=== divu_sequencer_flat ===
### Cell density map, divu_sequencer_flat

Scale: 2 px per um. The die is cut into 17 by 17 equal tiles; dark blue is low, red is high, 0 to 100% covered.
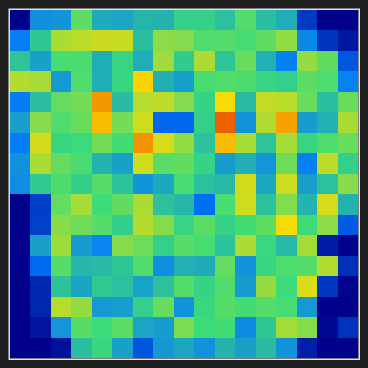

===== config.mk =====
export PLATFORM = sky130hd
export DESIGN_NAME = divu_sequencer_flat
export DESIGN_NICKNAME = d
export VERILOG_FILES = /design/src/rtl/divu_pkg.sv /design/src/rtl/divu_if.sv /design/src/rtl/divu_step.sv /design/src/rtl/divu_sequencer.sv /design/src/flat_wrapper.sv
export SDC_FILE = /design/constraint.sdc
export NUM_CORES = 1
export LEC_CHECK = 0
export ABC_AREA = 1
export CORE_MARGIN = 2
export CORE_UTILIZATION = 40
export DETAILED_ROUTE_END_ITERATION = 10
export PLACE_DENSITY_LB_ADDON = 0.08
export SYNTH_ARGS = -nofsm -noshare
export SYNTH_HDL_FRONTEND = slang
export SYNTH_HIERARCHICAL = 1
export SYNTH_SLANG_ARGS = --single-unit

===== constraint.sdc =====
create_clock -name clk -period 6.3 [get_ports clk]
set_input_delay 1.575 -clock clk [delete_from_list [all_inputs] [get_ports clk]]
set_output_delay 1.575 -clock clk [all_outputs]
set_load 0.05 [all_outputs]

===== src/rtl/divu_pkg.sv =====
// Shared types and constants for the DIVU/MFHI/MFLO multicycle divider.
package divu_pkg;

  typedef enum logic [0:0] {
    IDLE = 1'b0,
    RUN  = 1'b1
  } divu_state_e;

  localparam int DIVU_WIDTH = 32;
  localparam int DIVU_CNT_W = 6;

  // Decoder funct fields that drive the issue strobes
  localparam logic [5:0] FUNCT_DIVU = 6'b011011;
  localparam logic [5:0] FUNCT_MFHI = 6'b010000;
  localparam logic [5:0] FUNCT_MFLO = 6'b010010;

  localparam logic [DIVU_WIDTH-1:0] DIV_ZERO_QUOT = {DIVU_WIDTH{1'b1}};

endpackage


===== src/rtl/divu_if.sv =====
// Datapath <-> divide sequencer bundle: issue strobes, operands, stall and HI/LO results.
interface divu_if
  import divu_pkg::*;
#(
  parameter int WIDTH = DIVU_WIDTH
);

  logic             div_issue;
  logic             mfhi_issue;
  logic             mflo_issue;
  logic [WIDTH-1:0] dividend;
  logic [WIDTH-1:0] divisor;
  logic             stall;
  logic             busy;
  logic [WIDTH-1:0] hi;
  logic [WIDTH-1:0] lo;
  logic [WIDTH-1:0] mfx_result;
  logic             mfx_sel;

  modport master (
    output div_issue, mfhi_issue, mflo_issue, dividend, divisor,
    input  stall, busy, hi, lo, mfx_result, mfx_sel
  );

  modport slave (
    input  div_issue, mfhi_issue, mflo_issue, dividend, divisor,
    output stall, busy, hi, lo, mfx_result, mfx_sel
  );

endinterface


===== src/rtl/divu_step.sv =====
// One radix-2 restoring iteration: shift {rem,quo} left, trial-subtract the divisor.
module divu_step
  import divu_pkg::*;
#(
  parameter int WIDTH = DIVU_WIDTH
) (
  input  logic [WIDTH-1:0] rem,
  input  logic [WIDTH-1:0] quo,
  input  logic [WIDTH-1:0] divisor,
  output logic [WIDTH-1:0] rem_next,
  output logic [WIDTH-1:0] quo_next
);

  logic [WIDTH-1:0] rem_sh_s;
  logic             ge_s;

  // Shifted-out MSB of rem is bit WIDTH of the trial; if set the trial is non-negative
  always_comb begin
    rem_sh_s = {rem[WIDTH-2:0], quo[WIDTH-1]};
    ge_s     = rem[WIDTH-1] | (rem_sh_s >= divisor);
    if (ge_s) begin
      rem_next = rem_sh_s - divisor;
      quo_next = {quo[WIDTH-2:0], 1'b1};
    end else begin
      rem_next = rem_sh_s;
      quo_next = {quo[WIDTH-2:0], 1'b0};
    end
  end

endmodule


===== src/rtl/divu_sequencer.sv =====
// DIVU controller: captures operands, iterates one quotient bit per cycle, owns HI/LO and stall.
// Optional DIVU_EARLY_OUT_EN: dividend < divisor skips the iteration phase.
module divu_sequencer
  import divu_pkg::*;
#(
  parameter int WIDTH = DIVU_WIDTH,
  parameter int CNT_W = DIVU_CNT_W
) (
  input  logic   clk,
  input  logic   reset,
  divu_if.slave  bus
);

  divu_state_e      state_r, state_nxt_s;
  logic [CNT_W-1:0] cnt_r, cnt_nxt_s;
  logic [WIDTH-1:0] rem_r, rem_nxt_s;
  logic [WIDTH-1:0] quo_r, quo_nxt_s;
  logic [WIDTH-1:0] dvsr_r, dvsr_nxt_s;
  logic [WIDTH-1:0] hi_r, hi_nxt_s;
  logic [WIDTH-1:0] lo_r, lo_nxt_s;
  logic [WIDTH-1:0] step_rem_s, step_quo_s;
  logic             busy_s, stall_s, mfx_sel_s;
  logic [WIDTH-1:0] mfx_result_s;

  divu_step #(.WIDTH(WIDTH)) u_step (
    .rem      (rem_r),
    .quo      (quo_r),
    .divisor  (dvsr_r),
    .rem_next (step_rem_s),
    .quo_next (step_quo_s)
  );

  // FSM state register
  always_ff @(posedge clk or negedge reset) begin
    if (!reset) begin
      state_r <= IDLE;
    end else begin
      state_r <= state_nxt_s;
    end
  end

  // Next-state and datapath next values; HI/LO move only on completion or divide-by-zero
  always_comb begin
    state_nxt_s = state_r;
    cnt_nxt_s   = cnt_r;
    rem_nxt_s   = rem_r;
    quo_nxt_s   = quo_r;
    dvsr_nxt_s  = dvsr_r;
    hi_nxt_s    = hi_r;
    lo_nxt_s    = lo_r;
    case (state_r)
      IDLE: begin
        if (bus.div_issue) begin
          if (bus.divisor == {WIDTH{1'b0}}) begin
            hi_nxt_s = bus.dividend;
            lo_nxt_s = {WIDTH{1'b1}};
          end
`ifdef DIVU_EARLY_OUT_EN
          else if (bus.dividend < bus.divisor) begin
            hi_nxt_s = bus.dividend;
            lo_nxt_s = {WIDTH{1'b0}};
          end
`endif
          else begin
            dvsr_nxt_s  = bus.divisor;
            quo_nxt_s   = bus.dividend;
            rem_nxt_s   = {WIDTH{1'b0}};
            cnt_nxt_s   = CNT_W'(WIDTH);
            state_nxt_s = RUN;
          end
        end else begin
          state_nxt_s = IDLE;
        end
      end
      RUN: begin
        rem_nxt_s = step_rem_s;
        quo_nxt_s = step_quo_s;
        cnt_nxt_s = cnt_r - CNT_W'(1);
        if (cnt_r == CNT_W'(1)) begin
          hi_nxt_s    = step_rem_s;
          lo_nxt_s    = step_quo_s;
          state_nxt_s = IDLE;
        end else begin
          state_nxt_s = RUN;
        end
      end
      default: begin
        state_nxt_s = IDLE;
      end
    endcase
  end

  // Iteration and architectural result registers
  always_ff @(posedge clk or negedge reset) begin
    if (!reset) begin
      cnt_r  <= {CNT_W{1'b0}};
      rem_r  <= {WIDTH{1'b0}};
      quo_r  <= {WIDTH{1'b0}};
      dvsr_r <= {WIDTH{1'b0}};
      hi_r   <= {WIDTH{1'b0}};
      lo_r   <= {WIDTH{1'b0}};
    end else begin
      cnt_r  <= cnt_nxt_s;
      rem_r  <= rem_nxt_s;
      quo_r  <= quo_nxt_s;
      dvsr_r <= dvsr_nxt_s;
      hi_r   <= hi_nxt_s;
      lo_r   <= lo_nxt_s;
    end
  end

  // Stall any instruction that would observe or clobber an unfinished result
  always_comb begin
    busy_s    = (state_r == RUN);
    stall_s   = busy_s & (bus.div_issue | bus.mfhi_issue | bus.mflo_issue);
    mfx_sel_s = (bus.mfhi_issue | bus.mflo_issue) & ~stall_s;
    if (bus.mfhi_issue) begin
      mfx_result_s = hi_r;
    end else begin
      mfx_result_s = lo_r;
    end
  end

  assign bus.busy       = busy_s;
  assign bus.stall      = stall_s;
  assign bus.mfx_sel    = mfx_sel_s;
  assign bus.mfx_result = mfx_result_s;
  assign bus.hi         = hi_r;
  assign bus.lo         = lo_r;

endmodule


===== src/flat_wrapper.sv =====
// flat-port wrapper written by rule: the top's interface ports become plain ports
module divu_sequencer_flat import divu_pkg::*;
#(
  parameter int WIDTH = DIVU_WIDTH,
  parameter int CNT_W = DIVU_CNT_W
)
  (clk, reset, bus_div_issue, bus_mfhi_issue, bus_mflo_issue, bus_dividend, bus_divisor, bus_stall, bus_busy, bus_hi, bus_lo, bus_mfx_result, bus_mfx_sel);
  divu_if #(.WIDTH(WIDTH)) bus_i ();
  input  logic clk;
  input  logic reset;
  input wire logic [$bits(bus_i.div_issue)-1:0] bus_div_issue;
  input wire logic [$bits(bus_i.mfhi_issue)-1:0] bus_mfhi_issue;
  input wire logic [$bits(bus_i.mflo_issue)-1:0] bus_mflo_issue;
  input wire logic [$bits(bus_i.dividend)-1:0] bus_dividend;
  input wire logic [$bits(bus_i.divisor)-1:0] bus_divisor;
  output wire logic [$bits(bus_i.stall)-1:0] bus_stall;
  output wire logic [$bits(bus_i.busy)-1:0] bus_busy;
  output wire logic [$bits(bus_i.hi)-1:0] bus_hi;
  output wire logic [$bits(bus_i.lo)-1:0] bus_lo;
  output wire logic [$bits(bus_i.mfx_result)-1:0] bus_mfx_result;
  output wire logic [$bits(bus_i.mfx_sel)-1:0] bus_mfx_sel;
  assign bus_i.div_issue = bus_div_issue;
  assign bus_i.mfhi_issue = bus_mfhi_issue;
  assign bus_i.mflo_issue = bus_mflo_issue;
  assign bus_i.dividend = bus_dividend;
  assign bus_i.divisor = bus_divisor;
  assign bus_stall = bus_i.stall;
  assign bus_busy = bus_i.busy;
  assign bus_hi = bus_i.hi;
  assign bus_lo = bus_i.lo;
  assign bus_mfx_result = bus_i.mfx_result;
  assign bus_mfx_sel = bus_i.mfx_sel;
  divu_sequencer #(.WIDTH(WIDTH), .CNT_W(CNT_W)) u_core (.clk(clk), .reset(reset), .bus(bus_i));
endmodule

=== mux_nx1_stream_flat ===
===== config.mk =====
export PLATFORM = sky130hd
export DESIGN_NAME = mux_nx1_stream_flat
export DESIGN_NICKNAME = d
export VERILOG_FILES = /design/src/rtl/mux_nx1_stream_if.sv /design/src/rtl/mux_nx1_stream.sv /design/src/flat_wrapper.sv
export SDC_FILE = /design/constraint.sdc
export NUM_CORES = 1
export LEC_CHECK = 0
export CAP_MARGIN = 20
export CORE_MARGIN = 2
export CORE_UTILIZATION = 30
export DETAILED_ROUTE_END_ITERATION = 8
export MAX_ROUTING_LAYER = met4
export SLEW_MARGIN = 10
export SYNTH_ARGS = -nofsm -noshare
export SYNTH_HDL_FRONTEND = slang
export SYNTH_SLANG_ARGS = --single-unit

===== constraint.sdc =====
create_clock -name clk -period 6.1 [get_ports clk]
set_input_delay 0.915 -clock clk [delete_from_list [all_inputs] [get_ports clk]]
set_output_delay 0.915 -clock clk [all_outputs]
set_load 0.02 [all_outputs]

===== src/rtl/mux_nx1_stream_if.sv =====
// mux_nx1_stream_if
// Bundles the channel-side and consumer-side signals of the N:1 stream mux.
//   N, W, CW : channel count, word width, transfer-counter width
//   mode, sel             : channel selection controls (driven by the master)
//   in_data/in_valid      : N producer channels, channel i at [i*W +: W]
//   in_ready              : per-channel accept strobe (driven by the mux)
//   out_data/out_valid    : registered output word (driven by the mux)
//   out_ready             : consumer back-pressure (driven by the master)
//   out_ch, xfer_cnt      : source channel of the held word, accepted-word count
// The slave modport is the mux view; the master modport is the environment view.
interface mux_nx1_stream_if #(
  parameter int N  = 4,
  parameter int W  = 8,
  parameter int CW = 16
);
  localparam int SW = $clog2(N);

  logic            mode;
  logic [SW-1:0]   sel;
  logic [N*W-1:0]  in_data;
  logic [N-1:0]    in_valid;
  logic [N-1:0]    in_ready;
  logic [W-1:0]    out_data;
  logic            out_valid;
  logic            out_ready;
  logic [SW-1:0]   out_ch;
  logic [CW-1:0]   xfer_cnt;

  modport master (
    output mode, sel, in_data, in_valid, out_ready,
    input  in_ready, out_data, out_valid, out_ch, xfer_cnt
  );

  modport slave (
    input  mode, sel, in_data, in_valid, out_ready,
    output in_ready, out_data, out_valid, out_ch, xfer_cnt
  );
endinterface


===== src/rtl/mux_nx1_stream.sv =====
// mux_nx1_stream
// N-input, W-bit registered stream multiplexer with valid/ready handshakes.
// One channel is granted per cycle, either by explicit select (mode=0) or by
// round-robin arbitration (mode=1), and the winning word is captured into a
// single output register.
// Ports:
//   clk   : rising-edge clock
//   rst_n : asynchronous active-low reset
//   bus   : mux_nx1_stream_if slave view (mode, sel, in_*, out_*, out_ch,
//           xfer_cnt)
module mux_nx1_stream #(
  parameter int N  = 4,
  parameter int W  = 8,
  parameter int CW = 16
) (
  input  logic            clk,
  input  logic            rst_n,
  mux_nx1_stream_if.slave bus
);
  localparam int SW = $clog2(N);

  logic [W-1:0]  data_p1;
  logic [SW-1:0] ch_p1;
  logic          vld_p1;
  logic [CW-1:0] cnt_p1;
  logic [SW-1:0] ptr;

  logic          load_en;
  logic          sel_vld;
  logic          rr_vld;
  logic [SW-1:0] rr_idx;
  logic          grant_vld;
  logic [SW-1:0] grant_idx;
  logic [W-1:0]  word;
  logic [N-1:0]  ready;
  logic          xfer;

  // Pointer advance with explicit wrap so non-power-of-2 N returns to 0.
  function automatic logic [SW-1:0] next_ptr(input logic [SW-1:0] k);
    if (k == SW'(N - 1)) return '0;
    return k + SW'(1);
  endfunction

  // ---- stage p0: grant selection (combinational) ----
  assign load_en = ~vld_p1 | bus.out_ready;

  always_comb begin
    sel_vld = 1'b0;
    // Out-of-range select yields no grant.
    if (int'(bus.sel) < N) sel_vld = bus.in_valid[bus.sel];
  end

  always_comb begin
    int c;
    rr_vld = 1'b0;
    rr_idx = '0;
    c      = 0;
    for (int i = 0; i < N; i++) begin
      c = int'(ptr) + i;
      if (c >= N) c = c - N;
      if (!rr_vld && bus.in_valid[c]) begin
        rr_vld = 1'b1;
        rr_idx = SW'(c);
      end
    end
  end

  assign grant_vld = bus.mode ? rr_vld : sel_vld;
  assign grant_idx = bus.mode ? rr_idx : bus.sel;

  always_comb begin
    word = '0;
    for (int i = 0; i < N; i++) begin
      if (grant_idx == SW'(i)) word = bus.in_data[i*W +: W];
    end
  end

  // rst_n gating keeps in_ready low while reset is held, even though the
  // empty output stage would otherwise be willing to load.
  always_comb begin
    ready = '0;
    for (int i = 0; i < N; i++) begin
      ready[i] = rst_n & load_en & grant_vld & (grant_idx == SW'(i));
    end
  end

  assign xfer         = rst_n & load_en & grant_vld;
  assign bus.in_ready = ready;

  // ---- stage p1: output register ----
  always_ff @(posedge clk or negedge rst_n) begin
    if (!rst_n) begin
      vld_p1  <= 1'b0;
      data_p1 <= '0;
      ch_p1   <= '0;
      cnt_p1  <= '0;
      ptr     <= '0;
    end else if (load_en) begin
      vld_p1 <= xfer;
      if (xfer) begin
        data_p1 <= word;
        ch_p1   <= grant_idx;
        cnt_p1  <= cnt_p1 + CW'(1);
        if (bus.mode) ptr <= next_ptr(grant_idx);
      end
    end
  end

  assign bus.out_data  = data_p1;
  assign bus.out_valid = vld_p1;
  assign bus.out_ch    = ch_p1;
  assign bus.xfer_cnt  = cnt_p1;
endmodule


===== src/flat_wrapper.sv =====
// flat-port wrapper written by rule: the top's interface ports become plain ports
module mux_nx1_stream_flat 
#(
  parameter int N  = 4,
  parameter int W  = 8,
  parameter int CW = 16
)
  (clk, rst_n, bus_mode, bus_sel, bus_in_data, bus_in_valid, bus_out_ready, bus_in_ready, bus_out_data, bus_out_valid, bus_out_ch, bus_xfer_cnt);
  mux_nx1_stream_if #(.N(N), .W(W), .CW(CW)) bus_i ();
  input  logic clk;
  input  logic rst_n;
  input wire logic [$bits(bus_i.mode)-1:0] bus_mode;
  input wire logic [$bits(bus_i.sel)-1:0] bus_sel;
  input wire logic [$bits(bus_i.in_data)-1:0] bus_in_data;
  input wire logic [$bits(bus_i.in_valid)-1:0] bus_in_valid;
  input wire logic [$bits(bus_i.out_ready)-1:0] bus_out_ready;
  output wire logic [$bits(bus_i.in_ready)-1:0] bus_in_ready;
  output wire logic [$bits(bus_i.out_data)-1:0] bus_out_data;
  output wire logic [$bits(bus_i.out_valid)-1:0] bus_out_valid;
  output wire logic [$bits(bus_i.out_ch)-1:0] bus_out_ch;
  output wire logic [$bits(bus_i.xfer_cnt)-1:0] bus_xfer_cnt;
  assign bus_i.mode = bus_mode;
  assign bus_i.sel = bus_sel;
  assign bus_i.in_data = bus_in_data;
  assign bus_i.in_valid = bus_in_valid;
  assign bus_i.out_ready = bus_out_ready;
  assign bus_in_ready = bus_i.in_ready;
  assign bus_out_data = bus_i.out_data;
  assign bus_out_valid = bus_i.out_valid;
  assign bus_out_ch = bus_i.out_ch;
  assign bus_xfer_cnt = bus_i.xfer_cnt;
  mux_nx1_stream #(.N(N), .W(W), .CW(CW)) u_core (.clk(clk), .rst_n(rst_n), .bus(bus_i));
endmodule

=== seg7_monitor_flat ===
===== config.mk =====
export PLATFORM = sky130hd
export DESIGN_NAME = seg7_monitor_flat
export DESIGN_NICKNAME = d
export VERILOG_FILES = /design/src/rtl/seg7_monitor_if.sv /design/src/rtl/seg7_monitor.sv /design/src/flat_wrapper.sv
export SDC_FILE = /design/constraint.sdc
export NUM_CORES = 1
export LEC_CHECK = 0
export CORE_UTILIZATION = 45
export CTS_CLUSTER_DIAMETER = 30
export DETAILED_ROUTE_END_ITERATION = 10
export GPL_TIMING_DRIVEN = 0
export PLACE_DENSITY = 0.76
export SLEW_MARGIN = 20
export SYNTH_ARGS = -nofsm -noshare
export SYNTH_HDL_FRONTEND = slang
export SYNTH_SLANG_ARGS = --single-unit

===== constraint.sdc =====
create_clock -name CLOCK_50 -period 15.1 [get_ports CLOCK_50]
set_input_delay 3.775 -clock CLOCK_50 [delete_from_list [all_inputs] [get_ports CLOCK_50]]
set_output_delay 3.775 -clock CLOCK_50 [all_outputs]
set_load 0.02 [all_outputs]

===== src/rtl/seg7_monitor_if.sv =====
// Bundle of the four segment buses, the error-clear strobe and the decoded
// results exchanged between a display driver model and the segment monitor.
interface seg7_monitor_if;
  logic [0:7] seg1;
  logic [0:7] seg2;
  logic [0:7] seg3;
  logic [0:7] seg4;
  logic       clr;
  logic [3:0] bcd1;
  logic [3:0] bcd2;
  logic [3:0] bcd3;
  logic [3:0] bcd4;
  logic       valid;
  logic       upd;
  logic       step_ok;
  logic       pat_err;
  logic       range_err;

  modport master (
    output seg1, seg2, seg3, seg4, clr,
    input  bcd1, bcd2, bcd3, bcd4, valid, upd, step_ok, pat_err, range_err
  );

  modport slave (
    input  seg1, seg2, seg3, seg4, clr,
    output bcd1, bcd2, bcd3, bcd4, valid, upd, step_ok, pat_err, range_err
  );
endinterface


===== src/rtl/seg7_monitor.sv =====
// Observes four active-low seven-segment buses, debounces and decodes them to
// BCD, and checks the recovered MM:SS value for legality and 1 s stepping.
module seg7_monitor #(
  parameter int STABLE_CYCLES = 4
) (
  input logic          CLOCK_50,
  input logic          rst,
  seg7_monitor_if.slave mon
);
  localparam logic [15:0] STABLE = 16'(STABLE_CYCLES);

  logic [0:7]  seg_in [4];
  logic [15:0] cur;
  logic [3:0]  acc_all;
  logic [3:0]  leg_all;
  logic [3:0]  pat_hit;
  logic [3:0]  range_hit;
  logic        valid;
  logic [15:0] snap_reg;
  logic        snap_v_reg;
  logic        upd_reg;
  logic        step_ok_reg;
  logic        pat_err_reg;
  logic        range_err_reg;

  // Returns {legal, digit}; dp is already forced to 1 by the caller.
  function automatic logic [4:0] decode(input logic [0:7] p);
    logic [4:0] r;
    r = 5'b0_0000;
    case (p)
      8'b00000011: r = 5'b1_0000;
      8'b10011111: r = 5'b1_0001;
      8'b00100101: r = 5'b1_0010;
      8'b00001101: r = 5'b1_0011;
      8'b10011001: r = 5'b1_0100;
      8'b01001001: r = 5'b1_0101;
      8'b01000001: r = 5'b1_0110;
      8'b00011011: r = 5'b1_0111;
      8'b00000001: r = 5'b1_1000;
      8'b00001001: r = 5'b1_1001;
      default:     r = 5'b0_0000;
    endcase
    return r;
  endfunction

  // BCD MM:SS plus one second, wrapping 59:59 to 00:00.
  function automatic logic [15:0] bcd_inc(input logic [15:0] v);
    logic [15:0] r;
    r = v;
    if (v[3:0] != 4'd9) begin
      r[3:0] = v[3:0] + 4'd1;
    end else begin
      r[3:0] = 4'd0;
      if (v[7:4] != 4'd5) begin
        r[7:4] = v[7:4] + 4'd1;
      end else begin
        r[7:4] = 4'd0;
        if (v[11:8] != 4'd9) begin
          r[11:8] = v[11:8] + 4'd1;
        end else begin
          r[11:8] = 4'd0;
          r[15:12] = (v[15:12] != 4'd5) ? v[15:12] + 4'd1 : 4'd0;
        end
      end
    end
    return r;
  endfunction

  assign seg_in[0] = mon.seg1;
  assign seg_in[1] = mon.seg2;
  assign seg_in[2] = mon.seg3;
  assign seg_in[3] = mon.seg4;

  generate
    for (genvar gi = 0; gi < 4; gi++) begin : g_digit
      localparam bit IS_TENS = (gi % 2) == 1;
      logic [0:7]  sample;
      logic [0:7]  last_reg;
      logic [15:0] cnt_reg;
      logic        acc_reg;
      logic        leg_reg;
      logic [3:0]  bcd_reg;
      logic [4:0]  dec;
      logic        accept;

      assign sample = {seg_in[gi][0:6], 1'b1};
      assign dec    = decode(sample);
      // Acceptance happens exactly once per stable run: the edge where cnt
      // would reach the threshold.
      assign accept = (sample == last_reg) && (cnt_reg == STABLE - 16'd1);

      always_ff @(posedge CLOCK_50 or posedge rst) begin
        if (rst) begin
          last_reg <= 8'hFF;
          cnt_reg  <= 16'd0;
          acc_reg  <= 1'b0;
          leg_reg  <= 1'b0;
          bcd_reg  <= 4'd0;
        end else if (sample != last_reg) begin
          last_reg <= sample;
          cnt_reg  <= 16'd1;
          acc_reg  <= 1'b0;
          leg_reg  <= 1'b0;
        end else if (cnt_reg < STABLE) begin
          cnt_reg <= cnt_reg + 16'd1;
          if (accept) begin
            acc_reg <= 1'b1;
            leg_reg <= dec[4];
            if (dec[4]) begin
              bcd_reg <= dec[3:0];
            end
          end
        end
      end

      assign cur[gi*4 +: 4] = bcd_reg;
      assign acc_all[gi]    = acc_reg;
      assign leg_all[gi]    = leg_reg;
      assign pat_hit[gi]    = accept && !dec[4];
      assign range_hit[gi]  = IS_TENS && accept && dec[4] && (dec[3:0] > 4'd5);
    end
  endgenerate

  assign valid = (&acc_all) && (&leg_all);

  // Snapshot survives valid dropping, so a glitch that settles back to the
  // same value produces no update.
  always_ff @(posedge CLOCK_50 or posedge rst) begin
    if (rst) begin
      snap_reg      <= 16'd0;
      snap_v_reg    <= 1'b0;
      upd_reg       <= 1'b0;
      step_ok_reg   <= 1'b0;
      pat_err_reg   <= 1'b0;
      range_err_reg <= 1'b0;
    end else begin
      upd_reg     <= 1'b0;
      step_ok_reg <= 1'b0;
      if (valid && ((cur != snap_reg) || !snap_v_reg)) begin
        snap_reg    <= cur;
        snap_v_reg  <= 1'b1;
        upd_reg     <= 1'b1;
        step_ok_reg <= snap_v_reg && (cur == bcd_inc(snap_reg));
      end
      if (pat_hit != 4'd0) begin
        pat_err_reg <= 1'b1;
      end else if (mon.clr) begin
        pat_err_reg <= 1'b0;
      end
      if (range_hit != 4'd0) begin
        range_err_reg <= 1'b1;
      end else if (mon.clr) begin
        range_err_reg <= 1'b0;
      end
    end
  end

  assign mon.bcd1      = cur[3:0];
  assign mon.bcd2      = cur[7:4];
  assign mon.bcd3      = cur[11:8];
  assign mon.bcd4      = cur[15:12];
  assign mon.valid     = valid;
  assign mon.upd       = upd_reg;
  assign mon.step_ok   = step_ok_reg;
  assign mon.pat_err   = pat_err_reg;
  assign mon.range_err = range_err_reg;
endmodule


===== src/flat_wrapper.sv =====
// flat-port wrapper written by rule: the top's interface ports become plain ports
module seg7_monitor_flat 
#(
  parameter int STABLE_CYCLES = 4
)
  (CLOCK_50, rst, mon_seg1, mon_seg2, mon_seg3, mon_seg4, mon_clr, mon_bcd1, mon_bcd2, mon_bcd3, mon_bcd4, mon_valid, mon_upd, mon_step_ok, mon_pat_err, mon_range_err);
  seg7_monitor_if mon_i ();
  input logic CLOCK_50;
  input logic rst;
  input wire logic [$bits(mon_i.seg1)-1:0] mon_seg1;
  input wire logic [$bits(mon_i.seg2)-1:0] mon_seg2;
  input wire logic [$bits(mon_i.seg3)-1:0] mon_seg3;
  input wire logic [$bits(mon_i.seg4)-1:0] mon_seg4;
  input wire logic [$bits(mon_i.clr)-1:0] mon_clr;
  output wire logic [$bits(mon_i.bcd1)-1:0] mon_bcd1;
  output wire logic [$bits(mon_i.bcd2)-1:0] mon_bcd2;
  output wire logic [$bits(mon_i.bcd3)-1:0] mon_bcd3;
  output wire logic [$bits(mon_i.bcd4)-1:0] mon_bcd4;
  output wire logic [$bits(mon_i.valid)-1:0] mon_valid;
  output wire logic [$bits(mon_i.upd)-1:0] mon_upd;
  output wire logic [$bits(mon_i.step_ok)-1:0] mon_step_ok;
  output wire logic [$bits(mon_i.pat_err)-1:0] mon_pat_err;
  output wire logic [$bits(mon_i.range_err)-1:0] mon_range_err;
  assign mon_i.seg1 = mon_seg1;
  assign mon_i.seg2 = mon_seg2;
  assign mon_i.seg3 = mon_seg3;
  assign mon_i.seg4 = mon_seg4;
  assign mon_i.clr = mon_clr;
  assign mon_bcd1 = mon_i.bcd1;
  assign mon_bcd2 = mon_i.bcd2;
  assign mon_bcd3 = mon_i.bcd3;
  assign mon_bcd4 = mon_i.bcd4;
  assign mon_valid = mon_i.valid;
  assign mon_upd = mon_i.upd;
  assign mon_step_ok = mon_i.step_ok;
  assign mon_pat_err = mon_i.pat_err;
  assign mon_range_err = mon_i.range_err;
  seg7_monitor #(.STABLE_CYCLES(STABLE_CYCLES)) u_core (.CLOCK_50(CLOCK_50), .rst(rst), .mon(mon_i));
endmodule

=== rng_seed_ctrl ===
$ cat config.mk
export PLATFORM = sky130hd
export DESIGN_NAME = rng_seed_ctrl
export DESIGN_NICKNAME = d
export VERILOG_FILES = /design/src/rtl/rng_seed_ctrl.sv
export SDC_FILE = /design/constraint.sdc
export NUM_CORES = 1
export LEC_CHECK = 0
export ABC_AREA = 1
export CAP_MARGIN = 20
export CORE_AREA = 2 2 225 139
export DETAILED_ROUTE_END_ITERATION = 16
export DIE_AREA = 0 0 227 141
export GPL_TIMING_DRIVEN = 0
export PLACE_DENSITY_LB_ADDON = 0.12
export SYNTH_ARGS = -nofsm -noshare
export SYNTH_HDL_FRONTEND = slang
export SYNTH_SLANG_ARGS = --single-unit
$ cat constraint.sdc
create_clock -name clk -period 2.6 [get_ports clk]
set_clock_uncertainty 0.05 [all_clocks]
set_input_delay 0.39 -clock clk [delete_from_list [all_inputs] [get_ports clk]]
set_output_delay 0.39 -clock clk [all_outputs]
set_load 0.02 [all_outputs]
$ cat src/rtl/rng_seed_ctrl.sv
// rng_seed_ctrl: seed-side initiator for the rng96 core.
// Assembles a 96-bit seed from three 32-bit host beats and strobes it into the core.
// Gates consumers through a warm-up window, then periodically reseeds the core
// from its own output XORed with the current seed.
module rng_seed_ctrl #(
   parameter int WARMUP        = 16,    // >= 1
   parameter int RESEED_PERIOD = 4096,  // 0 disables auto-reseed
   parameter int CNT_W         = 16
) (
   input  logic             clk,
   input  logic             rst,
   input  logic [31:0]      seed_word,
   input  logic             seed_valid,
   output logic             seed_ready,
   input  logic [95:0]      random_in,
   output logic             loadseed,
   output logic [95:0]      seed_out,
   output logic             rng_ok,
   output logic             busy,
   output logic [CNT_W-1:0] reseed_cnt
);

   typedef enum logic [2:0] {IDLE, COLLECT, LOAD, WARM, RUN} state_t;

   localparam int WARM_W = (WARMUP > 1) ? $clog2(WARMUP) : 1;
   localparam int PER_W  = (RESEED_PERIOD > 1) ? $clog2(RESEED_PERIOD) : 1;
   localparam logic [WARM_W-1:0] WARM_LAST = WARM_W'(WARMUP - 1);
   localparam logic [PER_W-1:0]  PER_LAST  = PER_W'((RESEED_PERIOD > 0) ? RESEED_PERIOD - 1 : 0);
   localparam logic              RESEED_EN = (RESEED_PERIOD != 0);

   state_t            state;
   logic [1:0]        beat_cnt;
   logic [31:0]       seed_hi;
   logic [31:0]       seed_mid;
   logic [WARM_W-1:0] warm_cnt;
   logic [PER_W-1:0]  period_cnt;
   logic              beat_acc;

   // An all-zero seed would lock the LFSR-type core, so substitute 1.
   function automatic logic [95:0] nz_seed(input logic [95:0] s);
      return (s == 96'h0) ? 96'h1 : s;
   endfunction

   // Handshake and status decode straight from the state register.
   assign seed_ready = (state == IDLE) || (state == COLLECT) || (state == RUN);
   assign busy       = (state == COLLECT) || (state == LOAD) || (state == WARM);
   assign rng_ok     = (state == RUN);
   assign beat_acc   = seed_valid && seed_ready;

   // Main control FSM: beat collection, load strobe, warm-up and periodic reseed.
   always_ff @(posedge clk) begin
      if (rst) begin
         state      <= IDLE;
         beat_cnt   <= 2'd0;
         seed_hi    <= 32'h0;
         seed_mid   <= 32'h0;
         warm_cnt   <= '0;
         period_cnt <= '0;
         loadseed   <= 1'b0;
         seed_out   <= 96'h0;
         reseed_cnt <= '0;
      end else begin
         loadseed <= 1'b0;
         case (state)
            IDLE: begin
               if (beat_acc) begin
                  seed_hi  <= seed_word;
                  beat_cnt <= 2'd1;
                  state    <= COLLECT;
               end
            end
            COLLECT: begin
               if (beat_acc) begin
                  if (beat_cnt == 2'd1) begin
                     seed_mid <= seed_word;
                     beat_cnt <= 2'd2;
                  end else begin
                     // Third beat: seed_out lands together with the strobe.
                     seed_out <= nz_seed({seed_hi, seed_mid, seed_word});
                     loadseed <= 1'b1;
                     beat_cnt <= 2'd0;
                     state    <= LOAD;
                  end
               end
            end
            LOAD: begin
               warm_cnt <= '0;
               state    <= WARM;
            end
            WARM: begin
               if (warm_cnt == WARM_LAST) begin
                  period_cnt <= '0;
                  state      <= RUN;
               end else begin
                  warm_cnt <= warm_cnt + 1'b1;
               end
            end
            RUN: begin
               if (beat_acc) begin
                  // Host beat wins over a coinciding period expiry.
                  seed_hi    <= seed_word;
                  beat_cnt   <= 2'd1;
                  period_cnt <= '0;
                  state      <= COLLECT;
               end else if (RESEED_EN && (period_cnt == PER_LAST)) begin
                  seed_out   <= nz_seed(random_in ^ seed_out);
                  loadseed   <= 1'b1;
                  period_cnt <= '0;
                  if (reseed_cnt != {CNT_W{1'b1}})
                     reseed_cnt <= reseed_cnt + 1'b1;
                  state      <= LOAD;
               end else if (RESEED_EN) begin
                  period_cnt <= period_cnt + 1'b1;
               end
            end
            default: state <= IDLE;
         endcase
      end
   end

endmodule

### Cell density map, seg7_monitor_flat

Scale: 3 px per um. The die is cut into 13 by 13 equal tiles; dark blue is low, red is high, 0 to 100% covered.
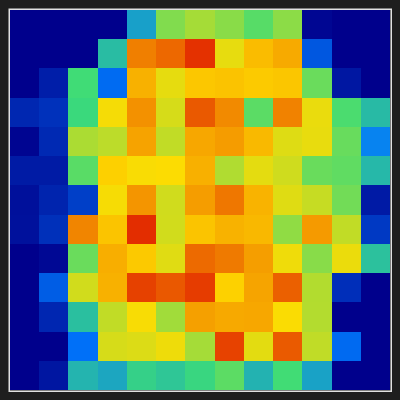
nearly empty tiles	17%
fullest tile	95%
tiles over 75% full	28%
emptiest ninth of the die	upper left
core area: 15200 um^2
Core Density at Floorplan: 46.11%
Layout Utilization: 54.66%

==> impl_metrics.ini, seg7_monitor_flat <==
; implementation run metrics
[synth]
ys.warnings.count = 0
yosys.area.top_type = dfrtp_1
aoi_share_pct = 11.59

[route]
via_count = 5033

[final_layout]
logic_area_um2 = 3159
flops = 137
flop_area_um2 = 3463

[global_route]
busiest_layer = met2
gr-usage-met2_pct = 29.25

[outcome]
status = finished clean

[critical_path]
endpoint = mon_valid
worstPathCellList = nand4_1 > nor2_2 > clkdlybuf4s50_1
critical_path_depth = 3
cp_num_buf_inv = 1

[job]
max-cap-violations = 0

[clocking]
hold_buffers = 0

[hold_path]
worst_hold_path_type = reg -> reg

[sta]
fin_skew_ns = 0.005919
slew_violations = 0

[pwr]
powerComb_mw = 0.0485
p_seq_share_pct = 42.5

[floorplanning]
rows = 45
-- seg7_monitor_flat: cell usage in the layout, fill, tap and decap left out, types with 17 or more instances in the layout --
cell	instances
dfrtp_1	109
and2_1	57
clkbuf_1	49
clkdlybuf4s50_1	36
xor2_1	33
nand2_1	33
nor2_1	29
dfstp_2	28
nor4_1	24
xnor2_1	24
a21oi_1	22
buf_2	20
nor3_1	18
o21ai_0	18
inv_1	17
clkbuf_16	17
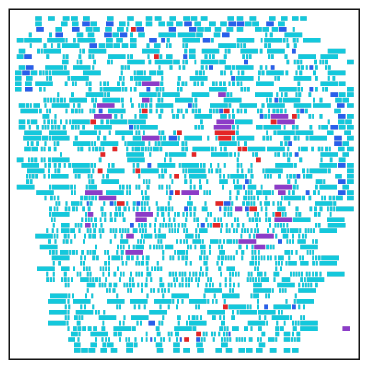
*Drive-strength map, divu_sequencer_flat*
Scale: 2 px per um.
color	size	cells	share
red	drive 3 to 4	28	1.5%
cyan	drive 1 or less	1683	93%
blue	drive 2	75	4.1%
purple	drive 6 and up	27	1.5%
Post-Layout Inst Area: 13780 um^2
Non-clk bufs: 183

Notes on 'Cell density map' of divu_sequencer_flat above:
fullest tile	89%
mean over tiles	44%
nearly empty tiles	6.6%
tiles over 75% full	2.4%

==> impl_metrics.ini, divu_sequencer_flat <==
; implementation run metrics
[outcome]
status = finished clean

[critical_path]
cp-start-kind = input pin
slowest_stage = clkdlybuf4s50_1
reg2reg_slack_ns = 2.65
cp_num_buf_inv = 3
r2r_end = u_core/bus.hi[0]$_DFFE_PN0P_

[placed_design]
dp_slack_ns = 1.180
place_congestion = 0.9021
io_buffer_count = 167

[route]
drt_iter0_drc = 773
wl_met3_um = 1456
routed_wl_um = 35510
routedWlPerCell_um = 16.16

[global_route]
grt_pass1_wl_um = 57410
gr-total-overflow = 0
grt_usage_pct = 23.71

[sta]
timing.final.ws_setup_ns = 1.195
slew_violations = 0
tightest_slew_ns = 0.8036
fin_skew_ns = 0.01715

[pwr]
combPwrFrac_pct = 7.4
switchingPower_mw = 0.6337
p_leak_nw = 6.825
swShare_pct = 27.47
powerComb_mw = 0.172
max-vdd-ir-drop_v = 0.0001715

[synth]
ys.warnings.count = 6
synthArstFlopShare_pct = 100.0
top_area_share_pct = 36.05
synth.distinct_cells = 33
ff_type = dfrtp_1
ys_ff = 167
ys_seq_share_pct = 36.05

[job]
max-cap-violations = 0

[final_layout]
buffer_area_share_pct = 13.01
n_antenna_cell = 0
layout.nets = 1904
final_cells = 2197
flops = 167
lay_top_count = nand2_1
utilization_pct = 48.13

[clocking]
cts_tree = built

[floorplanning]
taps = 384
fp_util_pct = 40.50

[hold_path]
min-delay-start = u_core/dvsr_r[18]$_DFFE_PN0P_
## divu_sequencer_flat: routing by layer
layer  up-vias  GRT usage, %
met5         -             0
met4         0         6.863
met3        38         2.559
met2       257         41.17
met1      5234         31.17
li1       5552             -
## divu_sequencer_flat: kinds of logic after synthesis
family                     after synthesis  synth area share, %
and+or+nand+nor                       1051                39.24
buffers and inverters                  332                12.88
DFF                                    167                36.05
AOI/OAI and AO/OA                       83                3.680
adders and majority gates               35                3.842
muxes                                   32                3.108
xor gates and xnor gates                16                1.209
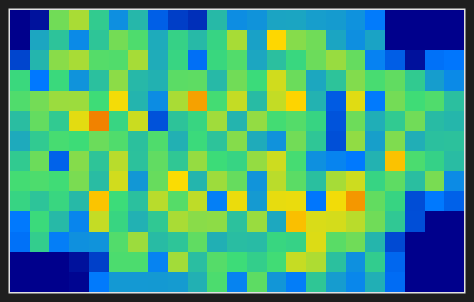
*Cell density map, rng_seed_ctrl*
Scale: 2 px per um. The die is cut into 23 by 14 equal tiles; dark blue is low, red is high, 0 to 100% covered.
nearly empty tiles	8.7%
fullest tile	85%
mean over tiles	42%
tiles over 75% full	2.5%
Core Density at Floorplan: 34.12%
Layout Utilization: 46.31%
core area: 30280 um^2

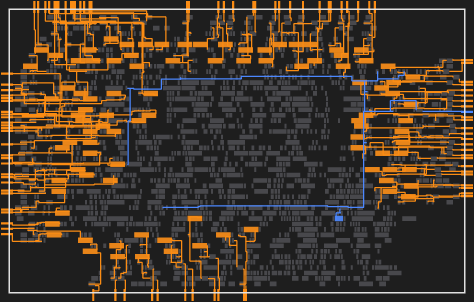
*Port wiring, rng_seed_ctrl*
Scale: 2 px per um.
color	port	bits	direction	edge	end cells	buffers	wire
blue	rng_ok	1	output	right	1	2	431 um
orange	seed_out	96	output	34 top, 27 left, 24 right, 11 bottom	96	96	4560 um
IO buf count: 245
I/O Pins: 247

==> impl_metrics.ini, rng_seed_ctrl <==
; implementation run metrics
[synth]
ys.warnings.count = 0
ys_seq_share_pct = 38.37
synth_cells = 1602
syn_area_um2 = 10330
ys_sh_adder_pct = 0.3633
ff_type = dfxtp_1
synth.distinct_cells = 34
yosys.area.top_type = dfxtp_1
simple_gate_area_share_pct = 23.31
ys_top_logic_family = simple AND/OR/NAND/NOR gates
common_cells = 309 x nor2_1, 284 x a21oi_1, 212 x inv_1, 205 x nand2_1, 198 x dfxtp_1

[pwr]
power.total_mw = 8.341

[sta]
period_used_pct = 96.63
rsz0062_at_grt = false

[clocking]
insertion_delay_ns = 0.45
cts_sinks = 198
hold_buffers = 0

[final_layout]
clk_share_pct = 4.836
dominant-cell-class = logic gates
drive_gt1_share_pct = 3.887
layout_top_cells = 309 x nor2_1, 284 x a21oi_1, 245 x clkdlybuf4s50_1, 212 x inv_1, 205 x nand2_1
buffer_area_share_pct = 20.57
flops = 198
top_register = seed_out

[critical_path]
reg2reg_slack_ns = 0.20
cp-end-kind = output port

[floorplanning]
die_h_um = 141
rows = 50
taps = 416

[placed_design]
dp_slack_ns = -0.3274
post-place-cells = 2263

[outcome]
status = finished clean

[global_route]
grt_usage_pct = 24.75
gr-total-overflow = 0

[hold_path]
min_path_cells = 2

[route]
via_count = 11360
-- rng_seed_ctrl: critical path: stages, from the launching register on --
cell and delay, ns:
dfxtp_1 0.36, nor2_2 0.15, inv_2 0.08, nor2_4 0.11
clkbuf_8 0.26, clkdlybuf4s50_1 0.67
-- rng_seed_ctrl: per-layer routing --
layer  share of wire, %  up-vias
met1                 51     5184
met4                1.4        2
li1                   -     5680
met2                 38      448
met5              0.032        -
met3                9.3       42
-- rng_seed_ctrl: where the power goes --
group	switching [mW]	internal [mW]	leakage, nW
clock network	1.26	1.86	0.333
registers	0.190	3.25	1.61
logic	1.04	0.751	3.91
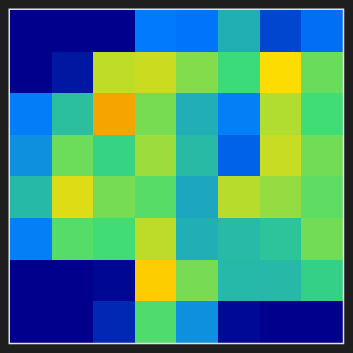
*Cell density map, mux_nx1_stream_flat*
Scale: 4 px per um. The die is cut into 8 by 8 equal tiles; dark blue is low, red is high, 0 to 100% covered.
emptiest ninth of the die	lower left
nearly empty tiles	19%
tiles over 75% full	3.1%
densest ninth of the die	middle right
core area: 5991 um^2
Core Density at Floorplan: 31.39%
Layout Utilization: 45.89%

==> impl_metrics.ini, mux_nx1_stream_flat <==
; implementation run metrics
[outcome]
status = finished clean

[route]
routedWlPerCell_um = 14.26
routed.top_layer = met4
drt_first_pass_iters = 4
viasPerCell = 5.018
drt_iter0_drc = 55

[pwr]
swShare_pct = 36.27
power.total_mw = 0.9913
switchingPower_mw = 0.3595
p_per_area_nw_per_um2 = 360.6
clk-power_mw = 0.202
internal_power_mw = 0.6318
p_seq_share_pct = 32.9

[critical_path]
reg2reg_slack_ns = 2.98
worstPathCellList = clkdlybuf4s50_1 > and2b_1 > o311ai_0 > o311ai_0 > a22o_1 > inv_1 > ha_1 > and2_1 > clkdlybuf4s50_1
cp-end-kind = output port
max_stage_delay_ns = 0.60
r2r_end = u_core.bus.out_data[1]$_DFFE_PN0P_
reg2reg_from = u_core.ptr[1]$_DFFE_PN0P_
cp_top_family = buffers and inverters

[sta]
slew_headroom_pct = 47.73
setup_tns_ns = 0
period_used_pct = 77.55
tightest_slew_ns = 0.7840

[clocking]
htree_levels = 2
cts_setup_buffers = 0
cts_made_buffers = 5

[global_route]
grt_pass1_vias = 1602
busiest_layer = met2
met1_usage_pct = 19.17
grt_use_met3_pct = 4.672
grt_pass1_wl_um = 7990
gr-total-overflow = 0
grt_usage_pct = 14.29
antenna_found_initial = 0

[synth]
yosys_area_um2 = 1881
yosys.area.top_type = dfrtp_1
synth_nets = 230
synth_cells = 183
top_area_share_pct = 38.59
syn_area_per_cell_um2 = 10.28

[placed_design]
place_congestion = 0.8270
postPlaceCellArea_um2 = 2633
dp_hpwl_um = 3455

[final_layout]
final_cells = 328
clk_share_pct = 4.233
layout.nets = 299
flops = 29
largest_reg_flops = 16
num-nonclk-buffers = 73
design_area_um2 = 2749
synthToLayoutAreaGrowth_pct = 46.17
n_antenna_cell = 0

[hold_path]
hold_path_end = u_core.bus.xfer_cnt[15]$_DFFE_PN0P_

[floorplanning]
rows = 28
taps = 75

[job]
max-cap-violations = 0
[mux_nx1_stream_flat: kinds of logic (layout without fill, tap and decap cells)]
kind of cell / Yosys count / count (layout) / share of synthesized area [%]
fa+ha+maj: 5 / 5 / 3.327
flops: 29 / 29 / 38.59
buf+inv: 16 / 86 / 4.724
compound gates: 27 / 27 / 10.85
mux: 19 / 19 / 11.04
simple gates: 72 / 72 / 24.48
xor+xnor: 15 / 15 / 6.986

=== vmem_arbiter ===
### Port wiring, vmem_arbiter

Scale: 4 px per um.
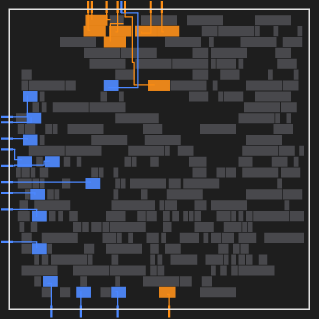

[src/rtl/vmem_arbiter_pkg.sv]
// Shared types and constants for the VRAM/OAM access arbiter.
// Latency: n/a (declarations only).
// Backpressure: n/a.
package vmem_arbiter_pkg;

    typedef enum logic [2:0] {
        S_IDLE,
        S_VID_RD,
        S_CPU_RD,
        S_CPU_WR,
        S_CPU_LOCK,
        S_ACK
    } vmem_state_t;

    localparam logic [1:0] MODE_HBLANK = 2'b00;
    localparam logic [1:0] MODE_VBLANK = 2'b01;
    localparam logic [1:0] MODE_OAM    = 2'b10;
    localparam logic [1:0] MODE_XFER   = 2'b11;

    localparam logic [15:0] VRAM_BASE = 16'h8000;
    localparam logic [15:0] VRAM_TOP  = 16'h9FFF;
    localparam logic [15:0] OAM_BASE  = 16'hFE00;
    localparam logic [15:0] OAM_TOP   = 16'hFE9F;

    localparam logic [7:0] LOCKED_RDATA = 8'hFF;

endpackage

[src/rtl/vmem_arbiter_addr_decode.sv]
// CPU address decode: classifies a bus address as VRAM, OAM or unmapped and forms the array address.
// Latency: purely combinational.
// Backpressure: none.
// Ports: cpu_addr in; is_vram / is_oam / is_invalid / arr_addr out.
module vmem_addr_decode
    import vmem_arbiter_pkg::*;
(
    input  logic [15:0] cpu_addr,
    output logic        is_vram,
    output logic        is_oam,
    output logic        is_invalid,
    output logic [12:0] arr_addr
);

    assign is_vram    = (cpu_addr >= VRAM_BASE) && (cpu_addr <= VRAM_TOP);
    // OAM indices 0xA0-0xFF fall outside OAM_TOP and therefore decode as unmapped.
    assign is_oam     = (cpu_addr >= OAM_BASE) && (cpu_addr <= OAM_TOP);
    assign is_invalid = !is_vram && !is_oam;
    assign arr_addr   = is_oam ? {5'b0, cpu_addr[7:0]} : cpu_addr[12:0];

endmodule

[src/rtl/vmem_arbiter.sv]
// Arbitrates the single-port VRAM/OAM arrays between CPU bus and display fetch, with display-mode locking.
// Latency: grant, strobe, ack cycles (ack in 3rd cycle of a request); one access per 3 cycles.
// Backpressure: requesters hold req until their one-cycle ack; CPU forced in after CPU_MAX_WAIT losses in modes 00/01.
// Ports: clk_cpu/rst_n; mode; cpu_* and vid_* request/ack/rdata; mem_* array bus and one-hot strobes.
module vmem_arbiter
    import vmem_arbiter_pkg::*;
#(
    parameter int CPU_MAX_WAIT = 8,
    parameter int LOCK_ENABLE  = 1
) (
    input  logic        clk_cpu,
    input  logic        rst_n,
    input  logic [1:0]  mode,
    input  logic        cpu_req,
    input  logic        cpu_we,
    input  logic [15:0] cpu_addr,
    input  logic [7:0]  cpu_wdata,
    output logic        cpu_ack,
    output logic [7:0]  cpu_rdata,
    input  logic        vid_req,
    input  logic        vid_oam,
    input  logic [12:0] vid_addr,
    output logic        vid_ack,
    output logic [7:0]  vid_rdata,
    output logic [12:0] mem_addr,
    output logic [7:0]  mem_wdata,
    input  logic [7:0]  mem_rdata,
    output logic        vram_oe,
    output logic        vram_we,
    output logic        oam_oe,
    output logic        oam_we
);

    localparam int WW = $clog2(CPU_MAX_WAIT + 1);
    localparam logic [WW-1:0] WAIT_MAX = WW'(CPU_MAX_WAIT);

    vmem_state_t   state_q, state_d;
    logic [WW-1:0] wait_cnt_q;
    logic [12:0]   mem_addr_q;
    logic [7:0]    mem_wdata_q;
    logic          tgt_oam_q;
    logic          owner_cpu_q;
    logic          lock_q;
    logic          we_q;
    logic [7:0]    cpu_rdata_q;
    logic [7:0]    vid_rdata_q;

    logic          is_vram, is_oam, is_invalid;
    logic [12:0]   cpu_arr_addr;
    logic          locked;
    logic          cpu_wins, vid_wins;
    logic [7:0]    ack_rdata;

    vmem_addr_decode u_decode (
        .cpu_addr   (cpu_addr),
        .is_vram    (is_vram),
        .is_oam     (is_oam),
        .is_invalid (is_invalid),
        .arr_addr   (cpu_arr_addr)
    );

    // Unmapped addresses are locked even in debug builds: there is no array to touch.
    assign locked = ((LOCK_ENABLE != 0) &&
                     ((is_vram && (mode == MODE_XFER)) || (is_oam && mode[1]))) ||
                    is_invalid;

    // Video has priority; the CPU is forced through only in blanking once it has lost enough times.
    assign cpu_wins = cpu_req && (!vid_req || (!mode[1] && (wait_cnt_q == WAIT_MAX)));
    assign vid_wins = vid_req && !cpu_wins;

    always_ff @(posedge clk_cpu or negedge rst_n) begin
        if (!rst_n) begin
            state_q <= S_IDLE;
        end else begin
            state_q <= state_d;
        end
    end

    always_comb begin
        state_d = state_q;
        case (state_q)
            S_IDLE: begin
                if (cpu_wins) begin
                    if (locked)      state_d = S_CPU_LOCK;
                    else if (cpu_we) state_d = S_CPU_WR;
                    else             state_d = S_CPU_RD;
                end else if (vid_wins) begin
                    state_d = S_VID_RD;
                end
            end
            S_VID_RD, S_CPU_RD, S_CPU_WR, S_CPU_LOCK: state_d = S_ACK;
            S_ACK:   state_d = S_IDLE;
            default: state_d = S_IDLE;
        endcase
    end

    // Grant-time capture of the access descriptor; lock is frozen here so a mode change cannot abort.
    always_ff @(posedge clk_cpu or negedge rst_n) begin
        if (!rst_n) begin
            wait_cnt_q  <= '0;
            mem_addr_q  <= '0;
            mem_wdata_q <= '0;
            tgt_oam_q   <= 1'b0;
            owner_cpu_q <= 1'b0;
            lock_q      <= 1'b0;
            we_q        <= 1'b0;
            cpu_rdata_q <= 8'h00;
            vid_rdata_q <= 8'h00;
        end else begin
            if (state_q == S_IDLE) begin
                if (cpu_wins) begin
                    mem_addr_q  <= cpu_arr_addr;
                    mem_wdata_q <= cpu_wdata;
                    tgt_oam_q   <= is_oam;
                    owner_cpu_q <= 1'b1;
                    lock_q      <= locked;
                    we_q        <= cpu_we;
                    wait_cnt_q  <= '0;
                end else if (vid_wins) begin
                    mem_addr_q  <= vid_addr;
                    tgt_oam_q   <= vid_oam;
                    owner_cpu_q <= 1'b0;
                    lock_q      <= 1'b0;
                    we_q        <= 1'b0;
                    if (cpu_req && (wait_cnt_q != WAIT_MAX)) begin
                        wait_cnt_q <= wait_cnt_q + WW'(1);
                    end
                end
            end
            if (cpu_ack && !we_q) cpu_rdata_q <= ack_rdata;
            if (vid_ack)          vid_rdata_q <= mem_rdata;
        end
    end

    // Strobes decode straight from the state register so they fall the instant rst_n asserts.
    assign vram_oe = ((state_q == S_VID_RD) || (state_q == S_CPU_RD)) && !tgt_oam_q;
    assign oam_oe  = ((state_q == S_VID_RD) || (state_q == S_CPU_RD)) &&  tgt_oam_q;
    assign vram_we = (state_q == S_CPU_WR) && !tgt_oam_q;
    assign oam_we  = (state_q == S_CPU_WR) &&  tgt_oam_q;

    assign cpu_ack = (state_q == S_ACK) &&  owner_cpu_q;
    assign vid_ack = (state_q == S_ACK) && !owner_cpu_q;

    // Array data lands during S_ACK; bypass it so rdata is valid in the same cycle as the ack.
    assign ack_rdata = lock_q ? LOCKED_RDATA : mem_rdata;
    assign cpu_rdata = (cpu_ack && !we_q) ? ack_rdata : cpu_rdata_q;
    assign vid_rdata = vid_ack ? mem_rdata : vid_rdata_q;

    assign mem_addr  = mem_addr_q;
    assign mem_wdata = mem_wdata_q;

endmodule
[config.mk]
export PLATFORM = sky130hd
export DESIGN_NAME = vmem_arbiter
export DESIGN_NICKNAME = d
export VERILOG_FILES = /design/src/rtl/vmem_arbiter_pkg.sv /design/src/rtl/vmem_arbiter_addr_decode.sv /design/src/rtl/vmem_arbiter.sv
export SDC_FILE = /design/constraint.sdc
export NUM_CORES = 1
export LEC_CHECK = 0
export CAP_MARGIN = 20
export CORE_UTILIZATION = 45
export DETAILED_ROUTE_END_ITERATION = 8
export DONT_BUFFER_PORTS = 1
export GPL_TIMING_DRIVEN = 0
export HOLD_SLACK_MARGIN = 0.05
export PLACE_DENSITY = 0.63
export SLEW_MARGIN = 20
export SYNTH_ARGS = -nofsm -noshare
export SYNTH_HDL_FRONTEND = slang
export SYNTH_HIERARCHICAL = 1
export SYNTH_SLANG_ARGS = --single-unit
[constraint.sdc]
create_clock -name clk_cpu -period 2.85 [get_ports clk_cpu]
set_clock_uncertainty 0.2 [all_clocks]
set_input_delay 0.4275 -clock clk_cpu [delete_from_list [all_inputs] [get_ports clk_cpu]]
set_output_delay 0.4275 -clock clk_cpu [all_outputs]
set_load 0.01 [all_outputs]
=== lif_integrator ===
### src/rtl/lif_pkg.sv
// Shared types, saturation limits and default parameters for the LIF neuron.
package lif_pkg;

    typedef enum logic [1:0] {
        S_IDLE   = 2'd0,
        S_INTEG  = 2'd1,
        S_FIRE   = 2'd2,
        S_REFRAC = 2'd3
    } state_t;

    localparam logic signed [15:0] V_MAX = 16'sh7FFF;
    localparam logic signed [15:0] V_MIN = 16'sh8000;

    localparam logic signed [15:0] DEF_THRESHOLD     = 16'sd4096;
    localparam int unsigned        DEF_LEAK_SHIFT    = 4;
    localparam int unsigned        DEF_REFRAC_CYCLES = 3;
    localparam logic signed [15:0] DEF_V_RESET       = 16'sd0;

    // Clamp an 18-bit signed intermediate into the 16-bit membrane range.
    function automatic logic signed [15:0] sat16(input logic signed [17:0] s);
        if (s > 18'(V_MAX)) begin
            return V_MAX;
        end else if (s < 18'(V_MIN)) begin
            return V_MIN;
        end else begin
            return s[15:0];
        end
    endfunction

endpackage

### src/rtl/lif_sat_addsub.sv
// Combinational saturating datapath: y = sat16(a + b - c), 18-bit signed intermediate.
module lif_sat_addsub
    import lif_pkg::*;
(
    input  logic signed [15:0] a,
    input  logic signed [15:0] b,
    input  logic signed [15:0] c,
    output logic signed [15:0] y
);

    logic signed [17:0] sum;

    assign sum = 18'(a) + 18'(b) - 18'(c);
    assign y   = sat16(sum);

endmodule

### src/rtl/lif_integrator.sv
// Leaky integrate-and-fire neuron: IDLE -> INTEG -> (FIRE -> REFRAC) -> IDLE.
// Defining LIF_SPIKE_COUNT_EN adds an 8-bit wrapping spike_count output.
module lif_integrator
    import lif_pkg::*;
#(
    parameter logic signed [15:0] THRESHOLD     = DEF_THRESHOLD,
    parameter int unsigned        LEAK_SHIFT    = DEF_LEAK_SHIFT,
    parameter int unsigned        REFRAC_CYCLES = DEF_REFRAC_CYCLES,
    parameter logic signed [15:0] V_RESET       = DEF_V_RESET
) (
    input  logic               clk,
    input  logic               rst,
    input  logic               in_valid,
    output logic               in_ready,
    input  logic signed [15:0] in_current,
    output logic signed [15:0] v_mem,
    output logic               spike_out
`ifdef LIF_SPIKE_COUNT_EN
    ,
    output logic [7:0]         spike_count
`endif
);

    localparam logic [7:0] REFRAC_LOAD = 8'(REFRAC_CYCLES);

    state_t             state;
    state_t             state_next;
    logic [7:0]         refrac_cnt;
    logic signed [15:0] x_reg;
    logic signed [15:0] leak;
    logic signed [15:0] v_next;
    logic               fire;

    assign leak = v_mem >>> LEAK_SHIFT;
    assign fire = (v_next >= THRESHOLD);

    lif_sat_addsub u_sat (
        .a (v_mem),
        .b (x_reg),
        .c (leak),
        .y (v_next)
    );

    always_ff @(posedge clk or posedge rst) begin
        if (rst) begin
            state <= S_IDLE;
        end else begin
            state <= state_next;
        end
    end

    always_comb begin
        state_next = state;
        in_ready   = 1'b0;
        case (state)
            S_IDLE: begin
                in_ready = 1'b1;
                if (in_valid) begin
                    state_next = S_INTEG;
                end
            end
            S_INTEG:  state_next = fire ? S_FIRE : S_IDLE;
            S_FIRE:   state_next = (REFRAC_CYCLES > 0) ? S_REFRAC : S_IDLE;
            // Counter holds the remaining REFRAC cycles including the current one.
            S_REFRAC: if (refrac_cnt <= 8'd1) state_next = S_IDLE;
            default:  state_next = S_IDLE;
        endcase
    end

    always_ff @(posedge clk or posedge rst) begin
        if (rst) begin
            v_mem      <= '0;
            spike_out  <= 1'b0;
            refrac_cnt <= '0;
            x_reg      <= '0;
        end else begin
            spike_out <= 1'b0;
            case (state)
                S_IDLE: begin
                    if (in_valid) begin
                        x_reg <= in_current;
                    end
                end
                S_INTEG: begin
                    v_mem     <= v_next;
                    spike_out <= fire;
                end
                S_FIRE: begin
                    v_mem      <= V_RESET;
                    refrac_cnt <= REFRAC_LOAD;
                end
                S_REFRAC: begin
                    if (refrac_cnt != 8'd0) begin
                        refrac_cnt <= refrac_cnt - 8'd1;
                    end
                end
                default: ;
            endcase
        end
    end

`ifdef LIF_SPIKE_COUNT_EN
    always_ff @(posedge clk or posedge rst) begin
        if (rst) begin
            spike_count <= '0;
        end else if (state == S_INTEG && fire) begin
            spike_count <= spike_count + 8'd1;
        end
    end
`endif

endmodule

### config.mk
export PLATFORM = sky130hd
export DESIGN_NAME = lif_integrator
export DESIGN_NICKNAME = d
export VERILOG_FILES = /design/src/rtl/lif_pkg.sv /design/src/rtl/lif_sat_addsub.sv /design/src/rtl/lif_integrator.sv
export SDC_FILE = /design/constraint.sdc
export NUM_CORES = 1
export LEC_CHECK = 0
export CORE_MARGIN = 1
export CORE_UTILIZATION = 40
export CTS_CLUSTER_DIAMETER = 120
export DETAILED_ROUTE_END_ITERATION = 7
export PLACE_DENSITY = 0.64
export SETUP_SLACK_MARGIN = 0.4
export SYNTH_ARGS = -nofsm -noshare
export SYNTH_HDL_FRONTEND = slang
export SYNTH_SLANG_ARGS = --single-unit
### constraint.sdc
create_clock -name clk -period 3.6 [get_ports clk]
set_input_delay 0.54 -clock clk [delete_from_list [all_inputs] [get_ports clk]]
set_output_delay 0.54 -clock clk [all_outputs]
set_load 0.01 [all_outputs]
=== pipe_hazard_ctrl_flat ===
--- src/rtl/pipe_hazard_ctrl_if.sv ---
// Hazard-controller port bundle: pipeline hazard inputs and the resulting stall/flush controls.
// The master side is the pipeline datapath. The slave side is the hazard controller.
interface pipe_hazard_ctrl_if #(
    parameter int REG_AW = 3,
    parameter int CNT_W  = 16
);
    logic              IDEX_MemRead_i;
    logic [REG_AW-1:0] IDEX_RTaddr_i;
    logic [REG_AW-1:0] IFID_RSaddr_i;
    logic [REG_AW-1:0] IFID_RTaddr_i;
    logic              IFID_UsesRT_i;
    logic              BranchTaken_i;
    logic              Jump_i;
    logic              PCWrite_o;
    logic              IFIDWrite_o;
    logic              IFIDFlush_o;
    logic              IDEXWrite_o;
    logic [CNT_W-1:0]  stall_cnt_o;
    logic [CNT_W-1:0]  flush_cnt_o;

    modport master (
        output IDEX_MemRead_i, IDEX_RTaddr_i, IFID_RSaddr_i, IFID_RTaddr_i,
               IFID_UsesRT_i, BranchTaken_i, Jump_i,
        input  PCWrite_o, IFIDWrite_o, IFIDFlush_o, IDEXWrite_o,
               stall_cnt_o, flush_cnt_o
    );

    modport slave (
        input  IDEX_MemRead_i, IDEX_RTaddr_i, IFID_RSaddr_i, IFID_RTaddr_i,
               IFID_UsesRT_i, BranchTaken_i, Jump_i,
        output PCWrite_o, IFIDWrite_o, IFIDFlush_o, IDEXWrite_o,
               stall_cnt_o, flush_cnt_o
    );
endinterface

--- src/rtl/pipe_hazard_ctrl.sv ---
// Load-use / redirect hazard controller for the 5-stage 16-bit pipeline.
// It drives the PC, IF/ID and ID/EX write controls and keeps saturating stall and flush counters.
module pipe_hazard_ctrl #(
    parameter int REG_AW          = 3,
    parameter int LU_STALL_CYCLES = 1,
    parameter int CNT_W           = 16
) (
    input  logic                  clk_i,
    input  logic                  rst_n,
    pipe_hazard_ctrl_if.slave     hz
);
    typedef enum logic {RUN, LU_STALL} state_t;

    localparam logic [2:0] BCNT_INIT = 3'(LU_STALL_CYCLES - 1);
    localparam logic [CNT_W-1:0] CNT_MAX = '1;

    state_t            state_q, state_d;
    logic [2:0]        bcnt_q, bcnt_d;
    logic [CNT_W-1:0]  stall_cnt_q, flush_cnt_q;
    logic [REG_AW-1:0] ex_rt;
    logic              lu, redir;
    logic              stall_inc, flush_inc;
    logic              pc_we, ifid_we, ifid_flush, idex_we;

    assign ex_rt = hz.IDEX_RTaddr_i;
    assign lu    = hz.IDEX_MemRead_i &
                   ((ex_rt == hz.IFID_RSaddr_i) |
                    (hz.IFID_UsesRT_i & (ex_rt == hz.IFID_RTaddr_i)));
    assign redir = hz.BranchTaken_i | hz.Jump_i;

    always_ff @(posedge clk_i or negedge rst_n) begin
        if (!rst_n) begin
            state_q <= RUN;
            bcnt_q  <= 3'd0;
        end else begin
            state_q <= state_d;
            bcnt_q  <= bcnt_d;
        end
    end

    always_comb begin
        state_d = state_q;
        bcnt_d  = bcnt_q;
        case (state_q)
            RUN: begin
                if (!redir && lu && (LU_STALL_CYCLES > 1)) begin
                    state_d = LU_STALL;
                    bcnt_d  = BCNT_INIT;
                end
            end
            LU_STALL: begin
                // A redirect discards the stalled instruction, so the remaining bubbles are moot.
                if (redir || bcnt_q == 3'd1) begin
                    state_d = RUN;
                    bcnt_d  = 3'd0;
                end else begin
                    bcnt_d = bcnt_q - 3'd1;
                end
            end
            default: begin
                state_d = RUN;
                bcnt_d  = 3'd0;
            end
        endcase
    end

    always_comb begin
        pc_we      = 1'b0;
        ifid_we    = 1'b0;
        ifid_flush = 1'b0;
        idex_we    = 1'b0;
        stall_inc  = 1'b0;
        flush_inc  = 1'b0;
        if (rst_n) begin
            if (redir) begin
                pc_we      = 1'b1;
                ifid_we    = 1'b1;
                ifid_flush = 1'b1;
                flush_inc  = 1'b1;
            end else if (state_q == LU_STALL || lu) begin
                stall_inc = 1'b1;
            end else begin
                pc_we   = 1'b1;
                ifid_we = 1'b1;
                idex_we = 1'b1;
            end
        end
    end

    always_ff @(posedge clk_i or negedge rst_n) begin
        if (!rst_n) begin
            stall_cnt_q <= '0;
            flush_cnt_q <= '0;
        end else begin
            if (stall_inc && stall_cnt_q != CNT_MAX)
                stall_cnt_q <= stall_cnt_q + 1'b1;
            if (flush_inc && flush_cnt_q != CNT_MAX)
                flush_cnt_q <= flush_cnt_q + 1'b1;
        end
    end

    assign hz.PCWrite_o   = pc_we;
    assign hz.IFIDWrite_o = ifid_we;
    assign hz.IFIDFlush_o = ifid_flush;
    assign hz.IDEXWrite_o = idex_we;
    assign hz.stall_cnt_o = stall_cnt_q;
    assign hz.flush_cnt_o = flush_cnt_q;
endmodule

--- src/flat_wrapper.sv ---
// flat-port wrapper written by rule: the top's interface ports become plain ports
module pipe_hazard_ctrl_flat 
#(
    parameter int REG_AW          = 3,
    parameter int LU_STALL_CYCLES = 1,
    parameter int CNT_W           = 16
)
  (clk_i, rst_n, hz_IDEX_MemRead_i, hz_IDEX_RTaddr_i, hz_IFID_RSaddr_i, hz_IFID_RTaddr_i, hz_IFID_UsesRT_i, hz_BranchTaken_i, hz_Jump_i, hz_PCWrite_o, hz_IFIDWrite_o, hz_IFIDFlush_o, hz_IDEXWrite_o, hz_stall_cnt_o, hz_flush_cnt_o);
  pipe_hazard_ctrl_if #(.REG_AW(REG_AW), .CNT_W(CNT_W)) hz_i ();
  input  logic clk_i;
  input  logic rst_n;
  input wire logic [$bits(hz_i.IDEX_MemRead_i)-1:0] hz_IDEX_MemRead_i;
  input wire logic [$bits(hz_i.IDEX_RTaddr_i)-1:0] hz_IDEX_RTaddr_i;
  input wire logic [$bits(hz_i.IFID_RSaddr_i)-1:0] hz_IFID_RSaddr_i;
  input wire logic [$bits(hz_i.IFID_RTaddr_i)-1:0] hz_IFID_RTaddr_i;
  input wire logic [$bits(hz_i.IFID_UsesRT_i)-1:0] hz_IFID_UsesRT_i;
  input wire logic [$bits(hz_i.BranchTaken_i)-1:0] hz_BranchTaken_i;
  input wire logic [$bits(hz_i.Jump_i)-1:0] hz_Jump_i;
  output wire logic [$bits(hz_i.PCWrite_o)-1:0] hz_PCWrite_o;
  output wire logic [$bits(hz_i.IFIDWrite_o)-1:0] hz_IFIDWrite_o;
  output wire logic [$bits(hz_i.IFIDFlush_o)-1:0] hz_IFIDFlush_o;
  output wire logic [$bits(hz_i.IDEXWrite_o)-1:0] hz_IDEXWrite_o;
  output wire logic [$bits(hz_i.stall_cnt_o)-1:0] hz_stall_cnt_o;
  output wire logic [$bits(hz_i.flush_cnt_o)-1:0] hz_flush_cnt_o;
  assign hz_i.IDEX_MemRead_i = hz_IDEX_MemRead_i;
  assign hz_i.IDEX_RTaddr_i = hz_IDEX_RTaddr_i;
  assign hz_i.IFID_RSaddr_i = hz_IFID_RSaddr_i;
  assign hz_i.IFID_RTaddr_i = hz_IFID_RTaddr_i;
  assign hz_i.IFID_UsesRT_i = hz_IFID_UsesRT_i;
  assign hz_i.BranchTaken_i = hz_BranchTaken_i;
  assign hz_i.Jump_i = hz_Jump_i;
  assign hz_PCWrite_o = hz_i.PCWrite_o;
  assign hz_IFIDWrite_o = hz_i.IFIDWrite_o;
  assign hz_IFIDFlush_o = hz_i.IFIDFlush_o;
  assign hz_IDEXWrite_o = hz_i.IDEXWrite_o;
  assign hz_stall_cnt_o = hz_i.stall_cnt_o;
  assign hz_flush_cnt_o = hz_i.flush_cnt_o;
  pipe_hazard_ctrl #(.REG_AW(REG_AW), .LU_STALL_CYCLES(LU_STALL_CYCLES), .CNT_W(CNT_W)) u_core (.clk_i(clk_i), .rst_n(rst_n), .hz(hz_i));
endmodule
--- config.mk ---
export PLATFORM = sky130hd
export DESIGN_NAME = pipe_hazard_ctrl_flat
export DESIGN_NICKNAME = d
export VERILOG_FILES = /design/src/rtl/pipe_hazard_ctrl_if.sv /design/src/rtl/pipe_hazard_ctrl.sv /design/src/flat_wrapper.sv
export SDC_FILE = /design/constraint.sdc
export NUM_CORES = 1
export LEC_CHECK = 0
export ABC_AREA = 0
export CORE_MARGIN = 4
export CORE_UTILIZATION = 45
export CTS_CLUSTER_DIAMETER = 150
export DETAILED_ROUTE_END_ITERATION = 6
export PLACE_DENSITY = 0.75
export SLEW_MARGIN = 10
export SYNTH_ARGS = -nofsm -noshare
export SYNTH_HDL_FRONTEND = slang
export SYNTH_SLANG_ARGS = --single-unit
--- constraint.sdc ---
create_clock -name clk_i -period 2.2 [get_ports clk_i]
set_input_delay 0.33 -clock clk_i [delete_from_list [all_inputs] [get_ports clk_i]]
set_output_delay 0.33 -clock clk_i [all_outputs]
set_load 0.1 [all_outputs]
=== alu_issue_stage ===
**src/rtl/alu_issue_stage.sv**
```systemverilog
// alu_issue_stage: S1 operand register feeding ALU32, S2 result register for writeback.
// Define ALU_BYPASS_EN to forward the S2 result into S1 operands.
module alu_issue_stage #(
    parameter int XLEN = 32,
    parameter int RA_W = 5
) (
    input  logic            clock,
    input  logic            reset,
    input  logic            flush,
    input  logic            in_valid,
    output logic            in_ready,
    input  logic [5:0]      in_op,
    input  logic [RA_W-1:0] in_rd,
    input  logic [RA_W-1:0] in_rs1,
    input  logic [RA_W-1:0] in_rs2,
    input  logic [XLEN-1:0] in_rs1_val,
    input  logic [XLEN-1:0] in_rs2_val,
    input  logic [XLEN-1:0] in_imm,
    input  logic            in_use_imm,
    output logic [XLEN-1:0] alu_a,
    output logic [XLEN-1:0] alu_b,
    output logic [5:0]      alu_opcode,
    input  logic [XLEN-1:0] alu_result,
    output logic            out_valid,
    input  logic            out_ready,
    output logic [RA_W-1:0] out_rd,
    output logic [XLEN-1:0] out_result,
    output logic            out_wen,
    output logic            out_illegal
);

    localparam logic [RA_W-1:0] RZERO = '0;

    logic            s1_v_q, s1_v_d;
    logic [5:0]      s1_op_q, s1_op_d;
    logic [RA_W-1:0] s1_rd_q, s1_rd_d;
    logic [XLEN-1:0] s1_a_q, s1_a_d;
    logic [XLEN-1:0] s1_b_q, s1_b_d;

    logic            s2_v_q, s2_v_d;
    logic [RA_W-1:0] s2_rd_q, s2_rd_d;
    logic [XLEN-1:0] s2_res_q, s2_res_d;
    logic            s2_wen_q, s2_wen_d;
    logic            s2_ill_q, s2_ill_d;

    logic            s2_adv, s1_adv;
    logic            in_fire, out_fire;
    logic            s1_legal;
    logic [XLEN-1:0] op_a, op_b;
    logic [XLEN-1:0] new_a, new_b;

    function automatic logic op_legal(input logic [5:0] op);
        logic ok;
        ok = 1'b0;
        if (op[5:4] == 2'b00) begin
            case (op[3:0])
                4'h0, 4'h1, 4'h2, 4'h4, 4'h6,
                4'h8, 4'hA, 4'hB, 4'hC, 4'hE: ok = 1'b1;
                default:                      ok = 1'b0;
            endcase
        end
        return ok;
    endfunction

    // Handshake: S2 drains on out_ready, S1 moves when S2 frees, no bubble.
    always_comb begin
        s2_adv   = !s2_v_q || out_ready;
        s1_adv   = s1_v_q && s2_adv;
        in_ready = !s1_v_q || s1_adv;
        in_fire  = in_valid && in_ready && !flush;
        out_fire = s2_v_q && out_ready;
    end

`ifdef ALU_BYPASS_EN
    logic [RA_W-1:0] s1_rs1_q, s1_rs1_d;
    logic [RA_W-1:0] s1_rs2_q, s1_rs2_d;
    logic            s1_imm_q, s1_imm_d;
    logic            s2_live;
    logic            fwd_a, fwd_b;
    logic            in_fwd_a, in_fwd_b;

    // Match S2 destination against held and incoming sources.
    always_comb begin
        s2_live  = s2_v_q && (s2_rd_q != RZERO);
        fwd_a    = s2_live && (s2_rd_q == s1_rs1_q);
        fwd_b    = s2_live && (s2_rd_q == s1_rs2_q) && !s1_imm_q;
        in_fwd_a = out_fire && (s2_rd_q != RZERO) && (s2_rd_q == in_rs1);
        in_fwd_b = out_fire && (s2_rd_q != RZERO) && (s2_rd_q == in_rs2)
                   && !in_use_imm;
        op_a     = fwd_a ? s2_res_q : s1_a_q;
        op_b     = fwd_b ? s2_res_q : s1_b_q;
        new_a    = in_fwd_a ? s2_res_q : in_rs1_val;
        new_b    = in_use_imm ? in_imm : (in_fwd_b ? s2_res_q : in_rs2_val);
        s1_rs1_d = s1_rs1_q;
        s1_rs2_d = s1_rs2_q;
        s1_imm_d = s1_imm_q;
        if (in_fire) begin
            s1_rs1_d = in_rs1;
            s1_rs2_d = in_rs2;
            s1_imm_d = in_use_imm;
        end
    end

    // Source indices of the op held in S1.
    always_ff @(posedge clock or negedge reset) begin
        if (!reset) begin
            s1_rs1_q <= '0;
            s1_rs2_q <= '0;
            s1_imm_q <= 1'b0;
        end else begin
            s1_rs1_q <= s1_rs1_d;
            s1_rs2_q <= s1_rs2_d;
            s1_imm_q <= s1_imm_d;
        end
    end
`else
    logic unused_rs;
    assign unused_rs = ^{in_rs1, in_rs2};

    // Operands pass unchanged; upstream interlocks on in-flight rd.
    always_comb begin
        op_a  = s1_a_q;
        op_b  = s1_b_q;
        new_a = in_rs1_val;
        new_b = in_use_imm ? in_imm : in_rs2_val;
    end
`endif

    // S1 next state: load on accept, refresh forwarded operands on writeback.
    always_comb begin
        s1_v_d  = s1_v_q;
        s1_op_d = s1_op_q;
        s1_rd_d = s1_rd_q;
        s1_a_d  = s1_a_q;
        s1_b_d  = s1_b_q;
        if (in_ready) begin
            s1_v_d = in_fire;
        end
        if (in_fire) begin
            s1_op_d = in_op;
            s1_rd_d = in_rd;
            s1_a_d  = new_a;
            s1_b_d  = new_b;
        end else if (out_fire) begin
            s1_a_d  = op_a;
            s1_b_d  = op_b;
        end
        if (flush) begin
            s1_v_d = 1'b0;
        end
    end

    // S2 next state: capture ALU result, squash it for illegal opcodes.
    always_comb begin
        s1_legal = op_legal(s1_op_q);
        s2_v_d   = s2_v_q;
        s2_rd_d  = s2_rd_q;
        s2_res_d = s2_res_q;
        s2_wen_d = s2_wen_q;
        s2_ill_d = s2_ill_q;
        if (s2_adv) begin
            s2_v_d = s1_v_q;
        end
        if (s1_adv) begin
            s2_rd_d  = s1_rd_q;
            s2_res_d = s1_legal ? alu_result : '0;
            s2_wen_d = s1_legal && (s1_rd_q != RZERO);
            s2_ill_d = !s1_legal;
        end
        if (flush) begin
            s2_v_d = 1'b0;
        end
    end

    // Pipeline registers for both stages.
    always_ff @(posedge clock or negedge reset) begin
        if (!reset) begin
            s1_v_q   <= 1'b0;
            s1_op_q  <= '0;
            s1_rd_q  <= '0;
            s1_a_q   <= '0;
            s1_b_q   <= '0;
            s2_v_q   <= 1'b0;
            s2_rd_q  <= '0;
            s2_res_q <= '0;
            s2_wen_q <= 1'b0;
            s2_ill_q <= 1'b0;
        end else begin
            s1_v_q   <= s1_v_d;
            s1_op_q  <= s1_op_d;
            s1_rd_q  <= s1_rd_d;
            s1_a_q   <= s1_a_d;
            s1_b_q   <= s1_b_d;
            s2_v_q   <= s2_v_d;
            s2_rd_q  <= s2_rd_d;
            s2_res_q <= s2_res_d;
            s2_wen_q <= s2_wen_d;
            s2_ill_q <= s2_ill_d;
        end
    end

    assign alu_a       = op_a;
    assign alu_b       = op_b;
    assign alu_opcode  = s1_op_q;
    assign out_valid   = s2_v_q;
    assign out_rd      = s2_rd_q;
    assign out_result  = s2_res_q;
    assign out_wen     = s2_wen_q;
    assign out_illegal = s2_ill_q;

endmodule
```
**config.mk**
```make
export PLATFORM = sky130hd
export DESIGN_NAME = alu_issue_stage
export DESIGN_NICKNAME = d
export VERILOG_FILES = /design/src/rtl/alu_issue_stage.sv
export SDC_FILE = /design/constraint.sdc
export NUM_CORES = 1
export LEC_CHECK = 0
export CORE_MARGIN = 8
export CORE_UTILIZATION = 40
export CTS_BUF_LIST = sky130_fd_sc_hd__clkbuf_4 sky130_fd_sc_hd__clkbuf_8 sky130_fd_sc_hd__clkbuf_16
export DETAILED_ROUTE_END_ITERATION = 6
export GPL_TIMING_DRIVEN = 0
export PLACE_DENSITY = 0.81
export SLEW_MARGIN = 20
export SYNTH_ARGS = -nofsm -noshare
export SYNTH_HDL_FRONTEND = slang
export SYNTH_SLANG_ARGS = --single-unit
```
**constraint.sdc**
```tcl
create_clock -name clock -period 1.51 [get_ports clock]
set_input_delay 0.302 -clock clock [delete_from_list [all_inputs] [get_ports clock]]
set_output_delay 0.302 -clock clock [all_outputs]
set_load 0.01 [all_outputs]
```
### Cell outlines without signal wires, lif_integrator

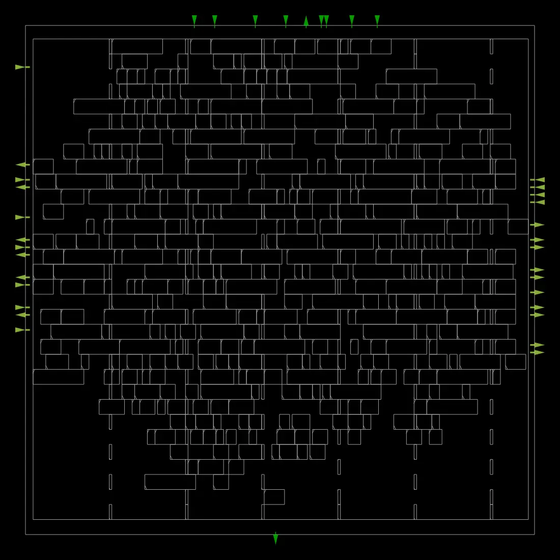
Final Non-Filler Cells: 490
Layout Utilization: 54.92%

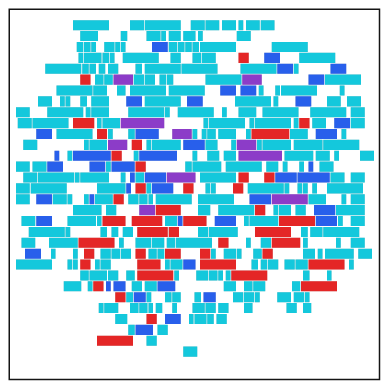
*Drive-strength map, lif_integrator*
Scale: 4 px per um.
color	size	cells	share
red	drive 3 to 4	43	11%
purple	drive 6 and up	10	2.6%
blue	drive 2	45	12%
cyan	drive 1 or less	290	75%

==> impl_metrics.ini, lif_integrator <==
; implementation run metrics
[outcome]
status = finished clean

[clocking]
ctsResizeCount = 22
clkTransAtPathRegs_ns = 0.10

[synth]
syn_area_um2 = 3254
ys_seq_share_pct = 33.06
yosys.area.top_type = dfrtp_1
synth.distinct_cells = 53

[critical_path]
cp_num_buf_inv = 4
crit_top_cell = buf_4
worstPathCellList = buf_4 > fa_1 > inv_1 > ha_1 > o21ai_1 > and2_1 > nor3_4 > o41a_1 > nor4_4 > buf_4 > buf_6 > o21bai_1 > a31oi_1
worstRegToRegCells = 13

[sta]
finalSetupViolations = 0
fin_skew_ns = 0.01658

[route]
viasPerCell = 5.190
ant_nets = 0

[global_route]
antenna_found_initial = 0
gr-total-overflow = 0

[final_layout]
drive_gt1_share_pct = 25.26

[placed_design]
dp_hpwl_um = 5512
dp_slack_ns = 0.02747
post-place-cells = 464

[hold_path]
worst_hold_path_type = reg -> reg

[floorplanning]
rows = 32
==> lif_integrator: area by class of cell <==
type | instances | area [um^2] | share of cell area, %
inverters | 68 | 255.2 | 5.953
clock buffers | 5 | 68.82 | 1.605
repair buffers | 62 | 589.3 | 13.74
multi-input cells | 207 | 2101 | 48.99
clock inverters | 3 | 67.56 | 1.576
flip-flops and latches | 43 | 1079 | 25.15
well taps | 102 | 127.6 | 2.976
==> lif_integrator: routing by layer <==
metal	track usage, %	up-vias	routed length (um)
li1	-	1244	-
met1	23.83	1236	3331
met2	31.28	53	3958
met3	2.985	10	226
met4	5.729	0	93
met5	0	-	0
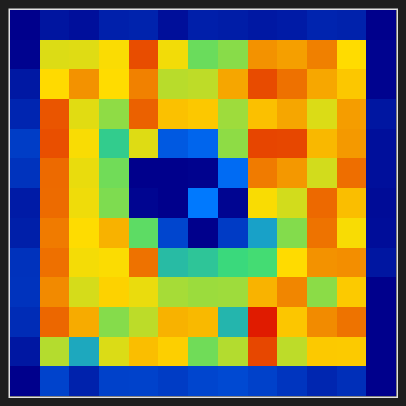
*Cell density map, alu_issue_stage*
Scale: 3 px per um. The die is cut into 13 by 13 equal tiles; dark blue is low, red is high, 0 to 100% covered.
nearly empty tiles	10%
fullest tile	97%
emptiest ninth of the die	center
mean over tiles	50%
tiles over 75% full	35%

==> impl_metrics.ini, alu_issue_stage <==
; implementation run metrics
[global_route]
grt_usage_pct = 19.16
grt_pass1_vias = 4470
grt_pass1_wl_um = 24270
grt_max_degree = 70
grt_use_met3_pct = 8.730
met1_usage_pct = 19.98

[critical_path]
cp_max_fo = 10
reg2reg_slack_ns = 0.03
cp-start-kind = flop
required_ns = 1.80

[final_layout]
utilization_pct = 67.63
layout.nets = 770

[synth]
synthArstFlopShare_pct = 100.0
aoi_share_pct = 6.121
ys_seq_share_pct = 57.03
top_cells_by_area = dfrtp_1 57%, mux2_4 15%, mux2_2 14%
simple_gate_area_share_pct = 4.302
ff_type = dfrtp_1
yosys.area.top_type = dfrtp_1
ys_sh_adder_pct = 0
syn_area_um2 = 5090
synth-edff-count = 0

[sta]
period_used_pct = 98.03
hold_violations = 0

[floorplanning]
rows = 41
core_area_um2 = 12520

[clocking]
cts_made_buffers = 17
cts_sinks = 116
cts_setup_buffers = 0

[route]
drc = 0
ant_nets = 0
viasPerCell = 4.866

[outcome]
status = finished clean
## alu_issue_stage: final cells by class
class	count	area [um^2]	share of cell area, %
repair buffers	261	2494	29.46
plain buffers	27	247.7	2.926
multi-input cells	190	2012	23.77
inverters	2	7.507	0.08868
well taps	172	215.2	2.542
clock inverters	10	105.1	1.242
clock buffers	22	481.7	5.690
flip-flops and latches	116	2903	34.29
## alu_issue_stage: worst max-delay path, stage by stage, from the launching register on
cell,delay (ns)
dfrtp_1,0.37
buf_6,0.12
nand3b_4,0.09
nand3b_4,0.14
buf_12,0.19
buf_12,0.15
mux2_4,0.30
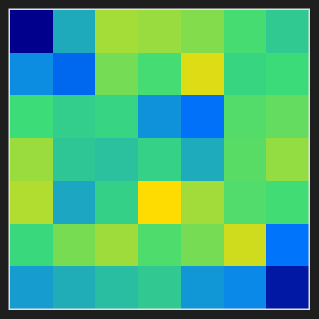
*Cell density map, vmem_arbiter*
Scale: 4 px per um. The die is cut into 7 by 7 equal tiles; dark blue is low, red is high, 0 to 100% covered.
fullest tile	75%
nearly empty tiles	2.0%
mean over tiles	47%
emptiest ninth of the die	upper left
Core Density at Floorplan: 46.50%
Layout Utilization: 52.77%

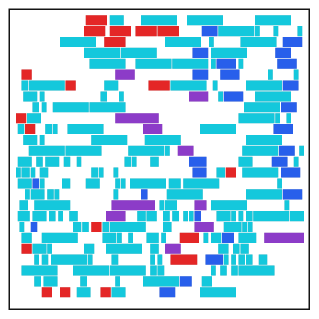
*Drive-strength map, vmem_arbiter*
Scale: 4 px per um.
color	size	cells	share
purple	drive 6 and up	11	4.8%
blue	drive 2	26	11%
cyan	drive 1 or less	175	76%
red	drive 3 to 4	19	8.2%
Area Overhead vs Synth: 13.49%
Non-clk bufs: 25
setup ws final: 0.1851 ns
Post-Layout Inst Area: 2695 um^2

Notes on 'Port wiring' of vmem_arbiter above:
color	port	bits	direction	edge	end cells	buffers	wire
blue	vid_addr	13	input	9 left, 3 bottom, 1 top	13	0	123 um
orange	cpu_wdata	8	input	7 top, 1 bottom	8	1	67.7 um

==> impl_metrics.ini, vmem_arbiter <==
; implementation run metrics
[route]
wl_met3_um = 387
routed.top_layer = met4
drt_iter0_drc = 40

[final_layout]
lay_top_count = dfrtp_1
n_antenna_cell = 0
flop_area_um2 = 1201
comb_share_pct = 37.79
drive_gt1_share_pct = 24.24
logic_area_um2 = 1018

[hold_path]
min-delay-start = cpu_wdata[6]
worst_hold_path_type = in -> reg

[synth]
synth.distinct_cells = 44
post-synth-top-count-cell = dfrtp_1
aoi_share_pct = 9.800
synth-edff-count = 0

[global_route]
busiest_layer = met2
gr-usage-met2_pct = 25.93

[placed_design]
place_congestion = 0.7250
dp_slack_ns = 0.2692

[sta]
holdWs_ns = 0.06203

[critical_path]
endpoint = vid_rdata[4]
required_ns = 2.22

[clocking]
cts.path.max_buffers = 2

[floorplanning]
core_area_um2 = 5107
dieArea_um2 = 5572

[job]
max-cap-violations = 0

[outcome]
status = finished clean
## vmem_arbiter: through the flow
| stage | std cells | util, % |
|---|---|---|
| 2_1_floorplan | 219 | - |
| 3_3_place_gp | 289 | 48.21 |
| 3_5_place_dp | 289 | 48.21 |
| 4_1_cts | 299 | 51.74 |
| 5_1_grt | 301 | 52.77 |
| 6_report | 301 | 52.77 |
## vmem_arbiter: worst max-delay path, cell delays in order (launching register included)
cell and delay [ns]:
dfrtp_1 0.33, buf_2 0.18, nand2_1 0.12, nor3_2 0.65
mux2_2 0.46
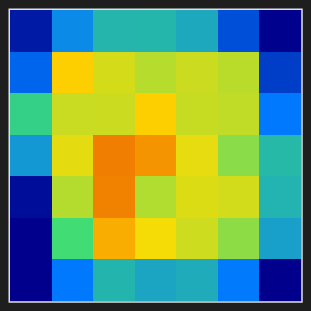
*Cell density map, pipe_hazard_ctrl_flat*
Scale: 4 px per um. The die is cut into 7 by 7 equal tiles; dark blue is low, red is high, 0 to 100% covered.
mean over tiles	48%
emptiest ninth of the die	lower left
densest ninth of the die	center
fullest tile	86%

==> impl_metrics.ini, pipe_hazard_ctrl_flat <==
; implementation run metrics
[global_route]
grt_pass1_wl_um = 7155
grt_max_degree = 23

[critical_path]
reg2reg_from = u_core.hz.stall_cnt_o[0]$_DFFE_PN0P_

[synth]
ys.warnings.count = 0
ys_ff = 36
yosys_area_um2 = 1891
synth_nets = 198
ys_seq_share_pct = 47.65

[final_layout]
final_cells = 292
layout.nets = 260

[clocking]
clkTransAtPathRegs_ns = 0.07
insertion_delay_ns = 0.29

[floorplanning]
dieWidth_um = 72.82
pin_count = 51
dieArea_um2 = 5302

[outcome]
status = finished clean

[sta]
slew_violations = 0
hold_violations = 0

[route]
drt_first_pass_iters = 4
## pipe_hazard_ctrl_flat: cell type report
| class | count | share of cell area (%) |
|---|---|---|
| clock buffers | 5 | 2.644 |
| clock inverters | 3 | 0.7212 |
| inverters | 4 | 0.5769 |
| multi-input cells | 136 | 37.74 |
| flip-flops and latches | 36 | 35.38 |
| well taps | 50 | 2.404 |
| repair buffers | 58 | 20.53 |
## pipe_hazard_ctrl_flat: worst max-delay path: cells and delay by family
kind            cells  cell delay (ns)
compound gates      1             0.32
buf+inv             2             0.67
simple gates        2             0.31
xor+xnor            1             0.19

=== spi_master_frame ===
### config.mk
export PLATFORM = sky130hd
export DESIGN_NAME = spi_master_frame
export DESIGN_NICKNAME = d
export VERILOG_FILES = /design/src/rtl/spi_master_frame.sv
export SDC_FILE = /design/constraint.sdc
export NUM_CORES = 1
export LEC_CHECK = 0
export ABC_AREA = 1
export CAP_MARGIN = 20
export CORE_MARGIN = 3
export CORE_UTILIZATION = 50
export CTS_CLUSTER_DIAMETER = 120
export DETAILED_ROUTE_END_ITERATION = 7
export PLACE_DENSITY = 0.72
export SETUP_SLACK_MARGIN = 0.2
export SLEW_MARGIN = 20
export SYNTH_ARGS = -nofsm -noshare
export SYNTH_HDL_FRONTEND = slang
export SYNTH_SLANG_ARGS = --single-unit
### constraint.sdc
create_clock -name clk -period 1.8 [get_ports clk]
set_clock_uncertainty 0.1 [all_clocks]
set_input_delay 0.36 -clock clk [delete_from_list [all_inputs] [get_ports clk]]
set_output_delay 0.36 -clock clk [all_outputs]
set_load 0.1 [all_outputs]
### src/rtl/spi_master_frame.sv
// SPI mode-0 master that sends and receives one byte per frame, MSB first.
// Frame shape: LEAD, 8 sclk periods, TRAIL, then a cs_n-high GAP before IDLE.
module spi_master_frame #(
  parameter int CLK_DIV = 2,
  parameter int GAP_CYC = 2
) (
  input  logic       clk,
  input  logic       rst,
  input  logic       start,
  input  logic [7:0] tx_data,
  output logic       busy,
  output logic       done,
  output logic [7:0] rx_data,
  output logic       cs_n,
  output logic       sclk,
  output logic       mosi,
  input  logic       miso
);

  typedef enum logic [2:0] {
    IDLE,
    LEAD,
    XFER,
    TRAIL,
    GAP
  } state_t;

  localparam logic [7:0] DIV_LAST = 8'(CLK_DIV - 1);
  localparam logic [7:0] GAP_LAST = 8'(GAP_CYC - 1);

  state_t     r_state;
  logic [7:0] r_tx;
  logic [7:0] r_rx;
  logic [2:0] r_bit;
  logic [7:0] r_div;
  logic [7:0] r_gap;
  logic       r_last;
  logic       w_div_end;

  assign w_div_end = (r_div == DIV_LAST);

  always_ff @(posedge clk or posedge rst) begin
    if (rst) begin
      r_state <= IDLE;
      r_tx    <= '0;
      r_rx    <= '0;
      r_bit   <= '0;
      r_div   <= '0;
      r_gap   <= '0;
      r_last  <= 1'b0;
      busy    <= 1'b0;
      done    <= 1'b0;
      rx_data <= '0;
      cs_n    <= 1'b1;
      sclk    <= 1'b0;
      mosi    <= 1'b0;
    end else begin
      done <= 1'b0;
      case (r_state)
        IDLE: begin
          if (start) begin
            r_tx    <= tx_data;
            r_rx    <= '0;
            r_bit   <= '0;
            r_div   <= '0;
            r_last  <= 1'b0;
            cs_n    <= 1'b0;
            busy    <= 1'b1;
            mosi    <= tx_data[7];
            r_state <= LEAD;
          end
        end

        LEAD: begin
          if (w_div_end) begin
            r_div   <= '0;
            sclk    <= 1'b1;
            r_rx    <= {r_rx[6:0], miso};
            r_state <= XFER;
          end else begin
            r_div <= r_div + 8'd1;
          end
        end

        // The low phase following the 8th falling edge still belongs to XFER,
        // so cs_n stays low for LEAD + 16 half-periods + TRAIL.
        XFER: begin
          if (w_div_end) begin
            r_div <= '0;
            if (sclk) begin
              sclk  <= 1'b0;
              r_bit <= r_bit + 3'd1;
              if (r_bit == 3'd7) begin
                r_last <= 1'b1;
              end else begin
                r_tx <= {r_tx[6:0], 1'b0};
                mosi <= r_tx[6];
              end
            end else if (r_last) begin
              r_last  <= 1'b0;
              r_state <= TRAIL;
            end else begin
              sclk <= 1'b1;
              r_rx <= {r_rx[6:0], miso};
            end
          end else begin
            r_div <= r_div + 8'd1;
          end
        end

        TRAIL: begin
          if (w_div_end) begin
            r_div   <= '0;
            r_gap   <= '0;
            cs_n    <= 1'b1;
            mosi    <= 1'b0;
            rx_data <= r_rx;
            done    <= 1'b1;
            r_state <= GAP;
          end else begin
            r_div <= r_div + 8'd1;
          end
        end

        GAP: begin
          if (r_gap == GAP_LAST) begin
            r_gap   <= '0;
            busy    <= 1'b0;
            r_state <= IDLE;
          end else begin
            r_gap <= r_gap + 8'd1;
          end
        end

        default: r_state <= IDLE;
      endcase
    end
  end

endmodule

=== wrr_arbiter ===
===== src/rtl/arb_pkg.sv =====
// Shared arbiter package: limits, weight type, decision kinds, one-hot decode.
package arb_pkg;

  localparam int ARB_MAX_REQS = 32;
  localparam int ARB_WEIGHT_W = 4;

  typedef logic [ARB_WEIGHT_W-1:0] weight_t;

  // Per-cycle decision taken by the weighted round-robin top level.
  typedef enum logic [2:0] {
    DEC_HOLD,
    DEC_LOCK,
    DEC_CONT,
    DEC_ARB,
    DEC_IDLE
  } dec_e;

  function automatic int unsigned onehot_to_idx(input logic [ARB_MAX_REQS-1:0] oh);
    int unsigned idx;
    idx = 0;
    for (int unsigned i = 0; i < ARB_MAX_REQS; i++)
      if (oh[i]) idx = idx | i;
    return idx;
  endfunction

endpackage


===== src/rtl/rr_pick.sv =====
// Combinational circular priority pick: first set request at or above ptr, wrapping.
module rr_pick #(
  parameter int NUM_REQS = 4
) (
  input  logic [NUM_REQS-1:0] reqs,
  input  logic [NUM_REQS-1:0] ptr,
  output logic [NUM_REQS-1:0] winner
);

  logic [2*NUM_REQS-1:0] reqs2;
  logic [2*NUM_REQS-1:0] ptr2;
  logic [2*NUM_REQS-1:0] hit;
  logic                  carry;
  logic                  live;

  assign reqs2 = {reqs, reqs};
  assign ptr2  = {{NUM_REQS{1'b0}}, ptr};

  // The wrap carry[0]=carry[NUM_REQS] is realised by running the chain over two
  // copies of the request vector, which keeps the netlist free of a comb loop.
  always_comb begin
    carry = 1'b0;
    live  = 1'b0;
    hit   = '0;
    for (int i = 0; i < 2*NUM_REQS; i++) begin
      live   = carry | ptr2[i];
      hit[i] = reqs2[i] & live;
      carry  = ~reqs2[i] & live;
    end
  end

  assign winner = hit[NUM_REQS-1:0] | hit[2*NUM_REQS-1:NUM_REQS];

endmodule


===== src/rtl/wrr_arbiter.sv =====
// Weighted round-robin arbiter with registered one-hot grants and accept handshake.
// Optional feature: define WRR_ARBITER_LOCK_EN to add a 'lock' input that pins the grant.
module wrr_arbiter
  import arb_pkg::*;
#(
  parameter int NUM_REQS = 4,
  parameter int WEIGHT_W = 4
) (
  input  logic                         clk,
  input  logic                         reset,
  input  logic [NUM_REQS-1:0]          reqs,
  input  logic [NUM_REQS*WEIGHT_W-1:0] weights,
  input  logic                         grant_ready,
`ifdef WRR_ARBITER_LOCK_EN
  input  logic                         lock,
`endif
  output logic [NUM_REQS-1:0]          grants,
  output logic                         grant_valid,
  output logic [$clog2(NUM_REQS)-1:0]  grant_idx
);

  localparam int IDX_W = $clog2(NUM_REQS);

  logic [NUM_REQS-1:0]     ptr, ptr_nxt;
  logic [WEIGHT_W-1:0]     credit, credit_nxt;
  logic [NUM_REQS-1:0]     grants_nxt;
  logic [NUM_REQS-1:0]     winner;
  logic [WEIGHT_W-1:0]     wsel;
  logic [ARB_MAX_REQS-1:0] gpad;
  logic                    cur_req;
  logic                    advance;
  logic                    lock_hold;
  dec_e                    dec;

  rr_pick #(.NUM_REQS(NUM_REQS)) u_pick (
    .reqs   (reqs),
    .ptr    (ptr),
    .winner (winner)
  );

  assign grant_valid = |grants;
  assign cur_req     = |(reqs & grants);
  assign advance     = !grant_valid || grant_ready;

`ifdef WRR_ARBITER_LOCK_EN
  assign lock_hold = grant_valid && cur_req && lock;
`else
  assign lock_hold = 1'b0;
`endif

  always_comb begin
    wsel = '0;
    for (int i = 0; i < NUM_REQS; i++)
      if (winner[i]) wsel = wsel | weights[i*WEIGHT_W +: WEIGHT_W];
  end

  always_comb begin
    dec = DEC_HOLD;
    if (advance) begin
      if (lock_hold)                                 dec = DEC_LOCK;
      else if (grant_valid && cur_req && credit != '0) dec = DEC_CONT;
      else if (|reqs)                                dec = DEC_ARB;
      else                                           dec = DEC_IDLE;
    end
  end

  always_comb begin
    grants_nxt = grants;
    credit_nxt = credit;
    ptr_nxt    = ptr;
    case (dec)
      DEC_CONT: credit_nxt = credit - 1'b1;
      DEC_ARB: begin
        grants_nxt = winner;
        credit_nxt = wsel;
        ptr_nxt    = {winner[NUM_REQS-2:0], winner[NUM_REQS-1]};
      end
      DEC_IDLE: begin
        grants_nxt = '0;
        credit_nxt = '0;
      end
      default: ;
    endcase
  end

  always_ff @(posedge clk) begin
    if (reset) begin
      grants <= '0;
      credit <= '0;
      ptr    <= NUM_REQS'(1);
    end else begin
      grants <= grants_nxt;
      credit <= credit_nxt;
      ptr    <= ptr_nxt;
    end
  end

  always_comb begin
    gpad                 = '0;
    gpad[NUM_REQS-1:0]   = grants;
  end

  assign grant_idx = IDX_W'(onehot_to_idx(gpad));

endmodule

===== config.mk =====
export PLATFORM = sky130hd
export DESIGN_NAME = wrr_arbiter
export DESIGN_NICKNAME = d
export VERILOG_FILES = /design/src/rtl/arb_pkg.sv /design/src/rtl/rr_pick.sv /design/src/rtl/wrr_arbiter.sv
export SDC_FILE = /design/constraint.sdc
export NUM_CORES = 1
export LEC_CHECK = 0
export CORE_AREA = 3 3 49 51
export DETAILED_ROUTE_END_ITERATION = 6
export DIE_AREA = 0 0 52 54
export PLACE_DENSITY = 0.71
export SYNTH_ARGS = -nofsm -noshare
export SYNTH_HDL_FRONTEND = slang
export SYNTH_SLANG_ARGS = --single-unit
export TNS_END_PERCENT = 5

===== constraint.sdc =====
create_clock -name clk -period 1.6 [get_ports clk]
set_clock_uncertainty 0.05 [all_clocks]
set_input_delay 0.32 -clock clk [delete_from_list [all_inputs] [get_ports clk]]
set_output_delay 0.32 -clock clk [all_outputs]
set_load 0.03 [all_outputs]


==> gallery <==
Drive-strength map.
Plate I
Scale: 4 px per um.
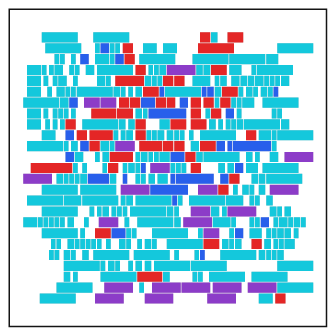
Plate II
Scale: 6 px per um.
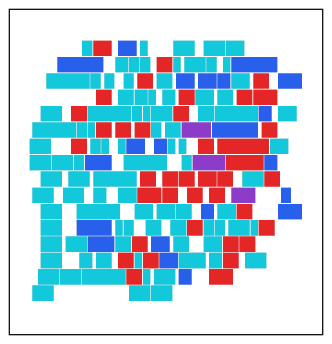
Plate II: wrr_arbiter
Plate I: spi_master_frame

Key to Plate II:
color	size	cells	share
blue	drive 2	21	14%
red	drive 3 to 4	39	25%
purple	drive 6 and up	3	1.9%
cyan	drive 1 or less	92	59%

### Cell density map, spi_master_frame

Scale: 4 px per um. The die is cut into 8 by 8 equal tiles; dark blue is low, red is high, 0 to 100% covered.
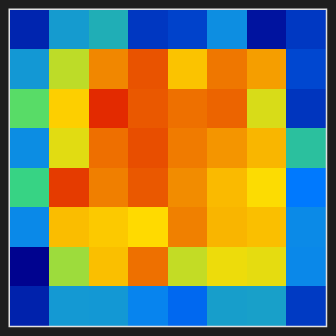
mean over tiles	56%
fullest tile	95%
nearly empty tiles	1.6%
densest ninth of the die	center

==> impl_metrics.ini, spi_master_frame <==
; implementation run metrics
[pwr]
powerComb_mw = 3.45
power.total_mw = 5.813
p_seq_share_pct = 29.4
p_per_area_nw_per_um2 = 1613
power_leader = combinational cells

[sta]
fmaxAchievable_mhz = 605.1
setup_tns_ns = 0
holdWs_ns = 0.2708
rsz0062_at_grt = true
final.min_clock_period_ns = 1.653
slew_violations = 0
tightest_slew_ns = 0.3512
timing.final.ws_setup_ns = 0.1473

[floorplanning]
pin_count = 25
die_h_um = 78.92
dieArea_um2 = 6228

[synth]
yosys.area.top_type = dfrtp_1
synth-xor-area-share_pct = 1.976
post-synth-top-count-cell = nand2_1
synthArstFlopShare_pct = 100.0
simple_gate_area_share_pct = 27.67
syn_area_per_cell_um2 = 7.890
synth_cells = 337

[clocking]
cts_setup_buffers = 10
cts_made_buffers = 5
insertion_delay_ns = 0.30

[critical_path]
worstPathCellList = inv_2 > ha_4 > nand2_4 > nor2_4 > nand2_4 > buf_4 > o21ai_0 > nand2_1 > o21bai_1 > nand2_1
max_stage_delay_ns = 0.40
arrival_ns = 1.74
r2r_end = r_state[1]$_DFFE_PP0P_
required_ns = 1.89

[route]
wl_met3_um = 236
routed_wl_um = 6258
routedWlPerCell_um = 13.52

[final_layout]
lay_top_count = nand2_1

[outcome]
status = finished clean

[placed_design]
io_buffer_count = 24

[global_route]
grt_use_met3_pct = 2.834

[job]
warnings = 30
max-cap-violations = 0
## spi_master_frame: sequential cells by signal (all words and copies together), names as in the netlist
name     flops
busy         1
cs_n         1
done         1
mosi         1
r_bit        3
r_div        8
r_gap        8
r_last       1
r_rx         8
r_state      3
r_tx         7
rx_data      8
sclk         1
## spi_master_frame: worst reg2reg max path, stage by stage, from the launching register on
cell and delay [ns]:
dfrtp_1 0.40, inv_2 0.08, ha_4 0.15, nand2_4 0.05, nor2_4 0.13, nand2_4 0.10
buf_4 0.15, o21ai_0 0.06, nand2_1 0.11, o21bai_1 0.14, nand2_1 0.07
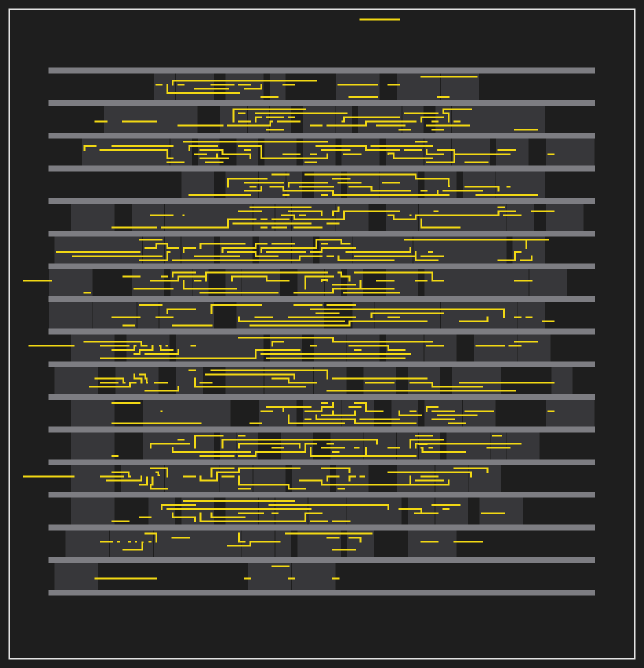
*Signal wires on met1, wrr_arbiter*
Scale: 12 px per um. Supply wires on this layer in gray. Cells faint in the background.
nets with wire on the layer	159
wire length on this layer	1100 um
share of all routed wire	41%
longest straight run	16.1 um
main direction	horizontal

==> impl_metrics.ini, wrr_arbiter <==
; implementation run metrics
[outcome]
status = finished, violations left
violations = setup timing

[sta]
final.min_clock_period_ns = 1.816
finalSetupViolations = 15
slew_violations = 0
timing.final.ws_setup_ns = -0.2161
rsz0062_at_grt = true
holdWs_ns = 0.4706

[synth]
ff_type = dfxtp_1
post-synth-top-count-cell = dfxtp_1
common_cells = 12 x dfxtp_1, 10 x a21oi_1, 9 x nand2_1, 8 x o21ai_0, 7 x inv_1
top_area_share_pct = 31.63

[floorplanning]
dieArea_um2 = 2808
die_h_um = 54

[route]
ant_nets = 0
met2WireLength_um = 1354

[final_layout]
num-nonclk-buffers = 60
drive_gt1_share_pct = 40.65

[critical_path]
slowest_stage = or4_4
critical_path_depth = 5
worstPathCellList = or4_4 > o31a_4 > and2_4 > or3_4 > o32ai_2
==> wrr_arbiter: metrics by stage <==
stage | utilization, % | cell area, um^2 | setup WS [ns]
floorplan | - | 773.2 | -0.3217
global placement | 65.59 | 1300 | -0.4652
detailed placement | 65.59 | 1300 | -0.5382
CTS | 68.75 | 1363 | -0.2111
global route | 70.77 | 1403 | -0.2761
finish | 70.77 | 1403 | -0.2161
==> wrr_arbiter: what timing repair did <==
action,in CTS,in global routing
hold endpoints to repair,0,0
hold buffers,0,0
buffers inserted,2,0
endpoints found under the setup margin,19,15
gates resized,24,12
pin swaps,6,3

=== ms_timer_sched ===
### Cell density map, ms_timer_sched

Scale: 3 px per um. The die is cut into 11 by 11 equal tiles; dark blue is low, red is high, 0 to 100% covered.
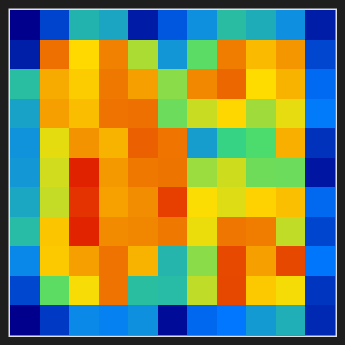

$ cat src/rtl/ms_timer_sched.sv
// ms_timer_sched: multi-channel 1 ms timeout scheduler with round-robin expiry event port.
// Optional auto-reload channels and overrun flags are built when TMR_PERIODIC_EN is defined.
`default_nettype none

module ms_timer_sched #(
  parameter int NCH = 4,
  parameter int CW  = 16,
  parameter int IDW = 2
) (
  input  logic              clk,
  input  logic              rst,
  input  logic              tick_1ms,
  input  logic [NCH-1:0]    start,
  input  logic [NCH-1:0]    cancel,
  input  logic [NCH*CW-1:0] dur,
  output logic [NCH-1:0]    busy,
  output logic              evt_valid,
  output logic [IDW-1:0]    evt_id,
  input  logic              evt_ready
`ifdef TMR_PERIODIC_EN
  ,
  input  logic [NCH-1:0]    periodic,
  output logic [NCH-1:0]    overrun
`endif
);

  localparam logic [1:0] ST_IDLE = 2'd0;
  localparam logic [1:0] ST_RUN  = 2'd1;
  localparam logic [1:0] ST_PEND = 2'd2;

  logic           accept;
  logic [NCH-1:0] pend;
  logic [NCH-1:0] clr;
  logic [NCH-1:0] touch;
  logic [IDW-1:0] ptr;
  logic           pres_live;

  assign accept = evt_valid && evt_ready;
  assign touch  = start | cancel;

  for (genvar i = 0; i < NCH; i++) begin : g_ch
    logic [1:0]    state;
    logic [CW-1:0] rem;
    logic [CW-1:0] d;
    logic          per_eff;
    logic          counting;
    logic          expire;

    assign d = dur[i*CW +: CW];
`ifdef TMR_PERIODIC_EN
    logic          per_q;
    logic [CW-1:0] rld;
    logic          ovr;
    assign per_eff    = per_q && (rld != '0);
    assign overrun[i] = ovr;
`else
    assign per_eff = 1'b0;
`endif
    // Periodic channels keep counting while their event waits to be accepted.
    assign counting = (state == ST_RUN) || ((state == ST_PEND) && per_eff);
    assign expire   = tick_1ms && counting && (rem == CW'(1));
    // Clear only the event that is still the one on the port.
    assign clr[i]   = accept && pres_live && (evt_id == IDW'(i));
    assign pend[i]  = (state == ST_PEND);
    assign busy[i]  = (state != ST_IDLE);

    always_ff @(posedge clk) begin
      if (rst) begin
        state <= ST_IDLE;
        rem   <= '0;
`ifdef TMR_PERIODIC_EN
        per_q <= 1'b0;
        rld   <= '0;
        ovr   <= 1'b0;
`endif
      end else if (cancel[i]) begin
        state <= ST_IDLE;
`ifdef TMR_PERIODIC_EN
        ovr   <= 1'b0;
`endif
      end else if (start[i]) begin
        rem   <= d;
        state <= (d == '0) ? ST_PEND : ST_RUN;
`ifdef TMR_PERIODIC_EN
        rld   <= d;
        per_q <= periodic[i];
        ovr   <= 1'b0;
`endif
      end else begin
        if (tick_1ms && counting) begin
          if (rem > CW'(1)) begin
            rem <= rem - CW'(1);
          end else begin
`ifdef TMR_PERIODIC_EN
            rem <= per_eff ? rld : '0;
`else
            rem <= '0;
`endif
          end
        end
        if (expire) begin
          state <= ST_PEND;
`ifdef TMR_PERIODIC_EN
          if ((state == ST_PEND) && !clr[i]) ovr <= 1'b1;
`endif
        end else if (clr[i]) begin
          state <= per_eff ? ST_RUN : ST_IDLE;
        end
      end
    end
  end

  logic [NCH-1:0] cand;
  logic           found;
  logic [IDW-1:0] pick;
  logic [IDW-1:0] ptr_nxt;
  int             idx;

  assign cand = pend & ~clr;

  always_comb begin
    found = 1'b0;
    pick  = '0;
    idx   = 0;
    for (int k = 0; k < NCH; k++) begin
      idx = int'(ptr) + k;
      if (idx >= NCH) idx = idx - NCH;
      if (!found && cand[idx]) begin
        found = 1'b1;
        pick  = IDW'(idx);
      end
    end
  end

  assign ptr_nxt = (int'(pick) == NCH - 1) ? '0 : IDW'(pick + 1'b1);

  always_ff @(posedge clk) begin
    if (rst) begin
      evt_valid <= 1'b0;
      evt_id    <= '0;
      ptr       <= '0;
      pres_live <= 1'b0;
    end else if (!evt_valid || accept) begin
      if (found) begin
        evt_valid <= 1'b1;
        evt_id    <= pick;
        ptr       <= ptr_nxt;
        pres_live <= !touch[pick];
      end else begin
        evt_valid <= 1'b0;
        pres_live <= 1'b0;
      end
    end else if (touch[evt_id]) begin
      pres_live <= 1'b0;
    end
  end

endmodule

`default_nettype wire

$ cat config.mk
export PLATFORM = sky130hd
export DESIGN_NAME = ms_timer_sched
export DESIGN_NICKNAME = d
export VERILOG_FILES = /design/src/rtl/ms_timer_sched.sv
export SDC_FILE = /design/constraint.sdc
export NUM_CORES = 1
export LEC_CHECK = 0
export ABC_AREA = 1
export CORE_MARGIN = 4
export CORE_UTILIZATION = 51
export CTS_BUF_LIST = sky130_fd_sc_hd__clkbuf_8
export DETAILED_ROUTE_END_ITERATION = 7
export HOLD_SLACK_MARGIN = 0.08
export PLACE_DENSITY = 0.83
export SLEW_MARGIN = 20
export SYNTH_ARGS = -nofsm -noshare
export SYNTH_HDL_FRONTEND = slang
export SYNTH_SLANG_ARGS = --single-unit
$ cat constraint.sdc
create_clock -name clk -period 1.8 [get_ports clk]
set_input_delay 0.18 -clock clk [delete_from_list [all_inputs] [get_ports clk]]
set_output_delay 0.18 -clock clk [all_outputs]
set_load 0.05 [all_outputs]
=== blur_frame_collector ===
### src/rtl/blur_pkg.sv
// rtl/blur_pkg.sv - shared pixel types and default raster geometry for the blur pipeline
package blur_pkg;

  localparam int PIXEL_W    = 8;
  localparam int IMG_WIDTH  = 64;
  localparam int IMG_HEIGHT = 64;

  typedef logic [PIXEL_W-1:0] pixel_t;

  typedef struct packed {
    pixel_t pixel;
    logic   sof;
    logic   eol;
    logic   eof;
  } tagged_pix_t;

endpackage

### src/rtl/blur_sync_fifo.sv
// rtl/blur_sync_fifo.sv - first-word-fall-through sync FIFO with a registered head and occupancy count
module blur_sync_fifo #(
  parameter int WIDTH = 8,
  parameter int DEPTH = 16
) (
  input  logic                   clk,
  input  logic                   rst_n,
  input  logic                   push,
  input  logic [WIDTH-1:0]       din,
  input  logic                   pop,
  output logic [WIDTH-1:0]       dout,
  output logic                   full,
  output logic                   empty,
  output logic [$clog2(DEPTH):0] level
);

  localparam int AW = $clog2(DEPTH);

  logic [WIDTH-1:0] mem [DEPTH];
  logic [AW-1:0]    wr_ptr;
  logic [AW-1:0]    rd_ptr;
  logic [AW-1:0]    rd_next;
  logic [AW:0]      level_after_pop;
  logic             do_push;
  logic             do_pop;

  assign empty           = (level == '0);
  assign full            = (level == (AW+1)'(DEPTH));
  assign do_pop          = pop && !empty;
  assign do_push         = push && (!full || do_pop);
  assign rd_next         = rd_ptr + AW'(1);
  assign level_after_pop = level - (AW+1)'(do_pop);

  always_ff @(posedge clk) begin
    if (do_push) mem[wr_ptr] <= din;
  end

  // dout is the registered head: reloaded from storage on pop, or straight from din into an empty FIFO
  always_ff @(posedge clk) begin
    if (!rst_n) begin
      wr_ptr <= '0;
      rd_ptr <= '0;
      level  <= '0;
      dout   <= '0;
    end else begin
      if (do_push) wr_ptr <= wr_ptr + AW'(1);
      if (do_pop)  rd_ptr <= rd_next;
      level <= level_after_pop + (AW+1)'(do_push);
      if (level_after_pop == '0) begin
        if (do_push) dout <= din;
      end else if (do_pop) begin
        dout <= mem[rd_next];
      end
    end
  end

endmodule

### src/rtl/blur_frame_collector.sv
// rtl/blur_frame_collector.sv - tags blurred raster pixels with sof/eol/eof and buffers them for a ready/valid consumer
// Optional per-frame checksum on frame_sum is built only when COLLECTOR_CHECKSUM_EN is defined.
module blur_frame_collector #(
  parameter int IMG_WIDTH  = blur_pkg::IMG_WIDTH,
  parameter int IMG_HEIGHT = blur_pkg::IMG_HEIGHT,
  parameter int FIFO_DEPTH = 16,
  parameter int PIXEL_W    = blur_pkg::PIXEL_W
) (
  input  logic                          clk,
  input  logic                          rst_n,
  input  logic [PIXEL_W-1:0]            pixel_in,
  input  logic                          pixel_vld,
  output logic [PIXEL_W-1:0]            m_data,
  output logic                          m_sof,
  output logic                          m_eol,
  output logic                          m_eof,
  output logic                          m_valid,
  input  logic                          m_ready,
  output logic                          overflow,
  output logic                          frame_done,
  output logic [$clog2(FIFO_DEPTH):0]   fifo_level,
  output logic [PIXEL_W+15:0]           frame_sum
);

  import blur_pkg::*;

  localparam int CW = $clog2(IMG_WIDTH);
  localparam int RW = $clog2(IMG_HEIGHT);
  localparam int SW = PIXEL_W + 16;
  localparam logic [CW-1:0] COL_LAST = CW'(IMG_WIDTH - 1);
  localparam logic [RW-1:0] ROW_LAST = RW'(IMG_HEIGHT - 1);

  typedef struct packed {
    logic [PIXEL_W-1:0] pixel;
    logic               sof;
    logic               eol;
    logic               eof;
  } entry_t;

  logic [CW-1:0] col;
  logic [RW-1:0] row;
  entry_t        wr_entry;
  entry_t        rd_entry;
  logic          full;
  logic          empty;
  logic          push;
  logic          pop;

  assign wr_entry.pixel = pixel_in;
  assign wr_entry.sof   = (col == '0) && (row == '0);
  assign wr_entry.eol   = (col == COL_LAST);
  assign wr_entry.eof   = (col == COL_LAST) && (row == ROW_LAST);

  assign m_valid = !empty;
  assign pop     = m_valid && m_ready;
  assign push    = pixel_vld && (!full || pop);

  // Counters follow every source pixel, dropped or not, so tags stay aligned with the raster
  always_ff @(posedge clk) begin
    if (!rst_n) begin
      col <= '0;
      row <= '0;
    end else if (pixel_vld) begin
      if (col == COL_LAST) begin
        col <= '0;
        row <= (row == ROW_LAST) ? '0 : row + RW'(1);
      end else begin
        col <= col + CW'(1);
      end
    end
  end

  blur_sync_fifo #(
    .WIDTH ($bits(entry_t)),
    .DEPTH (FIFO_DEPTH)
  ) u_fifo (
    .clk   (clk),
    .rst_n (rst_n),
    .push  (push),
    .din   (wr_entry),
    .pop   (pop),
    .dout  (rd_entry),
    .full  (full),
    .empty (empty),
    .level (fifo_level)
  );

  assign m_data = rd_entry.pixel;
  assign m_sof  = rd_entry.sof;
  assign m_eol  = rd_entry.eol;
  assign m_eof  = rd_entry.eof;

  always_ff @(posedge clk) begin
    if (!rst_n) begin
      overflow   <= 1'b0;
      frame_done <= 1'b0;
    end else begin
      overflow   <= overflow | (pixel_vld && full && !pop);
      frame_done <= pop && rd_entry.eof;
    end
  end

`ifdef COLLECTOR_CHECKSUM_EN
  logic [SW-1:0] acc;
  logic [SW-1:0] acc_next;
  logic [SW-1:0] sum_q;

  assign acc_next = rd_entry.sof ? SW'(rd_entry.pixel) : acc + SW'(rd_entry.pixel);

  always_ff @(posedge clk) begin
    if (!rst_n) begin
      acc   <= '0;
      sum_q <= '0;
    end else if (pop) begin
      acc <= acc_next;
      if (rd_entry.eof) sum_q <= acc_next;
    end
  end

  assign frame_sum = sum_q;
`else
  assign frame_sum = '0;
`endif

endmodule

### config.mk
export PLATFORM = sky130hd
export DESIGN_NAME = blur_frame_collector
export DESIGN_NICKNAME = d
export VERILOG_FILES = /design/src/rtl/blur_pkg.sv /design/src/rtl/blur_sync_fifo.sv /design/src/rtl/blur_frame_collector.sv
export SDC_FILE = /design/constraint.sdc
export NUM_CORES = 1
export LEC_CHECK = 0
export CAP_MARGIN = 15
export CORE_MARGIN = 2
export CORE_UTILIZATION = 45
export DETAILED_ROUTE_END_ITERATION = 8
export GPL_TIMING_DRIVEN = 0
export PLACE_DENSITY_LB_ADDON = 0.25
export SETUP_SLACK_MARGIN = 0.4
export SLEW_MARGIN = 15
export SYNTH_ARGS = -nofsm -noshare
export SYNTH_HDL_FRONTEND = slang
export SYNTH_SLANG_ARGS = --single-unit
### constraint.sdc
create_clock -name clk -period 7.25 [get_ports clk]
set_clock_uncertainty 0.15 [all_clocks]
set_input_delay 1.45 -clock clk [delete_from_list [all_inputs] [get_ports clk]]
set_output_delay 1.45 -clock clk [all_outputs]
set_load 0.1 [all_outputs]

## Gallery

Port wiring.
shot_01.png
Scale: 3 px per um.
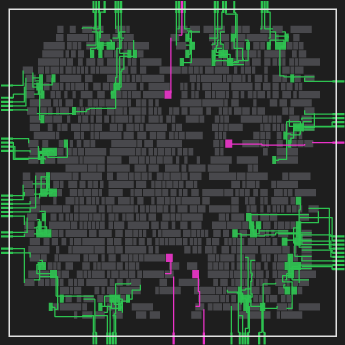
shot_02.png
Scale: 2 px per um.
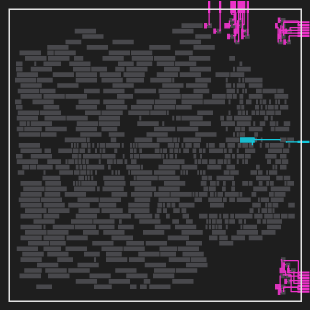
| picture | from |
|---|---|
| shot_02.png | blur_frame_collector |
| shot_01.png | ms_timer_sched |

### Cell density map, blur_frame_collector

Scale: 2 px per um. The die is cut into 15 by 15 equal tiles; dark blue is low, red is high, 0 to 100% covered.
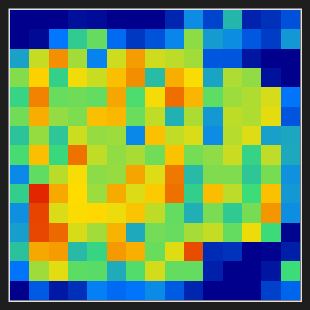
fullest tile	96%
mean over tiles	48%
nearly empty tiles	8.4%
tiles over 75% full	17%

==> impl_metrics.ini, blur_frame_collector <==
; implementation run metrics
[outcome]
status = finished clean

[synth]
synthArstFlopShare_pct = 0
synth_cells = 558
ff_type = edfxtp_1
synth-edff-count = 176
synth-xor-area-share_pct = 2.636
ys_cells = 558
synth.distinct_cells = 46
ys_sh_adder_pct = 1.813
ys.warnings.count = 0
ys_sh_mux_pct = 11.72

[job]
max-cap-violations = 0

[floorplanning]
fp_util_pct = 45.94
taps = 265
rows = 51

[critical_path]
cp_top_family = AND-OR/OR-AND gates
worstPathCellList = clkdlybuf4s50_1 > inv_1 > a21oi_4 > ha_1 > ha_1 > xnor2_2 > nand3_2 > o211ai_2 > o22ai_1 > o31a_1
cp_num_buf_inv = 2
slowest_stage = o211ai_2
max_stage_delay_ns = 0.51
critical_path_depth = 10
critical_path_class = in -> reg

[final_layout]
inverters = 14
largest_reg_flops = 176
logic_area_um2 = 2681
synthToLayoutAreaGrowth_pct = 17.06
final_cells = 920
flops = 214
logic_gate_count = 303

[route]
drt_first_pass_iters = 5
routedWlPerCell_um = 20.67
ant_nets = 0

[clocking]
clkTransAtPathRegs_ns = 0.06
cts_setup_buffers = 0

[hold_path]
hold_path_end = overflow$_SDFF_PN0_

[pwr]
p_per_area_nw_per_um2 = 357.4
max-vdd-ir-drop_v = 0.0002275
p_leak_nw = 3.553

[sta]
fmaxAchievable_mhz = 246.7
final.min_clock_period_ns = 4.054
holdWs_ns = 0.3483

[placed_design]
dp_hpwl_um = 12910
-- blur_frame_collector: routing by layer --
layer	vias up	wire length (um)	track usage, %
li1	2238	-	-
met1	2530	7949	23.89
met2	194	9280	31.21
met3	39	1330	3.050
met4	0	459	5.000
met5	-	0	0
-- blur_frame_collector: report_power, final --
group	switching (mW)	internal, mW	total (mW)
clock network	0.457	0.710	1.17
registers	0.0413	1.38	1.43
logic	0.749	0.411	1.16
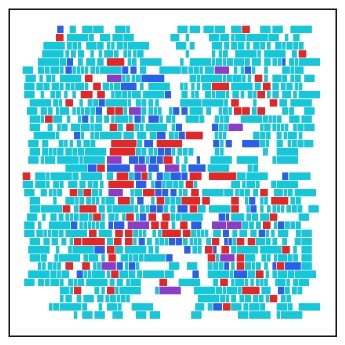
*Drive-strength map, ms_timer_sched*
Scale: 3 px per um.
color	size	cells	share
blue	drive 2	82	9.0%
cyan	drive 1 or less	726	79%
red	drive 3 to 4	92	10%
purple	drive 6 and up	14	1.5%
setup ws final: -0.1250 ns
Non-clk bufs: 154

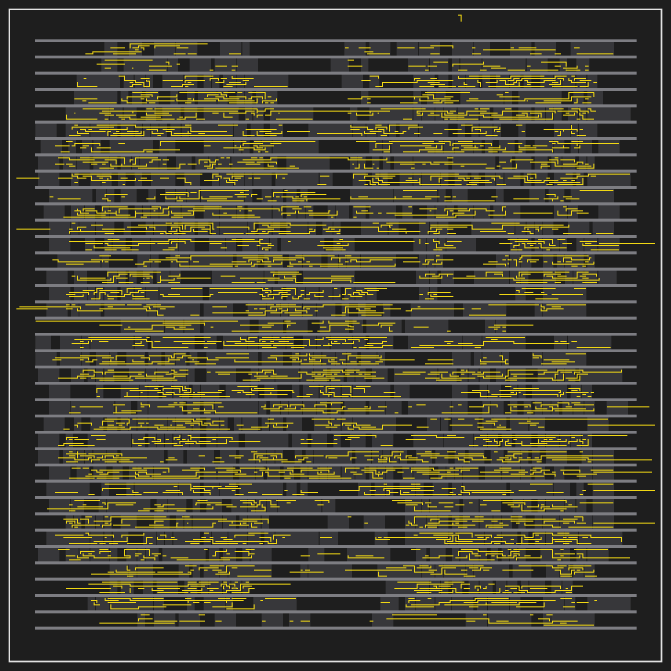
*Signal wires on met1, ms_timer_sched*
Scale: 6 px per um. Supply wires on this layer in gray. Cells faint in the background.
nets with wire on the layer	911
share of all routed wire	41%
wire length on this layer	6320 um
main direction	horizontal
via count: 6005
grt met1 use: 29.68%
Routed WL: 15470 um

## Picture notes: 'Cell density map' of ms_timer_sched
densest ninth of the die	center
fullest tile	96%
tiles over 75% full	41%
core area: 9819 um^2
Layout Utilization: 70.88%
Core Density at Floorplan: 52.42%

==> impl_metrics.ini, ms_timer_sched <==
; implementation run metrics
[outcome]
status = finished, violations left
violations = setup timing

[synth]
synth-xor-area-share_pct = 6.441
synthArstFlopShare_pct = 0
syn_area_per_cell_um2 = 6.625
ys_cells = 777
post-synth-top-count-cell = nand2_1

[sta]
slew_violations = 0
holdWs_ns = 0.4175
fmaxAchievable_mhz = 519.5
timing.final.ws_setup_ns = -0.1250
finalSetupViolations = 4

[floorplanning]
dieArea_um2 = 11760
taps = 133

[final_layout]
nFillCells = 828
seq_share_pct = 22.69
buffer_area_share_pct = 19.85
design_area_um2 = 6960
layout.nets = 995
synthToLayoutAreaGrowth_pct = 35.22

[pwr]
max-vdd-ir-drop_v = 0.0006195
power_leader = combinational cells

[global_route]
antenna_found_initial = 0

[clocking]
clkTransAtPathRegs_ns = 0.08
cts_tree = built
ctsResizeCount = 45

[job]
warnings = 32

[critical_path]
reg2reg_slack_ns = -0.13
reg2reg_from = ptr[1]$_SDFFE_PP0P_

[placed_design]
dp_hpwl_um = 10790
dp_slack_ns = -0.3757

[route]
drt_first_pass_iters = 6
ms_timer_sched: registers in the layout, summed over array words and instances, names as in the netlist:
name and count:
g_ch.state 8, evt_id 2, evt_valid 1, g_ch.rem 64, ptr 2, pres_live 1
ms_timer_sched: critical path: stages, from the launching register on:
cell,delay (ns)
dfxtp_1,0.53
xnor2_2,0.20
inv_2,0.09
nand3_1,0.12
nand2_2,0.09
nand4_1,0.15
nand2_2,0.10
inv_4,0.11
nand3_2,0.11
nor2_2,0.13
a21oi_2,0.05
a21oi_1,0.17


## Gallery

Port wiring.
panel A
Scale: 6 px per um.
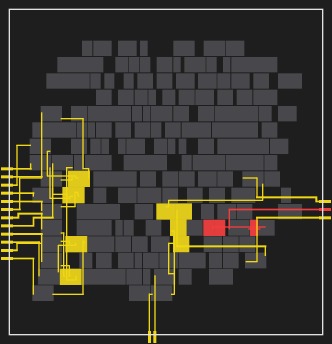
panel B
Scale: 4 px per um.
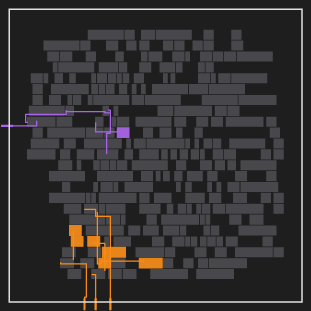
panel C
Scale: 3 px per um.
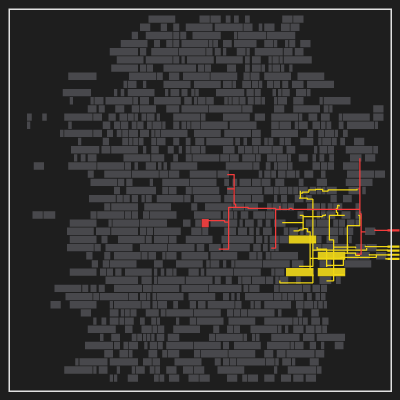
panel D
Scale: 2 px per um.
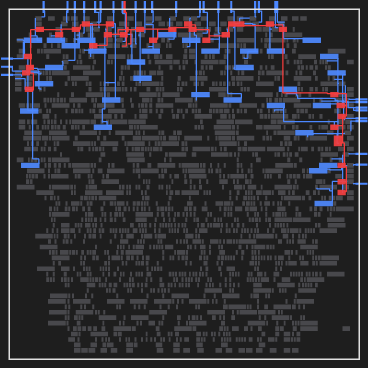
panel E
Scale: 4 px per um.
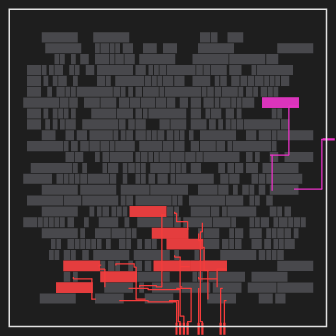
panel F
Scale: 3 px per um.
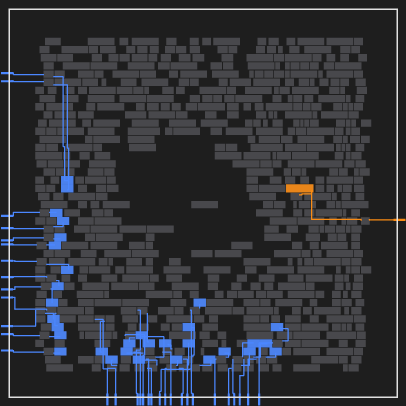
- largest die: panel D
- smallest die: panel A
Panel F comes from alu_issue_stage.
Panel B comes from pipe_hazard_ctrl_flat.
Panel E comes from spi_master_frame.
Panel D comes from divu_sequencer_flat.
Panel A comes from wrr_arbiter.
Panel C comes from seg7_monitor_flat.

Key to panel D:
color	port	bits	direction	edge	end cells	buffers	wire
red	bus_mfhi_issue	1	input	top	33	2	374 um
blue	bus_lo	32	output	20 top, 9 right, 3 left	32	32	1250 um


==> notes/layouts.md <==
Pictures saved along the way, in no particular order.

Cell outlines without signal wires.
(a)
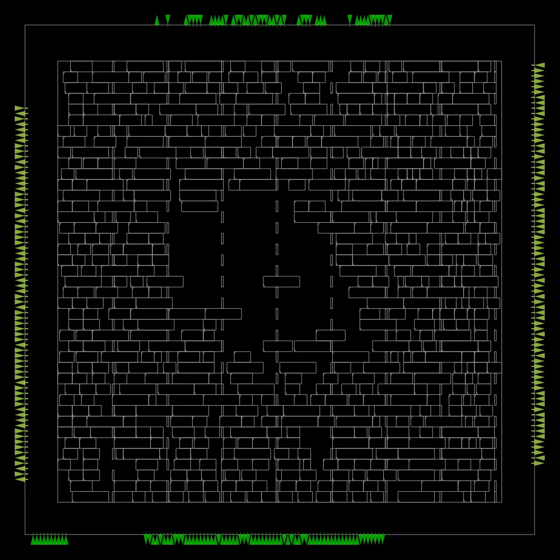
(b)
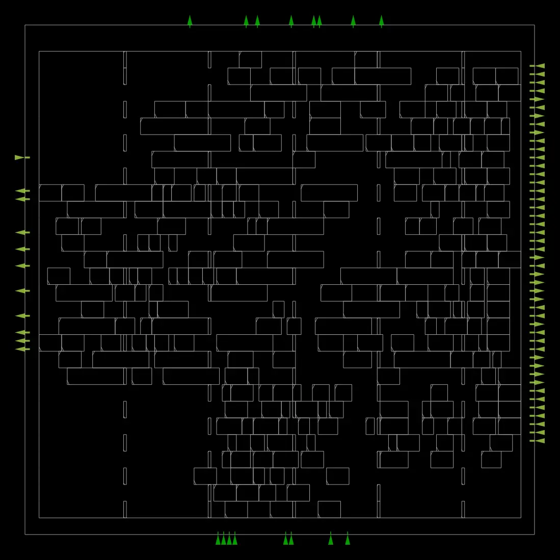
(c)
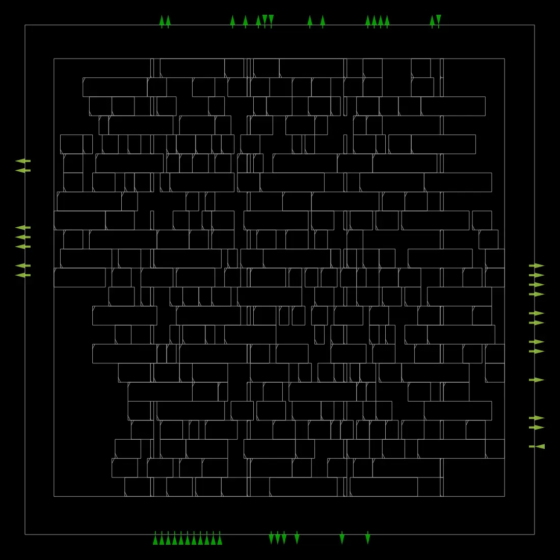
(d)
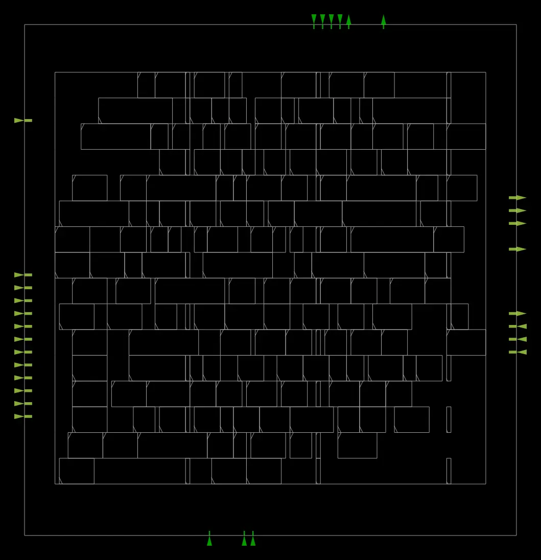
(e)
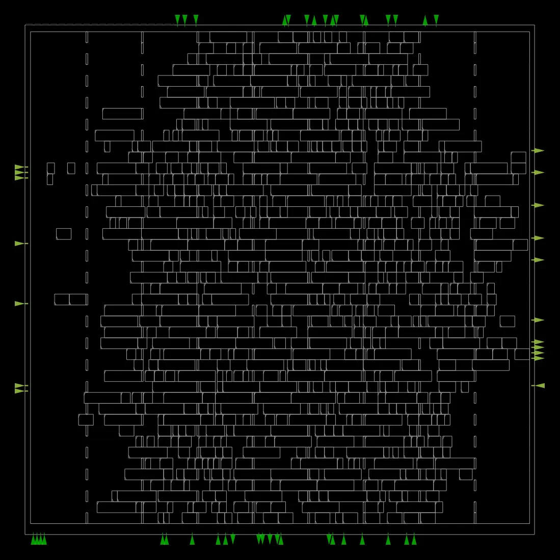
(f)
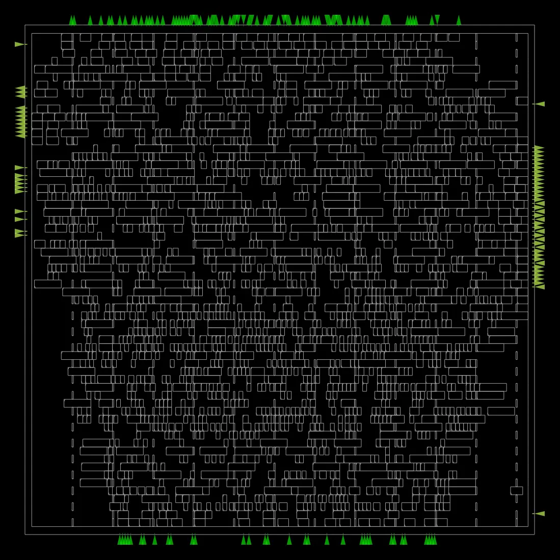
mux_nx1_stream_flat: (b)
pipe_hazard_ctrl_flat: (c)
divu_sequencer_flat: (f)
wrr_arbiter: (d)
alu_issue_stage: (a)
seg7_monitor_flat: (e)
- fewest cells: (d)
- fewest sequential cells: (d)

No activity file was given, so power comes from the tool's default toggle rates.
